==================== design 1
Figure 1. Met1 routing (design 1).
Drawn at 4 px/micron. Supply wires on this layer in grey. Cells faint in the background.
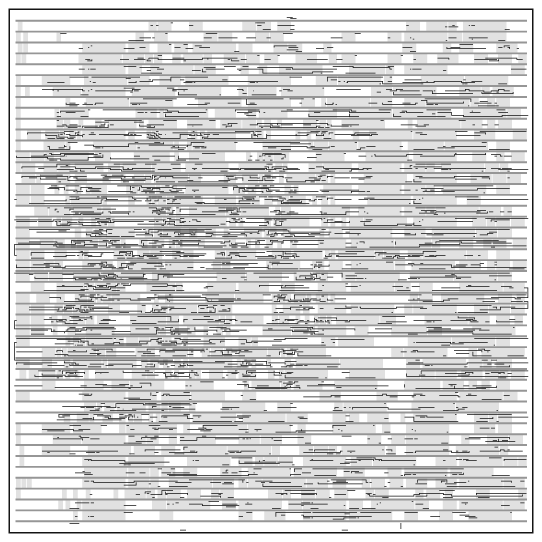

<file path="config.mk">
export PLATFORM = sky130hd
export DESIGN_NAME = instruction_fetch_unit
export DESIGN_NICKNAME = d
export VERILOG_FILES = /design/src/rtl/imem_pkg.sv /design/src/rtl/fetch_skid_fifo.sv /design/src/rtl/instruction_fetch_unit.sv
export SDC_FILE = /design/constraint.sdc
export NUM_CORES = 1
export LEC_CHECK = 0
export CORE_UTILIZATION = 55
export CTS_CLUSTER_DIAMETER = 40
export CTS_CLUSTER_SIZE = 20
export DETAILED_ROUTE_END_ITERATION = 16
export PLACE_DENSITY_LB_ADDON = 0.15
export SKIP_CTS_REPAIR_TIMING = 1
export SYNTH_ARGS = -nofsm -noshare
export SYNTH_HDL_FRONTEND = slang
export SYNTH_HIERARCHICAL = 1
export SYNTH_SLANG_ARGS = --single-unit
export TNS_END_PERCENT = 50
</file>
<file path="constraint.sdc">
create_clock -name clk -period 11.1 [get_ports clk]
set_input_delay 2.22 -clock clk [delete_from_list [all_inputs] [get_ports clk]]
set_output_delay 2.22 -clock clk [all_outputs]
set_load 0.05 [all_outputs]
</file>
<file path="src/rtl/imem_pkg.sv">
// Shared types and sizes for the instruction fetch path.
// Entries carry the fetched word together with its word address.
package imem_pkg;

  localparam int IMEM_ADDR_W      = 32;
  localparam int IMEM_WORD_W      = 32;
  localparam int FETCH_FIFO_DEPTH = 2;

  typedef enum logic {
    FETCH_IDLE,
    FETCH_RUN
  } fetch_state_t;

  typedef struct packed {
    logic [IMEM_WORD_W-1:0] data;
    logic [IMEM_ADDR_W-1:0] pc;
  } fetch_entry_t;

endpackage

</file>
<file path="src/rtl/fetch_skid_fifo.sv">
// Two-entry in-order buffer between the memory response and the
// downstream handshake; flush empties it in one edge.
module fetch_skid_fifo
  import imem_pkg::*;
(
  input  logic         clk,
  input  logic         rst,
  input  logic         flush,
  input  logic         push,
  input  fetch_entry_t push_entry,
  input  logic         pop,
  output fetch_entry_t head_entry,
  output logic [1:0]   count
);

  fetch_entry_t mem [FETCH_FIFO_DEPTH];
  logic         rd_ptr;
  logic         wr_ptr;

  always_ff @(posedge clk) begin
    if (rst || flush) begin
      rd_ptr <= 1'b0;
      wr_ptr <= 1'b0;
      count  <= 2'd0;
    end else begin
      if (push) wr_ptr <= ~wr_ptr;
      if (pop)  rd_ptr <= ~rd_ptr;
      count <= count + {1'b0, push} - {1'b0, pop};
    end
  end

  always_ff @(posedge clk) begin
    if (push) mem[wr_ptr] <= push_entry;
  end

  assign head_entry = mem[rd_ptr];

  // The credit rule upstream must keep a push from landing on a full buffer.
  always_ff @(posedge clk) begin
    if (!rst && !flush && push && !pop)
      assert (count < 2'(FETCH_FIFO_DEPTH));
    if (!rst && !flush && pop)
      assert (count != 2'd0);
  end

endmodule

</file>
<file path="src/rtl/instruction_fetch_unit.sv">
// PC sequencing, one-word reads to instruction memory and a buffered
// valid/ready instruction stream with redirect flush.
module instruction_fetch_unit
  import imem_pkg::*;
#(
  parameter logic [31:0] RESET_PC = 32'h0000_0000,
  parameter logic [31:0] PC_INC   = 32'd1
) (
  input  logic        clk,
  input  logic        rst,
  input  logic        run,
  input  logic        redirect_valid,
  input  logic [31:0] redirect_pc,
  input  logic        inst_ready,
  output logic        inst_valid,
  output logic [31:0] inst_data,
  output logic [31:0] inst_pc,
  output logic        imem_en,
  output logic        imem_wen,
  output logic [31:0] imem_addr,
  output logic [31:0] imem_data_in,
  input  logic [31:0] imem_data_out
);

  fetch_state_t state_q;
  fetch_state_t state_d;

  logic [IMEM_ADDR_W-1:0] pc_q;
  logic [IMEM_ADDR_W-1:0] inflight_pc_q;
  logic                   inflight_q;
  logic                   discard_q;

  logic         issue;
  logic         pop;
  logic         push;
  logic [2:0]   used;
  logic [1:0]   count;
  fetch_entry_t head;
  fetch_entry_t resp;

  always_ff @(posedge clk) begin
    if (rst) state_q <= FETCH_IDLE;
    else     state_q <= state_d;
  end

  always_comb begin
    state_d = state_q;
    unique case (state_q)
      FETCH_IDLE: if (run)  state_d = FETCH_RUN;
      FETCH_RUN:  if (!run) state_d = FETCH_IDLE;
      default:    state_d = FETCH_IDLE;
    endcase
  end

  // Slots already owed: buffered + in flight, less what leaves this cycle.
  assign used = {1'b0, count} + {2'b0, inflight_q} - {2'b0, pop};

  always_comb begin
    issue = (state_q == FETCH_RUN) && run && !redirect_valid
            && (used < 3'(FETCH_FIFO_DEPTH));
  end

  always_ff @(posedge clk) begin
    if (rst) begin
      pc_q          <= RESET_PC;
      inflight_q    <= 1'b0;
      inflight_pc_q <= '0;
      discard_q     <= 1'b0;
    end else begin
      if (redirect_valid) pc_q <= redirect_pc;
      else if (issue)     pc_q <= pc_q + PC_INC;
      if (issue) inflight_pc_q <= pc_q;
      inflight_q <= issue;
      discard_q  <= redirect_valid && inflight_q;
    end
  end

  assign pop       = inst_valid && inst_ready;
  assign push      = inflight_q && !discard_q && !redirect_valid;
  assign resp.data = imem_data_out;
  assign resp.pc   = inflight_pc_q;

  fetch_skid_fifo u_fifo (
    .clk        (clk),
    .rst        (rst),
    .flush      (redirect_valid),
    .push       (push),
    .push_entry (resp),
    .pop        (pop),
    .head_entry (head),
    .count      (count)
  );

  assign inst_valid   = (count != 2'd0);
  assign inst_data    = inst_valid ? head.data : '0;
  assign inst_pc      = inst_valid ? head.pc : '0;
  assign imem_en      = issue;
  assign imem_wen     = 1'b0;
  assign imem_addr    = pc_q;
  assign imem_data_in = '0;

endmodule
</file>
==================== design 2
--- src/rtl/muntjac_pkg.sv ---
`default_nettype none
// ============================================================================
// Module   : muntjac_pkg
// Purpose  : Shared types for the Muntjac front end.
//            fetched_instr_t is one aligned instruction as produced by the
//            aligner and consumed by decode.
// Revision : 1.0 - initial release
// ============================================================================
package muntjac_pkg;

  typedef struct packed {
    logic [63:0] pc;          // address of the instruction
    logic [31:0] instr_word;  // raw instruction bits (compressed in [15:0])
  } fetched_instr_t;

endpackage : muntjac_pkg
`default_nettype wire

--- src/rtl/muntjac_fetch_queue.sv ---
`default_nettype none
// ============================================================================
// Module   : muntjac_fetch_queue
// Purpose  : Decoupling FIFO between the instruction aligner and decode.
//            Accepts up to two aligned instructions per cycle, presents one
//            per cycle to decode, and is emptied in one cycle on redirect.
// Ports    : clk_i        - clock
//            rst_ni       - asynchronous active-low reset
//            flush_i      - discard all contents (pipeline redirect)
//            in_valid_i   - per-lane valid, lane 0 older (00, 01 or 11 only)
//            in_instr_i   - aligned instructions from the aligner
//            in_ready_o   - queue can take two instructions this cycle
//            out_valid_o  - head entry is valid
//            out_ready_i  - decode consumes the head
//            out_instr_o  - head entry
//            count_o      - current occupancy
// Revision : 1.0 - initial release
// ============================================================================
module muntjac_fetch_queue
  import muntjac_pkg::*;
#(
  parameter int unsigned Depth   = 4,  // power of two, at least 2
  parameter int unsigned InWidth = 2   // fixed at 2 in this revision
) (
  input  logic                          clk_i,
  input  logic                          rst_ni,
  input  logic                          flush_i,
  input  logic           [InWidth-1:0]  in_valid_i,
  input  fetched_instr_t [InWidth-1:0]  in_instr_i,
  output logic                          in_ready_o,
  output logic                          out_valid_o,
  input  logic                          out_ready_i,
  output fetched_instr_t                out_instr_o,
  output logic       [$clog2(Depth):0]  count_o
);

  localparam int unsigned PtrW   = $clog2(Depth);
  localparam int unsigned CountW = $clog2(Depth) + 1;

  fetched_instr_t    r_mem [Depth];
  logic [PtrW-1:0]   r_rd_ptr;
  logic [PtrW-1:0]   r_wr_ptr;
  logic [CountW-1:0] r_count;

  logic              w_enq;
  logic              w_deq;
  logic [CountW-1:0] w_enq_n;
  logic [CountW-1:0] w_deq_n;
  logic [CountW-1:0] w_count_next;
  logic [PtrW-1:0]   w_wr_ptr_p1;

  // Ready looks only at the registered count, so decode backpressure never
  // reaches the aligner combinationally. Two free slots are always required
  // because the aligner may offer a full pair.
  assign in_ready_o  = (r_count <= CountW'(Depth - 2));
  assign out_valid_o = (r_count != '0);
  assign out_instr_o = r_mem[r_rd_ptr];
  assign count_o     = r_count;

  // Flush suppresses both handshakes in its cycle.
  assign w_enq = in_ready_o && (|in_valid_i) && !flush_i;
  assign w_deq = out_valid_o && out_ready_i && !flush_i;

  assign w_enq_n = w_enq ? (CountW'(in_valid_i[0]) + CountW'(in_valid_i[1])) : '0;
  assign w_deq_n = CountW'(w_deq);
  assign w_count_next = r_count + w_enq_n - w_deq_n;

  // Pointers are exactly log2(Depth) wide, so natural overflow is the
  // modulo-Depth wrap (lane 1 lands at index 0 when wr_ptr is Depth-1).
  assign w_wr_ptr_p1 = r_wr_ptr + PtrW'(1);

  always_ff @(posedge clk_i or negedge rst_ni) begin
    if (!rst_ni) begin
      for (int i = 0; i < int'(Depth); i++) begin
        r_mem[i] <= '0;
      end
      r_rd_ptr <= '0;
      r_wr_ptr <= '0;
      r_count  <= '0;
    end else if (flush_i) begin
      // Storage is left as is; an empty queue never exposes it as valid.
      r_rd_ptr <= '0;
      r_wr_ptr <= '0;
      r_count  <= '0;
    end else begin
      if (w_enq) begin
        r_mem[r_wr_ptr] <= in_instr_i[0];
        if (in_valid_i[1]) begin
          r_mem[w_wr_ptr_p1] <= in_instr_i[1];
        end
        r_wr_ptr <= r_wr_ptr + w_enq_n[PtrW-1:0];
      end
      if (w_deq) begin
        r_rd_ptr <= r_rd_ptr + PtrW'(1);
      end
      r_count <= w_count_next;
    end
  end

  // --------------------------------------------------------------------------
  // Protocol and invariant checks
  // --------------------------------------------------------------------------
  a_count_bound : assert property (@(posedge clk_i) disable iff (!rst_ni)
    r_count <= CountW'(Depth));

  a_enq_needs_ready : assert property (@(posedge clk_i) disable iff (!rst_ni)
    w_enq |-> in_ready_o);

  // Lane 1 may only be valid together with the older lane 0.
  a_lane_legal : assert property (@(posedge clk_i) disable iff (!rst_ni)
    !(in_valid_i[1] && !in_valid_i[0]));

endmodule : muntjac_fetch_queue
`default_nettype wire
--- config.mk ---
export PLATFORM = sky130hd
export DESIGN_NAME = muntjac_fetch_queue
export DESIGN_NICKNAME = d
export VERILOG_FILES = /design/src/rtl/muntjac_pkg.sv /design/src/rtl/muntjac_fetch_queue.sv
export SDC_FILE = /design/constraint.sdc
export NUM_CORES = 1
export LEC_CHECK = 0
export ABC_AREA = 0
export CAP_MARGIN = 20
export CORE_ASPECT_RATIO = 1.1
export CORE_MARGIN = 4
export CORE_UTILIZATION = 50
export CTS_BUF_LIST = sky130_fd_sc_hd__clkbuf_4 sky130_fd_sc_hd__clkbuf_8
export DETAILED_ROUTE_END_ITERATION = 7
export MAX_ROUTING_LAYER = met4
export PLACE_DENSITY_LB_ADDON = 0.1
export SLEW_MARGIN = 20
export SYNTH_ARGS = -nofsm -noshare
export SYNTH_HDL_FRONTEND = slang
export SYNTH_SLANG_ARGS = --single-unit
--- constraint.sdc ---
create_clock -name clk_i -period 4.02 [get_ports clk_i]
set_input_delay 0.603 -clock clk_i [delete_from_list [all_inputs] [get_ports clk_i]]
set_output_delay 0.603 -clock clk_i [all_outputs]
set_load 0.03 [all_outputs]
==================== design 3
## config.mk

```make
export PLATFORM = sky130hd
export DESIGN_NAME = uart_loader
export DESIGN_NICKNAME = d
export VERILOG_FILES = /design/src/rtl/uart_loader.sv
export SDC_FILE = /design/constraint.sdc
export NUM_CORES = 1
export LEC_CHECK = 0
export ABC_CLOCK_PERIOD_IN_PS = 2600
export CORE_MARGIN = 2
export CORE_UTILIZATION = 56
export CTS_CLUSTER_SIZE = 24
export DETAILED_ROUTE_END_ITERATION = 10
export GPL_ROUTABILITY_DRIVEN = 1
export PLACE_DENSITY = 0.88
export SLEW_MARGIN = 20
export SYNTH_ARGS = -nofsm -noshare
export SYNTH_HDL_FRONTEND = slang
export SYNTH_SLANG_ARGS = --single-unit
```

## constraint.sdc

```tcl
create_clock -name cpu_clk -period 2.6 [get_ports cpu_clk]
set_input_delay 0.52 -clock cpu_clk [delete_from_list [all_inputs] [get_ports cpu_clk]]
set_output_delay 0.52 -clock cpu_clk [all_outputs]
set_load 0.005 [all_outputs]
```

## src/rtl/uart_loader.sv

```systemverilog
// Serial boot loader: parses load (0x55) and go (0x47) frames from a UART,
// writes payload bytes to memory, and answers with ACK/NAK.
module uart_loader #(
  parameter int TX_GAP         = 2400,
  parameter int TIMEOUT_CYCLES = 1000000
) (
  input  logic        cpu_clk,
  input  logic        rst_n,
  input  logic        get_recv,
  input  logic [7:0]  recv_out,
  output logic        set_recv_clear,
  output logic [7:0]  send_in,
  output logic        set_send,
  output logic [15:0] mem_addr,
  output logic [7:0]  mem_wdata,
  output logic        mem_we,
  output logic        run,
  output logic [15:0] run_addr,
  output logic        busy,
  output logic [7:0]  err_count
);
  localparam int MAXC = (TX_GAP > TIMEOUT_CYCLES) ? TX_GAP : TIMEOUT_CYCLES;
  localparam int CW   = $clog2(MAXC + 1);

  localparam logic [7:0] ACK       = 8'h06;
  localparam logic [7:0] NAK       = 8'h15;
  localparam logic [7:0] SYNC_LOAD = 8'h55;
  localparam logic [7:0] SYNC_GO   = 8'h47;

  typedef enum logic [3:0] {
    IDLE, L_AHI, L_ALO, L_LEN, L_DATA, L_CHK, G_AHI, G_ALO, RESP
  } state_t;

  state_t        state;
  logic          guard;
  logic [CW-1:0] timer;
  logic [15:0]   addr;
  logic [8:0]    cnt;
  logic [7:0]    sum;
  logic          take;

  // A byte is taken only outside RESP and never while the previous clear
  // pulse or its trailing guard cycle is in flight.
  assign take = get_recv && !set_recv_clear && !guard && (state != RESP);
  assign busy = (state != IDLE);

  function automatic logic [7:0] sat_inc(input logic [7:0] v);
    return (v == 8'hFF) ? v : v + 8'd1;
  endfunction

  always_ff @(posedge cpu_clk or negedge rst_n) begin
    if (!rst_n) begin
      state          <= IDLE;
      guard          <= 1'b0;
      timer          <= '0;
      addr           <= 16'h0000;
      cnt            <= 9'd0;
      sum            <= 8'h00;
      set_recv_clear <= 1'b0;
      send_in        <= 8'h00;
      set_send       <= 1'b0;
      mem_addr       <= 16'h0000;
      mem_wdata      <= 8'h00;
      mem_we         <= 1'b0;
      run            <= 1'b0;
      run_addr       <= 16'h0000;
      err_count      <= 8'h00;
    end else begin
      set_recv_clear <= take;
      guard          <= set_recv_clear;
      mem_we         <= 1'b0;
      run            <= 1'b0;
      set_send       <= 1'b0;
      if (take) begin
        timer <= '0;
        case (state)
          IDLE: begin
            if (recv_out == SYNC_LOAD) begin
              state <= L_AHI;
              sum   <= 8'h00;
            end else if (recv_out == SYNC_GO) begin
              state <= G_AHI;
            end
          end
          L_AHI: begin
            addr[15:8] <= recv_out;
            sum        <= sum + recv_out;
            state      <= L_ALO;
          end
          L_ALO: begin
            addr[7:0] <= recv_out;
            sum       <= sum + recv_out;
            state     <= L_LEN;
          end
          L_LEN: begin
            cnt   <= (recv_out == 8'h00) ? 9'd256 : {1'b0, recv_out};
            sum   <= sum + recv_out;
            state <= L_DATA;
          end
          L_DATA: begin
            mem_we    <= 1'b1;
            mem_addr  <= addr;
            mem_wdata <= recv_out;
            addr      <= addr + 16'd1;
            sum       <= sum + recv_out;
            cnt       <= cnt - 9'd1;
            if (cnt == 9'd1) state <= L_CHK;
          end
          L_CHK: begin
            send_in <= (sum == recv_out) ? ACK : NAK;
            if (sum != recv_out) err_count <= sat_inc(err_count);
            state   <= RESP;
          end
          G_AHI: begin
            addr[15:8] <= recv_out;
            state      <= G_ALO;
          end
          G_ALO: begin
            run      <= 1'b1;
            run_addr <= {addr[15:8], recv_out};
            send_in  <= ACK;
            state    <= RESP;
          end
          default: ;
        endcase
      end else if (state == RESP) begin
        // set_send fires one cycle into RESP so it can never overlap run/mem_we.
        if (timer == '0) set_send <= 1'b1;
        if (timer == CW'(TX_GAP)) begin
          state <= IDLE;
          timer <= '0;
        end else begin
          timer <= timer + CW'(1);
        end
      end else if (state != IDLE) begin
        if (timer == CW'(TIMEOUT_CYCLES - 1)) begin
          state     <= IDLE;
          timer     <= '0;
          err_count <= sat_inc(err_count);
        end else begin
          timer <= timer + CW'(1);
        end
      end
    end
  end
endmodule

```

Figure 2. Nets reached from selected ports (design 3).
Drawn at 2 px/micron.
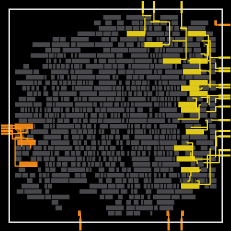
[send_in] orange | bits: 8 | direction: output | end cells: 7 | wire: 109 microns
[mem_addr] yellow | bits: 16 | direction: output | end cells: 16 | wire: 386 microns
number of buffer cells added on primary ports: 67
I/O pin cnt: 72

==> out/README.md, design 3 <==
| Quantity | This run | Unit |
|---|---|---|
| Result of the run | completed | - |
| Clock network power | 0.00204 | W |
| Global Route Usage Sum | 28.3 | % |
| Cell area after synthesis | 5790 | sq um |
| Aggregate global routing overflow | 0 | - |
| Half-perimeter wire length of the detailed placement result | 9930 | microns |
| Drt via density | 6.03 | - |
| Cell leakage power | 3.28 | nW |
| Logic family by area | simple AND/OR/NAND/NOR gates | - |
| Worst slack after detailed placement | -0.121 | ns |
| Cells after Synth | 583 | - |
| Stage-log warning count | 28 | - |
| Portion of the post-synthesis area used by sequential elements | 48.8 | % |
| First DRT Iteration DRCs | 320 | - |
| Post-CTS resize count | 2 | - |
| Final setup TNS | 0 | ns |
| Total via count after detailed routing | 5050 | - |
| Global routing met2 resource utilization | 46.9 | % |
| Instance area after placement | 6860 | sq um |
| GRT Max-Usage Layer | met2 | - |
| Critical path endpoint | state[0] | - |
| Top library cells by usage in the layout, fill and taps aside | dfrtp_1, clkdlybuf4s50_1, nor2_1 | - |
| Synthesized-area fraction occupied by xor and xnor cells | 4.69 | % |
| Number of flip-flops under the largest register name | 20 | - |
| Die x size | 106 | microns |
| Cell types occupying the most area after synthesis | dfrtp_1, mux2_2, o21ai_0 | - |
| Register with the highest flop count | timer | - |
| Power share of the clock group | 24.0 | % |
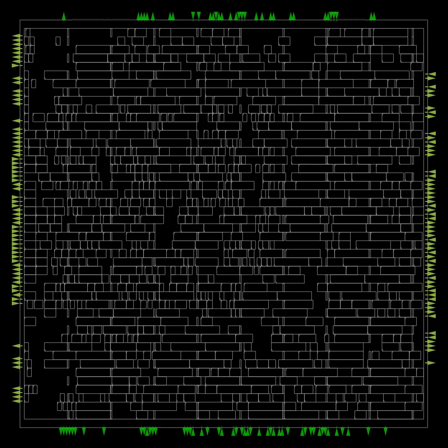
Figure 3: design 1, placement view.
core occupancy in the finished layout: 70.3%
Site Rows: 46
flip-flop and latch share of the layout cell area: 47.0%

Notes on Figure 1 above:
nets with wire on the layer: 809
share of all routed wire: 41%

==> out/README.md, design 1 <==
| Quantity | This run | Unit |
|---|---|---|
| Result of the run | completed | - |
| Filler-free cell count of the finished design | 1102 | - |
| I/O pin cnt | 200 | - |
| Detailed-routing wirelength on met1 | 7540 | microns |
| Global Route met3 Usage | 4.93 | % |
| Kind of start point of the critical path | input port | - |
| Instance area after placement | 10700 | sq um |
| Async set or reset register ratio after synthesis | 0 | % |
| Inserted Clock Buffers | 17 | - |
| Met3 Wirelength | 1320 | microns |
| Top sig layer | met4 | - |
| Min-Delay Path Class | register to register | - |
| Routed WL per cell | 16.5 | microns |
| Power of the combinational group | 0.000134 | W |
| Cell types occupying the most area after synthesis | edfxtp_1, dfxtp_1, mux2_4 | - |
| Worst slack after detailed placement | 2.42 | ns |
| Count of buffer and inverter cells on the critical path | 3 | - |
| Maximum level of the CTS H-tree | 4 | - |
| Worst Hold Slack | 0.455 | ns |
| Portion of the post-synthesis area used by sequential elements | 58.2 | % |
| Insertion delay of the later-clocked pin in the worst-skew pair | 0.42 | ns |
| Worst vdd ir | 113 | uV |
| Kind of capture point of the worst setup path | output pin | - |
| Synth Area in Compound Gates | 6.50 | % |
| Net total in the final layout | 947 | - |
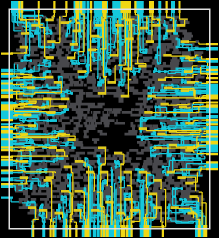
Figure 4: design 2, nets reached from selected ports.
Drawn at 1 px/micron.
[in_instr_i] cyan | bits: 192 | direction: input | end cells: 384 | wire: 10600 microns
[out_instr_o] yellow | bits: 96 | direction: output | end cells: 96 | wire: 4030 microns
number of buffer cells added on primary ports: 298
I/O pin cnt: 299

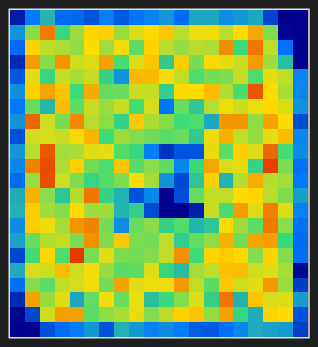
Figure 5: design 2, placement density heat map.
Drawn at 1.5 px/micron. The die is cut into 20 by 22 equal tiles; dark blue is low, red is high, 0 to 100% covered.
emptiest ninth of the die: centre
mean over tiles: 56%
nearly empty tiles: 3.0%
tiles over 75% full: 20%
fullest tile: 94%
core occupancy in the finished layout: 63.2%
pre-placement core utilization: 50.9%

==> out/README.md, design 2 <==
| Quantity | This run | Unit |
|---|---|---|
| Num sequential | 391 | - |
| Mean Syn Cell Area | 13.4 | sq um |
| Sw Share | 36.3 | % |
| Part of the total power dissipated in sequential elements | 34.7 | % |
| Hold Violations, Final | 0 | - |
| Worst slew pin tran | 0.978 | ns |
| Maximum level of the CTS H-tree | 3 | - |
| Die x size | 199 | microns |
| Synth Area in Compound Gates | 34.2 | % |
| Cells after Synth | 1496 | - |
| Cell area after synthesis | 20000 | sq um |
| Power Sequential | 0.00727 | W |
| Drt via density | 7.04 | - |
| Synthesized-area fraction occupied by xor and xnor cells | 0.219 | % |
| Result of the run | completed | - |
| Internal power | 0.0133 | W |
| Filler-free cell count of the finished design | 2278 | - |
| Synth top area share | 48.8 | % |
| Most common cell in the synthesized netlist | dfrtp_1 | - |
| First element of the critical path | r_rd_ptr[0] | - |
| Area of the core | 39400 | sq um |

==> notes/layouts.md <==
Pictures saved along the way, in no particular order.

Placed cells, one colour a class.
panel A
Drawn at 4 px/micron.
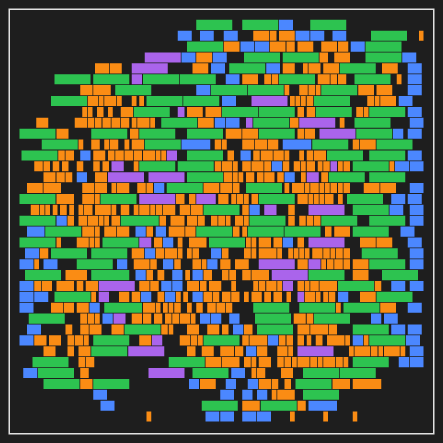
panel B
Drawn at 3 px/micron.
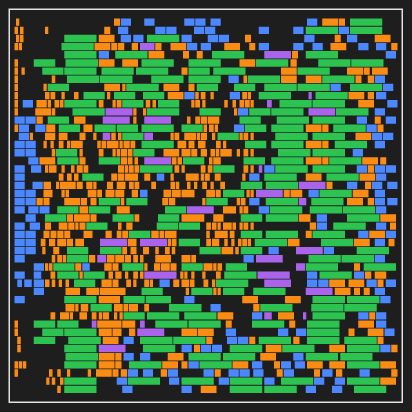
panel C
Drawn at 1.5 px/micron.
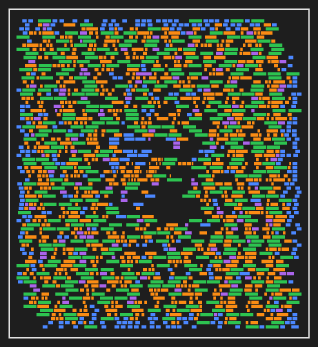
design 3: panel A
design 1: panel B
design 2: panel C

Key to panel C:
[clock drivers and dummy loads] purple | cells: 120
[sequential cells] green | cells: 391
[remaining buffers and delay cells] blue | cells: 335
[remaining logic cells] orange | cells: 914


==================== design 4
Figure 6. Placement view (design 4).
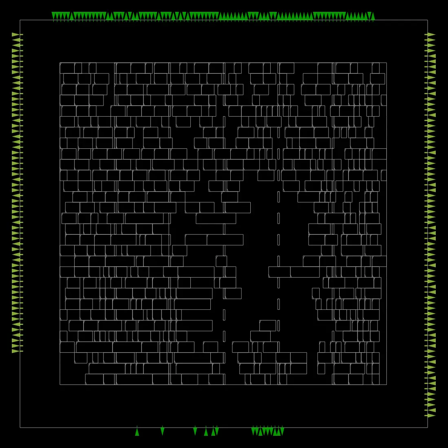

[src/rtl/dmem_arbiter.sv]
// dmem_arbiter: shares the single-port data memory between the core load/store
// path (port 0) and the loader/debug port (port 1). Round-robin arbitration,
// bounded lock for atomic sequences, 1-cycle read return routed to the issuer.
module dmem_arbiter #(
    parameter int DATA_WIDTH    = 32,
    parameter int DMEM_SZ_IN_KB = 1,
    parameter int LOCK_MAX      = 8,
    localparam int ADDR_WIDTH   = $clog2(DMEM_SZ_IN_KB * 1024)
) (
    input  logic                  clk,
    input  logic                  arst,
    // port 0: core load/store path
    input  logic                  m0_req,
    input  logic                  m0_we,
    input  logic                  m0_lock,
    input  logic [ADDR_WIDTH-1:0] m0_addr,
    input  logic [DATA_WIDTH-1:0] m0_wdata,
    output logic                  m0_gnt,
    output logic                  m0_rvalid,
    output logic [DATA_WIDTH-1:0] m0_rdata,
    // port 1: loader/debug port
    input  logic                  m1_req,
    input  logic                  m1_we,
    input  logic                  m1_lock,
    input  logic [ADDR_WIDTH-1:0] m1_addr,
    input  logic [DATA_WIDTH-1:0] m1_wdata,
    output logic                  m1_gnt,
    output logic                  m1_rvalid,
    output logic [DATA_WIDTH-1:0] m1_rdata,
    // dmem side
    output logic                  mem_en,
    output logic                  mem_we,
    output logic [ADDR_WIDTH-1:0] mem_addr,
    output logic [DATA_WIDTH-1:0] mem_wdata,
    input  logic [DATA_WIDTH-1:0] mem_rdata
);

    localparam int CNT_W = $clog2(LOCK_MAX + 1);
    localparam logic [CNT_W-1:0] CNT_MAX = CNT_W'(LOCK_MAX);

    logic             last;         // port granted most recently
    logic             owner_valid;  // a lock is held
    logic             owner;        // port holding the lock
    logic [CNT_W-1:0] lock_cnt;     // locked grants taken so far
    logic             rd_pend;      // read issued last cycle
    logic             rd_port;      // port that issued it

    logic gnt0, gnt1;
    logic gnt_lock;
    logic lock_active;

    // An exhausted lock no longer restricts arbitration; it is dropped at the
    // end of this cycle whether or not the owner is granted.
    assign lock_active = owner_valid && (lock_cnt != CNT_MAX);
    assign gnt_lock    = gnt1 ? m1_lock : m0_lock;

    // Grant selection: lock owner first, otherwise round-robin against last.
    always_comb begin
        // NOTE: every signal driven here gets a default first so no path
        // leaves it unassigned and no latch is inferred.
        gnt0 = 1'b0;
        gnt1 = 1'b0;
        if (!arst) begin
            if (lock_active) begin
                gnt0 = m0_req && !owner;
                gnt1 = m1_req &&  owner;
            end else if (m0_req && m1_req) begin
                gnt0 =  last;
                gnt1 = !last;
            end else begin
                gnt0 = m0_req;
                gnt1 = m1_req;
            end
        end
    end

    assign m0_gnt = gnt0;
    assign m1_gnt = gnt1;
    assign mem_en = gnt0 | gnt1;

    // Memory command mux from the granted port; all zero when idle.
    always_comb begin
        mem_we    = 1'b0;
        mem_addr  = '0;
        mem_wdata = '0;
        if (gnt0) begin
            mem_we    = m0_we;
            mem_addr  = m0_addr;
            mem_wdata = m0_wdata;
        end else if (gnt1) begin
            mem_we    = m1_we;
            mem_addr  = m1_addr;
            mem_wdata = m1_wdata;
        end
    end

    // Arbiter history and lock bookkeeping.
    always_ff @(posedge clk or posedge arst) begin
        // NOTE: state registers use non-blocking assignments so every
        // register samples pre-edge values regardless of statement order.
        if (arst) begin
            last        <= 1'b1;
            owner_valid <= 1'b0;
            owner       <= 1'b0;
            lock_cnt    <= '0;
        end else if (mem_en) begin
            last <= gnt1;
            if (lock_active) begin
                // Only the owner can be granted here.
                if (gnt_lock) begin
                    lock_cnt <= lock_cnt + 1'b1;
                end else begin
                    owner_valid <= 1'b0;
                    lock_cnt    <= '0;
                end
            end else if (gnt_lock && !(owner_valid && owner == gnt1)) begin
                owner_valid <= 1'b1;
                owner       <= gnt1;
                lock_cnt    <= CNT_W'(1);
            end else begin
                // Unlocked grant, or the exhausted owner's final access.
                owner_valid <= 1'b0;
                lock_cnt    <= '0;
            end
        end else if (owner_valid && !lock_active) begin
            owner_valid <= 1'b0;
            lock_cnt    <= '0;
        end
    end

    // Remember which port issued a read so its data can be returned next cycle.
    always_ff @(posedge clk or posedge arst) begin
        if (arst) begin
            rd_pend <= 1'b0;
            rd_port <= 1'b0;
        end else begin
            rd_pend <= mem_en && !mem_we;
            if (mem_en) begin
                rd_port <= gnt1;
            end
        end
    end

    // Read return routing; the non-issuing port sees zero data.
    always_comb begin
        m0_rvalid = rd_pend && !rd_port;
        m1_rvalid = rd_pend &&  rd_port;
        m0_rdata  = m0_rvalid ? mem_rdata : '0;
        m1_rdata  = m1_rvalid ? mem_rdata : '0;
    end

endmodule

[config.mk]
export PLATFORM = sky130hd
export DESIGN_NAME = dmem_arbiter
export DESIGN_NICKNAME = d
export VERILOG_FILES = /design/src/rtl/dmem_arbiter.sv
export SDC_FILE = /design/constraint.sdc
export NUM_CORES = 1
export LEC_CHECK = 0
export ABC_AREA = 1
export ABC_CLOCK_PERIOD_IN_PS = 1800
export CAP_MARGIN = 10
export CORE_MARGIN = 10
export CORE_UTILIZATION = 21
export CTS_BUF_LIST = sky130_fd_sc_hd__clkbuf_4
export CTS_CLUSTER_DIAMETER = 100
export CTS_CLUSTER_SIZE = 8
export DETAILED_ROUTE_END_ITERATION = 8
export GPL_TIMING_DRIVEN = 0
export PLACE_DENSITY = 0.81
export SYNTH_ARGS = -nofsm -noshare
export SYNTH_HDL_FRONTEND = slang
export SYNTH_SLANG_ARGS = --single-unit
[constraint.sdc]
create_clock -name clk -period 1.8 [get_ports clk]
set_clock_uncertainty 0.2 [all_clocks]
set_input_delay 0.27 -clock clk [delete_from_list [all_inputs] [get_ports clk]]
set_output_delay 0.27 -clock clk [all_outputs]
set_load 0.01 [all_outputs]
==================== design 5
**src/rtl/k_calculator_if.sv**
```systemverilog
// Handshake bundle between the K calculator and its user: adjust/freq_sel in, K result and status out.
interface k_calculator_if #(
    parameter int unsigned SEL_W = 8,
    parameter int unsigned K_W   = 16
) ();
    logic             adjust;
    logic [SEL_W-1:0] freq_sel;
    logic [K_W-1:0]   k_out;
    logic             kcalc;
    logic             busy;

    modport master (output adjust, output freq_sel, input k_out, input kcalc, input busy);
    modport slave  (input adjust, input freq_sel, output k_out, output kcalc, output busy);
endinterface

```
**src/rtl/k_calculator.sv**
```systemverilog
// Computes K = floor(NUM / freq_sel) with a one-bit-per-clock restoring divider after adjust release.
// Optional macro ROUND_NEAREST_EN adds a ROUND state producing round-to-nearest K (saturating).
module k_calculator #(
    parameter int unsigned SEL_W = 8,
    parameter int unsigned K_W   = 16,
    parameter int unsigned NUM   = 50000
) (
    input  logic             clk,
    input  logic             rst,
    k_calculator_if.slave    bus
);

    localparam int unsigned REM_W = SEL_W + 1;
    localparam int unsigned CNT_W = (K_W > 1) ? $clog2(K_W) : 1;

    localparam logic [2:0] IDLE   = 3'd0;
    localparam logic [2:0] ARMED  = 3'd1;
    localparam logic [2:0] DIVIDE = 3'd2;
    localparam logic [2:0] DONE   = 3'd3;
`ifdef ROUND_NEAREST_EN
    localparam int unsigned RND_W = SEL_W + 2;
    localparam logic [2:0] ROUND  = 3'd4;
`endif

    logic [2:0]       state_q,   state_nxt;
    logic [SEL_W-1:0] divisor_q, divisor_nxt;
    logic [REM_W-1:0] rem_q,     rem_nxt;
    logic [K_W-1:0]   work_q,    work_nxt;
    logic [CNT_W-1:0] cnt_q,     cnt_nxt;
    logic [K_W-1:0]   k_q,       k_nxt;
    logic             kcalc_q,   kcalc_nxt;
    logic             busy_q,    busy_nxt;

    logic [REM_W-1:0] rem_sh;
    logic [REM_W-1:0] rem_step;
    logic             rem_ge;
    logic [K_W-1:0]   work_step;

    // State and datapath registers
    always_ff @(posedge clk or negedge rst) begin
        if (!rst) begin
            state_q   <= IDLE;
            divisor_q <= '0;
            rem_q     <= '0;
            work_q    <= '0;
            cnt_q     <= '0;
            k_q       <= '0;
            kcalc_q   <= 1'b0;
            busy_q    <= 1'b0;
        end else begin
            state_q   <= state_nxt;
            divisor_q <= divisor_nxt;
            rem_q     <= rem_nxt;
            work_q    <= work_nxt;
            cnt_q     <= cnt_nxt;
            k_q       <= k_nxt;
            kcalc_q   <= kcalc_nxt;
            busy_q    <= busy_nxt;
        end
    end

    // Next-state, divider step and output decode
    always_comb begin
        state_nxt   = state_q;
        divisor_nxt = divisor_q;
        rem_nxt     = rem_q;
        work_nxt    = work_q;
        cnt_nxt     = cnt_q;
        k_nxt       = k_q;

        // rem < divisor always holds, so its MSB is zero before the shift
        rem_sh    = {rem_q[SEL_W-1:0], work_q[K_W-1]};
        rem_ge    = (rem_sh >= {1'b0, divisor_q});
        rem_step  = rem_ge ? (rem_sh - {1'b0, divisor_q}) : rem_sh;
        work_step = {work_q[K_W-2:0], rem_ge};

        case (state_q)
            IDLE: begin
                if (bus.adjust) state_nxt = ARMED;
            end
            ARMED: begin
                if (!bus.adjust) begin
                    divisor_nxt = bus.freq_sel;
                    rem_nxt     = '0;
                    work_nxt    = K_W'(NUM);
                    cnt_nxt     = CNT_W'(K_W - 1);
                    if (bus.freq_sel == '0) begin
                        k_nxt     = '1;
                        state_nxt = DONE;
                    end else begin
                        state_nxt = DIVIDE;
                    end
                end
            end
            DIVIDE: begin
                // A new adjust press wins over completion, even on the last bit
                if (bus.adjust) begin
                    state_nxt = ARMED;
                end else begin
                    rem_nxt  = rem_step;
                    work_nxt = work_step;
                    cnt_nxt  = cnt_q - CNT_W'(1);
                    if (cnt_q == '0) begin
`ifdef ROUND_NEAREST_EN
                        state_nxt = ROUND;
`else
                        k_nxt     = work_step;
                        state_nxt = DONE;
`endif
                    end
                end
            end
`ifdef ROUND_NEAREST_EN
            ROUND: begin
                if (bus.adjust) begin
                    state_nxt = ARMED;
                end else begin
                    if (({rem_q, 1'b0} >= RND_W'(divisor_q)) && (work_q != '1))
                        k_nxt = work_q + K_W'(1);
                    else
                        k_nxt = work_q;
                    state_nxt = DONE;
                end
            end
`endif
            DONE: begin
                if (bus.adjust) state_nxt = ARMED;
            end
            default: state_nxt = IDLE;
        endcase

        kcalc_nxt = (state_nxt == DONE);
`ifdef ROUND_NEAREST_EN
        busy_nxt  = (state_nxt == DIVIDE) || (state_nxt == ROUND);
`else
        busy_nxt  = (state_nxt == DIVIDE);
`endif
    end

    assign bus.k_out = k_q;
    assign bus.kcalc = kcalc_q;
    assign bus.busy  = busy_q;

endmodule
```
**src/flat_wrapper.sv**
```systemverilog
// flat-port wrapper written by rule: the top's interface ports become plain ports
module k_calculator_flat 
#(
    parameter int unsigned SEL_W = 8,
    parameter int unsigned K_W   = 16,
    parameter int unsigned NUM   = 50000
)
  (clk, rst, bus_adjust, bus_freq_sel, bus_k_out, bus_kcalc, bus_busy);
  k_calculator_if #(.SEL_W(SEL_W), .K_W(K_W)) bus_i ();
  input  logic clk;
  input  logic rst;
  input wire logic [$bits(bus_i.adjust)-1:0] bus_adjust;
  input wire logic [$bits(bus_i.freq_sel)-1:0] bus_freq_sel;
  output wire logic [$bits(bus_i.k_out)-1:0] bus_k_out;
  output wire logic [$bits(bus_i.kcalc)-1:0] bus_kcalc;
  output wire logic [$bits(bus_i.busy)-1:0] bus_busy;
  assign bus_i.adjust = bus_adjust;
  assign bus_i.freq_sel = bus_freq_sel;
  assign bus_k_out = bus_i.k_out;
  assign bus_kcalc = bus_i.kcalc;
  assign bus_busy = bus_i.busy;
  k_calculator #(.SEL_W(SEL_W), .K_W(K_W), .NUM(NUM)) u_core (.clk(clk), .rst(rst), .bus(bus_i));
endmodule
```
**config.mk**
```make
export PLATFORM = sky130hd
export DESIGN_NAME = k_calculator_flat
export DESIGN_NICKNAME = d
export VERILOG_FILES = /design/src/rtl/k_calculator_if.sv /design/src/rtl/k_calculator.sv /design/src/flat_wrapper.sv
export SDC_FILE = /design/constraint.sdc
export NUM_CORES = 1
export LEC_CHECK = 0
export ABC_AREA = 0
export CAP_MARGIN = 20
export CORE_ASPECT_RATIO = 1.25
export CORE_MARGIN = 10
export CORE_UTILIZATION = 51
export DETAILED_ROUTE_END_ITERATION = 8
export GPL_TIMING_DRIVEN = 0
export PLACE_DENSITY = 0.76
export SKIP_CTS_REPAIR_TIMING = 1
export SLEW_MARGIN = 20
export SYNTH_ARGS = -nofsm -noshare
export SYNTH_HDL_FRONTEND = slang
export SYNTH_SLANG_ARGS = --single-unit
```
**constraint.sdc**
```tcl
create_clock -name clk -period 2.05 [get_ports clk]
set_input_delay 0.205 -clock clk [delete_from_list [all_inputs] [get_ports clk]]
set_output_delay 0.205 -clock clk [all_outputs]
set_load 0.01 [all_outputs]
```
==================== design 6
### src/rtl/psg_pkg.sv
// Shared definitions for the PSG frame player.
//   - Sequencer and bus-writer state enumerations. The sequencer owns IDLE/FETCH/mute
//     ordering; each address/data pair, including the optional gap, runs inside the
//     bus writer.
//   - PSG register indices and the envelope "no retrigger" byte.
package psg_pkg;

    localparam int unsigned PSG_NUM_REGS      = 14;
    localparam logic [3:0]  PSG_REG_ENV_SHAPE = 4'hD;
    localparam logic [7:0]  ENV_SKIP_BYTE     = 8'hFF;
    localparam logic [3:0]  PSG_REG_VOL_A     = 4'd8;
    localparam logic [3:0]  PSG_REG_VOL_B     = 4'd9;
    localparam logic [3:0]  PSG_REG_VOL_C     = 4'd10;

    // Frame sequencer. StWrite covers WR_ADDR/WR_DATA/GAP; StMute covers MUTE_ADDR/MUTE_DATA.
    typedef enum logic [1:0] {
        StIdle,
        StFetch,
        StWrite,
        StMute
    } seq_state_e;

    // Bus writer phases for one address/data pair.
    typedef enum logic [1:0] {
        WrIdle,
        WrAddr,
        WrData,
        WrGap
    } wr_state_e;

endpackage

### src/rtl/psg_bus_writer.sv
// Issues one PSG address/data write pair followed by GAP_CYCLES idle cycles.
// Ports:
//   clk, reset         clock, asynchronous active-high reset
//   start              begin a pair; honoured only while idle
//   reg_idx, data      register index and value, sampled on start
//   idle               no pair in progress
//   done               combinational; high in the final cycle of the pair (incl. gap)
//   psg_a0/psg_wren/psg_wrdata  registered PSG bus outputs
module psg_bus_writer
    import psg_pkg::*;
#(
    parameter int unsigned GAP_CYCLES = 0
) (
    input  logic       clk,
    input  logic       reset,
    input  logic       start,
    input  logic [3:0] reg_idx,
    input  logic [7:0] data,
    output logic       idle,
    output logic       done,
    output logic       psg_a0,
    output logic       psg_wren,
    output logic [7:0] psg_wrdata
);

    localparam logic [3:0] GapLast = 4'(GAP_CYCLES - 1);

    wr_state_e  state_q, state_d;
    logic [3:0] gap_cnt_q, gap_cnt_d;
    logic [7:0] data_q;

    assign idle = (state_q == WrIdle);

    always_comb begin
        state_d   = state_q;
        gap_cnt_d = gap_cnt_q;
        done      = 1'b0;
        unique case (state_q)
            WrIdle: if (start) state_d = WrAddr;
            WrAddr: state_d = WrData;
            WrData: begin
                if (GAP_CYCLES == 0) begin
                    done    = 1'b1;
                    state_d = WrIdle;
                end else begin
                    state_d   = WrGap;
                    gap_cnt_d = 4'd0;
                end
            end
            WrGap: begin
                if (gap_cnt_q == GapLast) begin
                    done    = 1'b1;
                    state_d = WrIdle;
                end else begin
                    gap_cnt_d = gap_cnt_q + 4'd1;
                end
            end
            default: state_d = WrIdle;
        endcase
    end

    always_ff @(posedge clk or posedge reset) begin
        if (reset) begin
            state_q    <= WrIdle;
            gap_cnt_q  <= 4'd0;
            data_q     <= 8'h00;
            psg_a0     <= 1'b0;
            psg_wren   <= 1'b0;
            psg_wrdata <= 8'h00;
        end else begin
            state_q   <= state_d;
            gap_cnt_q <= gap_cnt_d;
            if (start && idle) data_q <= data;
            // Bus outputs are decoded from the next state so they are registered yet on time.
            psg_wren <= (state_d == WrAddr) || (state_d == WrData);
            psg_a0   <= (state_d == WrAddr);
            if (state_d == WrAddr)      psg_wrdata <= {4'h0, reg_idx};
            else if (state_d == WrData) psg_wrdata <= data_q;
            else                        psg_wrdata <= 8'h00;
        end
    end

endmodule

### src/rtl/psg_frame_player.sv
// Replays a byte stream of PSG register frames, one frame per frame_tick.
// Each byte i of a frame becomes an address write (a0=1, data=i) followed by a data write.
// Register 13 carrying 8'hFF is skipped (no envelope retrigger). Dropping enable finishes
// the pair in flight, then writes 0 to volume registers 8, 9, 10 (mute).
// Optional macro PSG_PLAYER_SKIP_UNCHANGED_EN: keep shadows of registers 0..12 and skip
// pairs whose byte matches a valid shadow; aborts and reset invalidate all shadows.
// Ports:
//   clk, reset                  clock, asynchronous active-high reset
//   enable                      playback armed (level)
//   frame_tick                  one-cycle frame strobe
//   in_data/in_valid/in_ready   byte stream input
//   psg_a0/psg_wren/psg_wrdata  PSG bus initiator
//   busy                        frame or mute sequence in progress
//   frame_done                  pulse after the last register of a frame
//   overrun, clr_err            sticky tick-while-busy flag and its clear
module psg_frame_player
    import psg_pkg::*;
#(
    parameter int unsigned NUM_REGS   = PSG_NUM_REGS,
    parameter int unsigned GAP_CYCLES = 0
) (
    input  logic       clk,
    input  logic       reset,
    input  logic       enable,
    input  logic       frame_tick,
    input  logic [7:0] in_data,
    input  logic       in_valid,
    output logic       in_ready,
    output logic       psg_a0,
    output logic       psg_wren,
    output logic [7:0] psg_wrdata,
    output logic       busy,
    output logic       frame_done,
    output logic       overrun,
    input  logic       clr_err
);

    localparam logic [3:0] LastIdx = 4'(NUM_REGS - 1);

    seq_state_e state_q, state_d;
    logic [3:0] reg_idx_q, reg_idx_d;
    logic [1:0] mute_cnt_q, mute_cnt_d;
    logic       muted_q, muted_d;
    logic       frame_done_d, overrun_d;
    logic       hs, skip, unchanged, advance, abort;
    logic       wr_start, wr_idle, wr_done;
    logic [3:0] wr_idx;
    logic [7:0] wr_data;

    // in_ready is only high in StFetch.
    assign hs      = in_valid & in_ready;
    assign wr_idx  = (state_q == StMute) ? PSG_REG_VOL_A + {2'b00, mute_cnt_q} : reg_idx_q;
    assign wr_data = (state_q == StMute) ? 8'h00 : in_data;

`ifdef PSG_PLAYER_SKIP_UNCHANGED_EN
    logic [7:0]  shadow_q [16];
    logic [15:0] shadow_vld_q;

    assign unchanged = (reg_idx_q < PSG_REG_ENV_SHAPE) && shadow_vld_q[reg_idx_q] &&
                       (shadow_q[reg_idx_q] == in_data);

    always_ff @(posedge clk or posedge reset) begin
        if (reset) begin
            shadow_vld_q <= '0;
            for (int i = 0; i < 16; i++) shadow_q[i] <= 8'h00;
        end else begin
            if (abort) shadow_vld_q <= '0;
            // Frame writes and mute writes both refresh the shadow at issue time.
            if (wr_start && (wr_idx < PSG_REG_ENV_SHAPE)) begin
                shadow_q[wr_idx]     <= wr_data;
                shadow_vld_q[wr_idx] <= 1'b1;
            end
        end
    end
`else
    assign unchanged = 1'b0;
`endif

    assign skip = ((reg_idx_q == PSG_REG_ENV_SHAPE) && (in_data == ENV_SKIP_BYTE)) || unchanged;

    always_comb begin
        state_d      = state_q;
        reg_idx_d    = reg_idx_q;
        mute_cnt_d   = mute_cnt_q;
        muted_d      = muted_q;
        frame_done_d = 1'b0;
        wr_start     = 1'b0;
        advance      = 1'b0;
        abort        = 1'b0;

        unique case (state_q)
            StIdle: begin
                if (frame_tick && enable) begin
                    state_d   = StFetch;
                    reg_idx_d = 4'd0;
                end else if (!enable && !muted_q) begin
                    state_d    = StMute;
                    mute_cnt_d = 2'd0;
                end
            end
            StFetch: begin
                if (hs && !skip) begin
                    wr_start = 1'b1;
                    state_d  = StWrite;
                end else if (!enable) begin
                    abort = 1'b1;
                end else if (hs) begin
                    advance = 1'b1;
                end
            end
            StWrite: begin
                // Abort only once the pair is complete so no address write is orphaned.
                if (wr_done) begin
                    if (!enable) abort = 1'b1;
                    else         advance = 1'b1;
                end
            end
            StMute: begin
                wr_start = wr_idle;
                if (wr_done) begin
                    if (wr_idx == PSG_REG_VOL_C) begin
                        state_d = StIdle;
                        muted_d = 1'b1;
                    end else begin
                        mute_cnt_d = mute_cnt_q + 2'd1;
                    end
                end
            end
            default: state_d = StIdle;
        endcase

        if (abort) begin
            state_d    = StMute;
            mute_cnt_d = 2'd0;
        end else if (advance) begin
            if (reg_idx_q == LastIdx) begin
                frame_done_d = 1'b1;
                state_d      = StIdle;
            end else begin
                reg_idx_d = reg_idx_q + 4'd1;
                state_d   = StFetch;
            end
        end

        // Re-arm the one-shot idle mute whenever playback is enabled again.
        if (enable) muted_d = 1'b0;

        overrun_d = overrun;
        if (clr_err) overrun_d = 1'b0;
        if (frame_tick && (state_q != StIdle)) overrun_d = 1'b1;
    end

    always_ff @(posedge clk or posedge reset) begin
        if (reset) begin
            state_q    <= StIdle;
            reg_idx_q  <= 4'd0;
            mute_cnt_q <= 2'd0;
            muted_q    <= 1'b1;
            in_ready   <= 1'b0;
            busy       <= 1'b0;
            frame_done <= 1'b0;
            overrun    <= 1'b0;
        end else begin
            state_q    <= state_d;
            reg_idx_q  <= reg_idx_d;
            mute_cnt_q <= mute_cnt_d;
            muted_q    <= muted_d;
            in_ready   <= (state_d == StFetch);
            busy       <= (state_d != StIdle);
            frame_done <= frame_done_d;
            overrun    <= overrun_d;
        end
    end

    psg_bus_writer #(
        .GAP_CYCLES(GAP_CYCLES)
    ) u_writer (
        .clk       (clk),
        .reset     (reset),
        .start     (wr_start),
        .reg_idx   (wr_idx),
        .data      (wr_data),
        .idle      (wr_idle),
        .done      (wr_done),
        .psg_a0    (psg_a0),
        .psg_wren  (psg_wren),
        .psg_wrdata(psg_wrdata)
    );

endmodule
### config.mk
export PLATFORM = sky130hd
export DESIGN_NAME = psg_frame_player
export DESIGN_NICKNAME = d
export VERILOG_FILES = /design/src/rtl/psg_pkg.sv /design/src/rtl/psg_bus_writer.sv /design/src/rtl/psg_frame_player.sv
export SDC_FILE = /design/constraint.sdc
export NUM_CORES = 1
export LEC_CHECK = 0
export CORE_MARGIN = 3
export CORE_UTILIZATION = 45
export CTS_CLUSTER_DIAMETER = 40
export DETAILED_ROUTE_END_ITERATION = 10
export PLACE_DENSITY = 0.69
export SYNTH_ARGS = -nofsm -noshare
export SYNTH_HDL_FRONTEND = slang
export SYNTH_SLANG_ARGS = --single-unit
### constraint.sdc
create_clock -name clk -period 2.5 [get_ports clk]
set_input_delay 0.375 -clock clk [delete_from_list [all_inputs] [get_ports clk]]
set_output_delay 0.375 -clock clk [all_outputs]
set_load 0.005 [all_outputs]
==================== design 7
## src/rtl/seq_run_det.sv

```systemverilog
// seq_run_det: locks onto a run of RUN_LEN equal samples and counts lock events
module seq_run_det #(
  parameter int RUN_LEN = 2,
  parameter int CNT_W   = 8,
  parameter int HIT_W   = 16
) (
  input  logic             clk,
  input  logic             rst,
  input  logic             en,
  input  logic             clear,
  input  logic             a,
  input  logic             b,
  output logic             z,
  output logic             lock_val,
  output logic [CNT_W-1:0] run_cnt,
  output logic             hit_pulse,
  output logic [HIT_W-1:0] hit_cnt,
  output logic [1:0]       state_dbg
);
  typedef enum logic [1:0] {IDLE = 2'd0, RUN = 2'd1, LOCK = 2'd2, ILL = 2'd3} state_t;
  localparam logic [CNT_W-1:0] RUN_LEN_C = CNT_W'(RUN_LEN);
  state_t state;
  logic same, hit;
  logic [CNT_W-1:0] inc;
  assign same = a == lock_val;
  assign inc = run_cnt + 1'b1;
  // a lock event is either the run reaching RUN_LEN or a qualified value change while locked
  assign hit = en && ((state == RUN && same && inc == RUN_LEN_C) || (state == LOCK && !same && b));
  assign z = state == LOCK;
  assign state_dbg = state;
  always_ff @(posedge clk) begin
    if (rst) begin
      state <= IDLE;
      lock_val <= 1'b0;
      run_cnt <= '0;
      hit_pulse <= 1'b0;
      hit_cnt <= '0;
    end else if (clear) begin
      state <= IDLE;
      lock_val <= 1'b0;
      run_cnt <= '0;
      hit_pulse <= 1'b0;
    end else begin
      hit_pulse <= hit;
      if (hit && !(&hit_cnt)) hit_cnt <= hit_cnt + 1'b1;
      if (state == ILL) state <= IDLE;
      else if (en) begin
        case (state)
          IDLE: begin
            lock_val <= a;
            run_cnt <= 1;
            state <= RUN;
          end
          RUN: begin
            lock_val <= a;
            run_cnt <= same ? inc : CNT_W'(1);
            state <= hit ? LOCK : RUN;
          end
          LOCK: begin
            lock_val <= a;
            run_cnt <= same ? ((&run_cnt) ? run_cnt : inc) : CNT_W'(1);
            state <= (same || b) ? LOCK : RUN;
          end
          default: state <= IDLE;
        endcase
      end
    end
  end
endmodule

```

## config.mk

```make
export PLATFORM = sky130hd
export DESIGN_NAME = seq_run_det
export DESIGN_NICKNAME = d
export VERILOG_FILES = /design/src/rtl/seq_run_det.sv
export SDC_FILE = /design/constraint.sdc
export NUM_CORES = 1
export LEC_CHECK = 0
export CORE_ASPECT_RATIO = 1.1
export CORE_MARGIN = 5
export CORE_UTILIZATION = 53
export DETAILED_ROUTE_END_ITERATION = 12
export GPL_ROUTABILITY_DRIVEN = 0
export HOLD_SLACK_MARGIN = 0.1
export PLACE_DENSITY = 0.92
export SETUP_SLACK_MARGIN = 0.02
export SLEW_MARGIN = 20
export SYNTH_ARGS = -nofsm -noshare
export SYNTH_HDL_FRONTEND = slang
export SYNTH_SLANG_ARGS = --single-unit
```

## constraint.sdc

```tcl
create_clock -name clk -period 4.5 [get_ports clk]
set_clock_uncertainty 0.15 [all_clocks]
set_input_delay 1.35 -clock clk [delete_from_list [all_inputs] [get_ports clk]]
set_output_delay 1.35 -clock clk [all_outputs]
set_load 0.03 [all_outputs]
```


==> notes/layouts.md <==
Pictures saved along the way, in no particular order.

Nets reached from selected ports.
picture 1
Drawn at 3 px/micron.
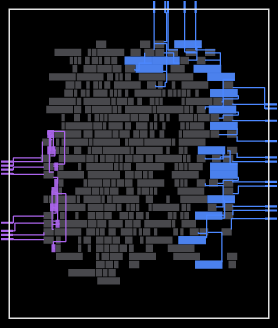
picture 2
Drawn at 3 px/micron.
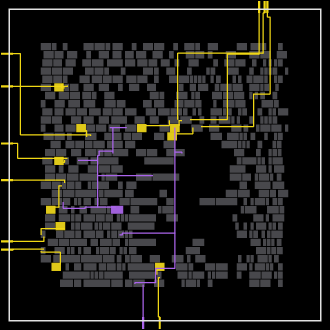
picture 3
Drawn at 4 px/micron.
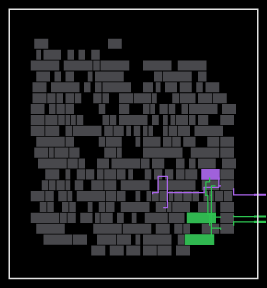
picture 4
Drawn at 4 px/micron.
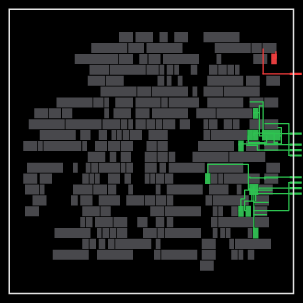
For design 5, see picture 1.
For design 7, see picture 3.
For design 6, see picture 4.
For design 4, see picture 2.

Key to picture 3:
[state_dbg] green | bits: 2 | direction: output | end cells: 2 | wire: 46.1 microns
[z] purple | bits: 1 | direction: output | end cells: 1 | wire: 40.7 microns

Figure 7. Placed cells, one colour a class (design 6).
Drawn at 6 px/micron.
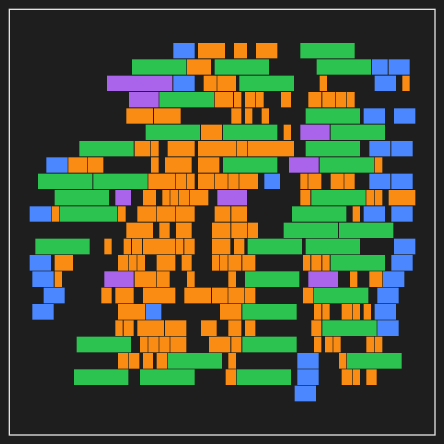
[remaining buffers and delay cells] blue | cells: 30
[sequential cells] green | cells: 37
[remaining logic cells] orange | cells: 142
[clock drivers and dummy loads] purple | cells: 8
core occupancy in the finished layout: 60.1%
flip-flop and latch share of the layout cell area: 40.0%

==> out/README.md, design 6 <==
| Quantity | This run | Unit |
|---|---|---|
| Result of the run | completed | - |
| Logic family by area | simple AND/OR/NAND/NOR gates | - |
| Cells after Synth | 185 | - |
| First element of the critical path | state_q[1] | - |
| Portion of the post-synthesis area used by sequential elements | 49.2 | % |
| Part of the total power dissipated in sequential elements | 40.9 | % |
| Net count after synthesis | 208 | - |
| Sw Share | 35.3 | % |
| CTS tree | built | - |
| Area share of and/or/nand/nor cells after synthesis | 19.7 | % |
| Min setup slack post-route | 0.291 | ns |
| Instance area after placement | 2200 | sq um |
| Final instance area | 2320 | sq um |
| Worst Path Class, Setup | register to register | - |
| Critical path endpoint | busy | - |
| Share of the clock period used by the worst path after layout | 88.4 | % |
| Count of buffer and inverter cells on the critical path | 0 | - |
| Global routing met2 resource utilization | 29.9 | % |
| Synthesized-area fraction occupied by xor and xnor cells | 0.930 | % |
| Half-perimeter wire length of the detailed placement result | 3130 | microns |
| CTS Root Buffer Type | clkbuf_8 | - |
| Insertion delay of the later-clocked pin in the worst-skew pair | 0.29 | ns |
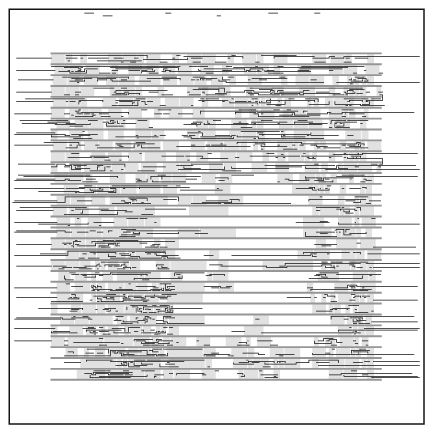
Figure 8: design 4, met1 routing.
Drawn at 4 px/micron. Supply wires on this layer in grey. Cells faint in the background.
main direction: horizontal
nets with wire on the layer: 554
longest straight run: 32.2 microns

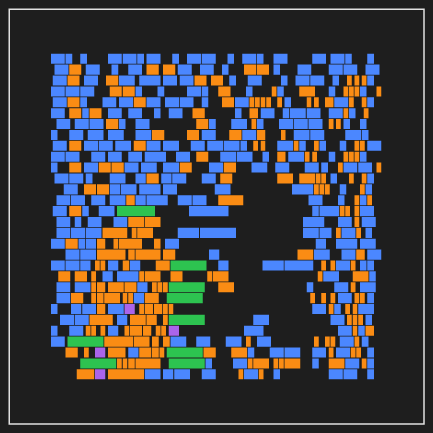
Figure 9: design 4, placed cells, one colour a class.
Drawn at 4 px/micron.
[remaining buffers and delay cells] blue | cells: 281
[remaining logic cells] orange | cells: 212
[sequential cells] green | cells: 9
[clock drivers and dummy loads] purple | cells: 4

## Picture notes: Figure 6
filler-free cell count of the finished design: 586
Site Rows: 30
num sequential: 9

==> out/README.md, design 4 <==
| Quantity | This run | Unit |
|---|---|---|
| Result of the run | complete, but fails checks | - |
| Failing checks | negative setup slack | - |
| CTS tree | built | - |
| Logic family by area | simple AND/OR/NAND/NOR gates | - |
| Worst relative slew slack | 75.0 | % |
| Half-perimeter wire length of the detailed placement result | 9560 | microns |
| Multi-input comb cells | 162 | - |
| Number of setup violations in the final report | 54 | - |
| Largest cell class by area | buffers | - |
| Maximum net fanout on the critical path | 7 | - |
| Kind of capture point of the worst setup path | output pin | - |
| Clock-cell share of area | 0.703 | % |
| Total power | 0.00365 | W |
| Top sig layer | met4 | - |
| Clock Pin Slew Worst Setup and Hold Paths | 0.08 | ns |
| Max-capacitance violation count | 0 | - |
| Post-CTS Repair Setup Buffers | 21 | - |
| Register cell area after layout | 226 | sq um |
| Number of warnings reported in the yosys synthesis log | 0 | - |
| Antenna violations before repair | 0 | - |
| Min setup slack post-route | -0.558 | ns |
| Portion of the post-synthesis area used by sequential elements | 15.5 | % |
| Final critical-path required period | 2.36 | ns |
| Number of buffer cells added on primary ports | 235 | - |
| Global Route Usage Sum | 19.0 | % |
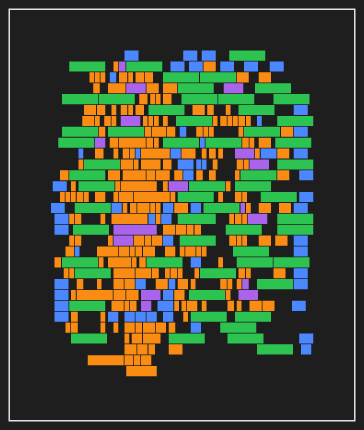
Figure 10: design 5, placed cells, one colour a class.
Drawn at 4 px/micron.
[sequential cells] green | cells: 57
[clock drivers and dummy loads] purple | cells: 16
[remaining logic cells] orange | cells: 217
[remaining buffers and delay cells] blue | cells: 59

==> out/README.md, design 5 <==
| Quantity | This run | Unit |
|---|---|---|
| Number of setup violations in the final report | 6 | - |
| CTS tree | built | - |
| # clk buffers | 11 | - |
| Failing checks | negative setup slack | - |
| Final instance area | 3590 | sq um |
| Worst Hold Slack | 0.453 | ns |
| Cell types occupying the most area after synthesis | dfrtp_1, nand2_1, o22a_1 | - |
| Final critical-path required period | 2.12 | ns |
| Depth of the critical timing path with buffers and inverters included | 8 | - |
| Area reported by Yosys stat | 2780 | sq um |
| Combinational cell fraction of total power | 25.1 | % |
| Worst slack after detailed placement | -0.157 | ns |
| Power share of the clock group | 32.7 | % |
| Die y size | 103 | microns |
| First DRT Iteration DRCs | 155 | - |
| Cell leakage power | 1.54 | nW |
| Met1 track demand over resource | 14.3 | % |
| Result of the run | complete, but fails checks | - |
| Total wire length | 6340 | microns |
| Synth top area share | 51.3 | % |
| Min setup slack post-route | -0.0653 | ns |
| Setup repair after global routing missed its margin | yes | - |
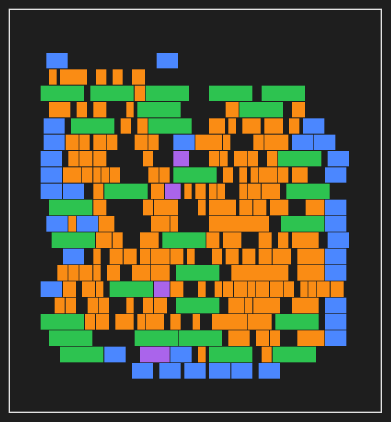
Figure 11: design 7, placed cells, one colour a class.
Drawn at 6 px/micron.
[remaining logic cells] orange | cells: 146
[sequential cells] green | cells: 28
[clock drivers and dummy loads] purple | cells: 4
[remaining buffers and delay cells] blue | cells: 34
final instance area: 1940 sq um
Site Rows: 20
flip-flop and latch share of the layout cell area: 28.9%
core occupancy in the finished layout: 69.2%
area of the core: 2800 sq um

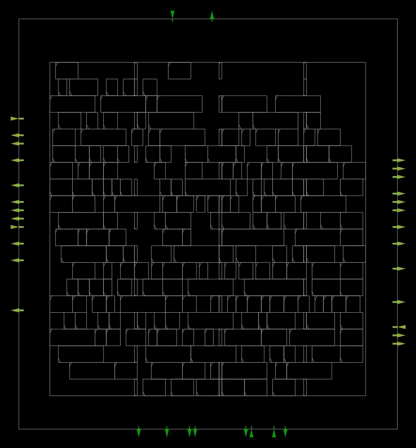
Figure 12: design 7, placement view.
num sequential: 28
FILL cells: 236
inserted tap cell count: 33
filler-free cell count of the finished design: 245

==> out/README.md, design 7 <==
| Quantity | This run | Unit |
|---|---|---|
| Cell types occupying the most area after synthesis | dfxtp_1, a21oi_1, ha_1 | - |
| Detailed-routed wire length on met2 | 1570 | microns |
| #FFs+latches synth | 28 | - |
| Number of flip-flops under the largest register name | 16 | - |
| Non-Clock Buffer Count | 34 | - |
| Global routing met2 resource utilization | 27.1 | % |
| Most common cell in the synthesized netlist | dfxtp_1 | - |
| First element of the critical path | a | - |
| Combinational cell fraction of total power | 7.1 | % |
| Inserted Clock Buffers | 3 | - |
| Cell area after synthesis | 1560 | sq um |
| Synthesis-to-finish area growth | 24.3 | % |
| # clk buffers | 4 | - |
| Drt via density | 5.84 | - |
| Cells after Synth | 181 | - |
| Family with the most delay on the worst path | AND-OR/OR-AND gates | - |
| Area used by multi-input combinational logic | 940 | sq um |
| Result of the run | completed | - |
| Reg2reg setup slack | 1.62 | ns |
| Die area | 4130 | sq um |
| Critical path endpoint | hit_cnt[14] | - |
| Power Sequential | 0.000251 | W |
| Final setup TNS | 0 | ns |
| Number of stages on the worst hold path | 2 | - |


==> gallery <==
Placement density heat map.
image #1
Drawn at 4 px/micron. The die is cut into 11 by 11 equal tiles; dark blue is low, red is high, 0 to 100% covered.
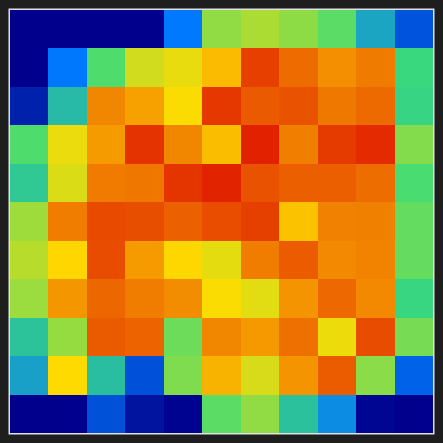
image #2
Drawn at 4 px/micron. The die is cut into 9 by 10 equal tiles; dark blue is low, red is high, 0 to 100% covered.
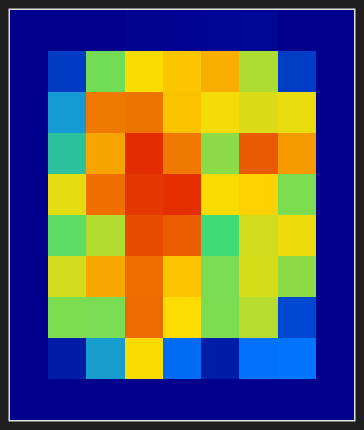
image #3
Drawn at 6 px/micron. The die is cut into 6 by 7 equal tiles; dark blue is low, red is high, 0 to 100% covered.
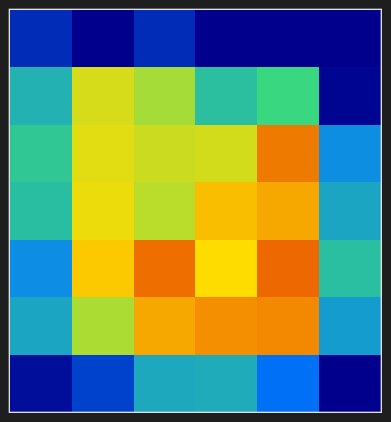
image #4
Drawn at 6 px/micron. The die is cut into 7 by 7 equal tiles; dark blue is low, red is high, 0 to 100% covered.
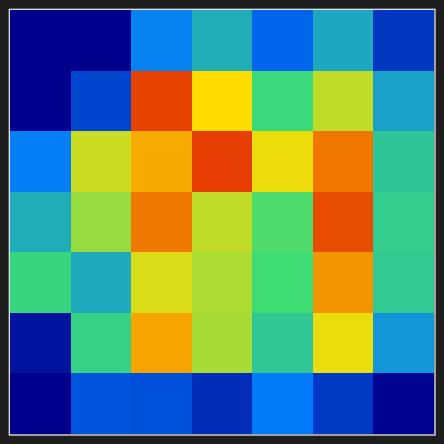
image #5
Drawn at 3 px/micron. The die is cut into 13 by 13 equal tiles; dark blue is low, red is high, 0 to 100% covered.
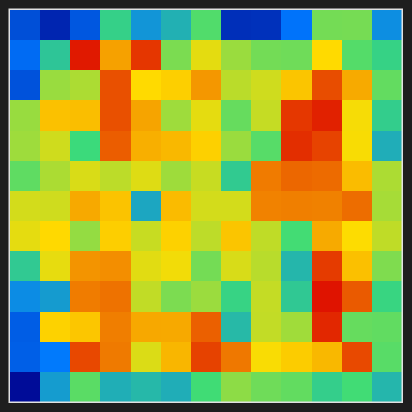
image #6
Drawn at 4 px/micron. The die is cut into 10 by 10 equal tiles; dark blue is low, red is high, 0 to 100% covered.
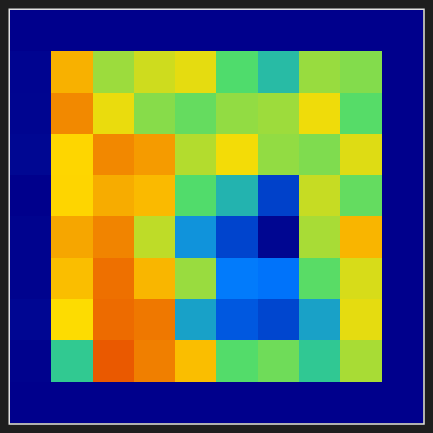
- largest die: image #5
- smallest die: image #3
- image #2 = design 5
- image #5 = design 1
- image #1 = design 3
- image #4 = design 6
- image #3 = design 7
- image #6 = design 4

Key to image #5:
fullest tile: 98%
tiles over 75% full: 37%
mean over tiles: 64%


==> gallery <==
Placement view.
(a)
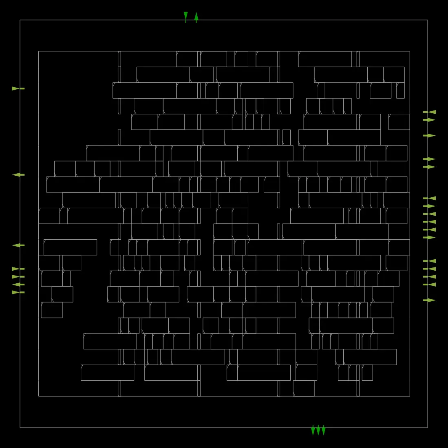
(b)
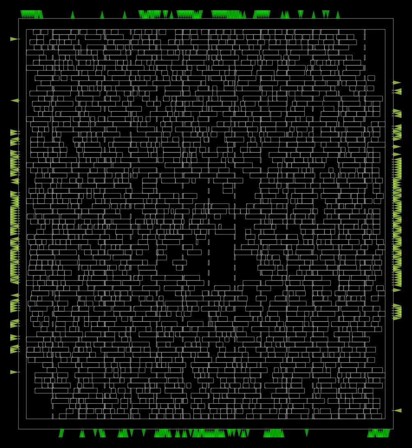
(c)
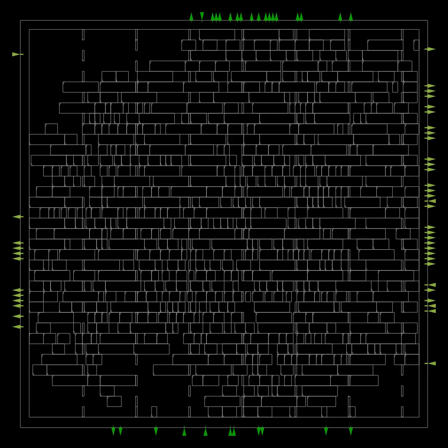
The one with the most cells is (b).
- (c) = design 3
- (a) = design 6
- (b) = design 2

Power and IR drop assume default switching activity.
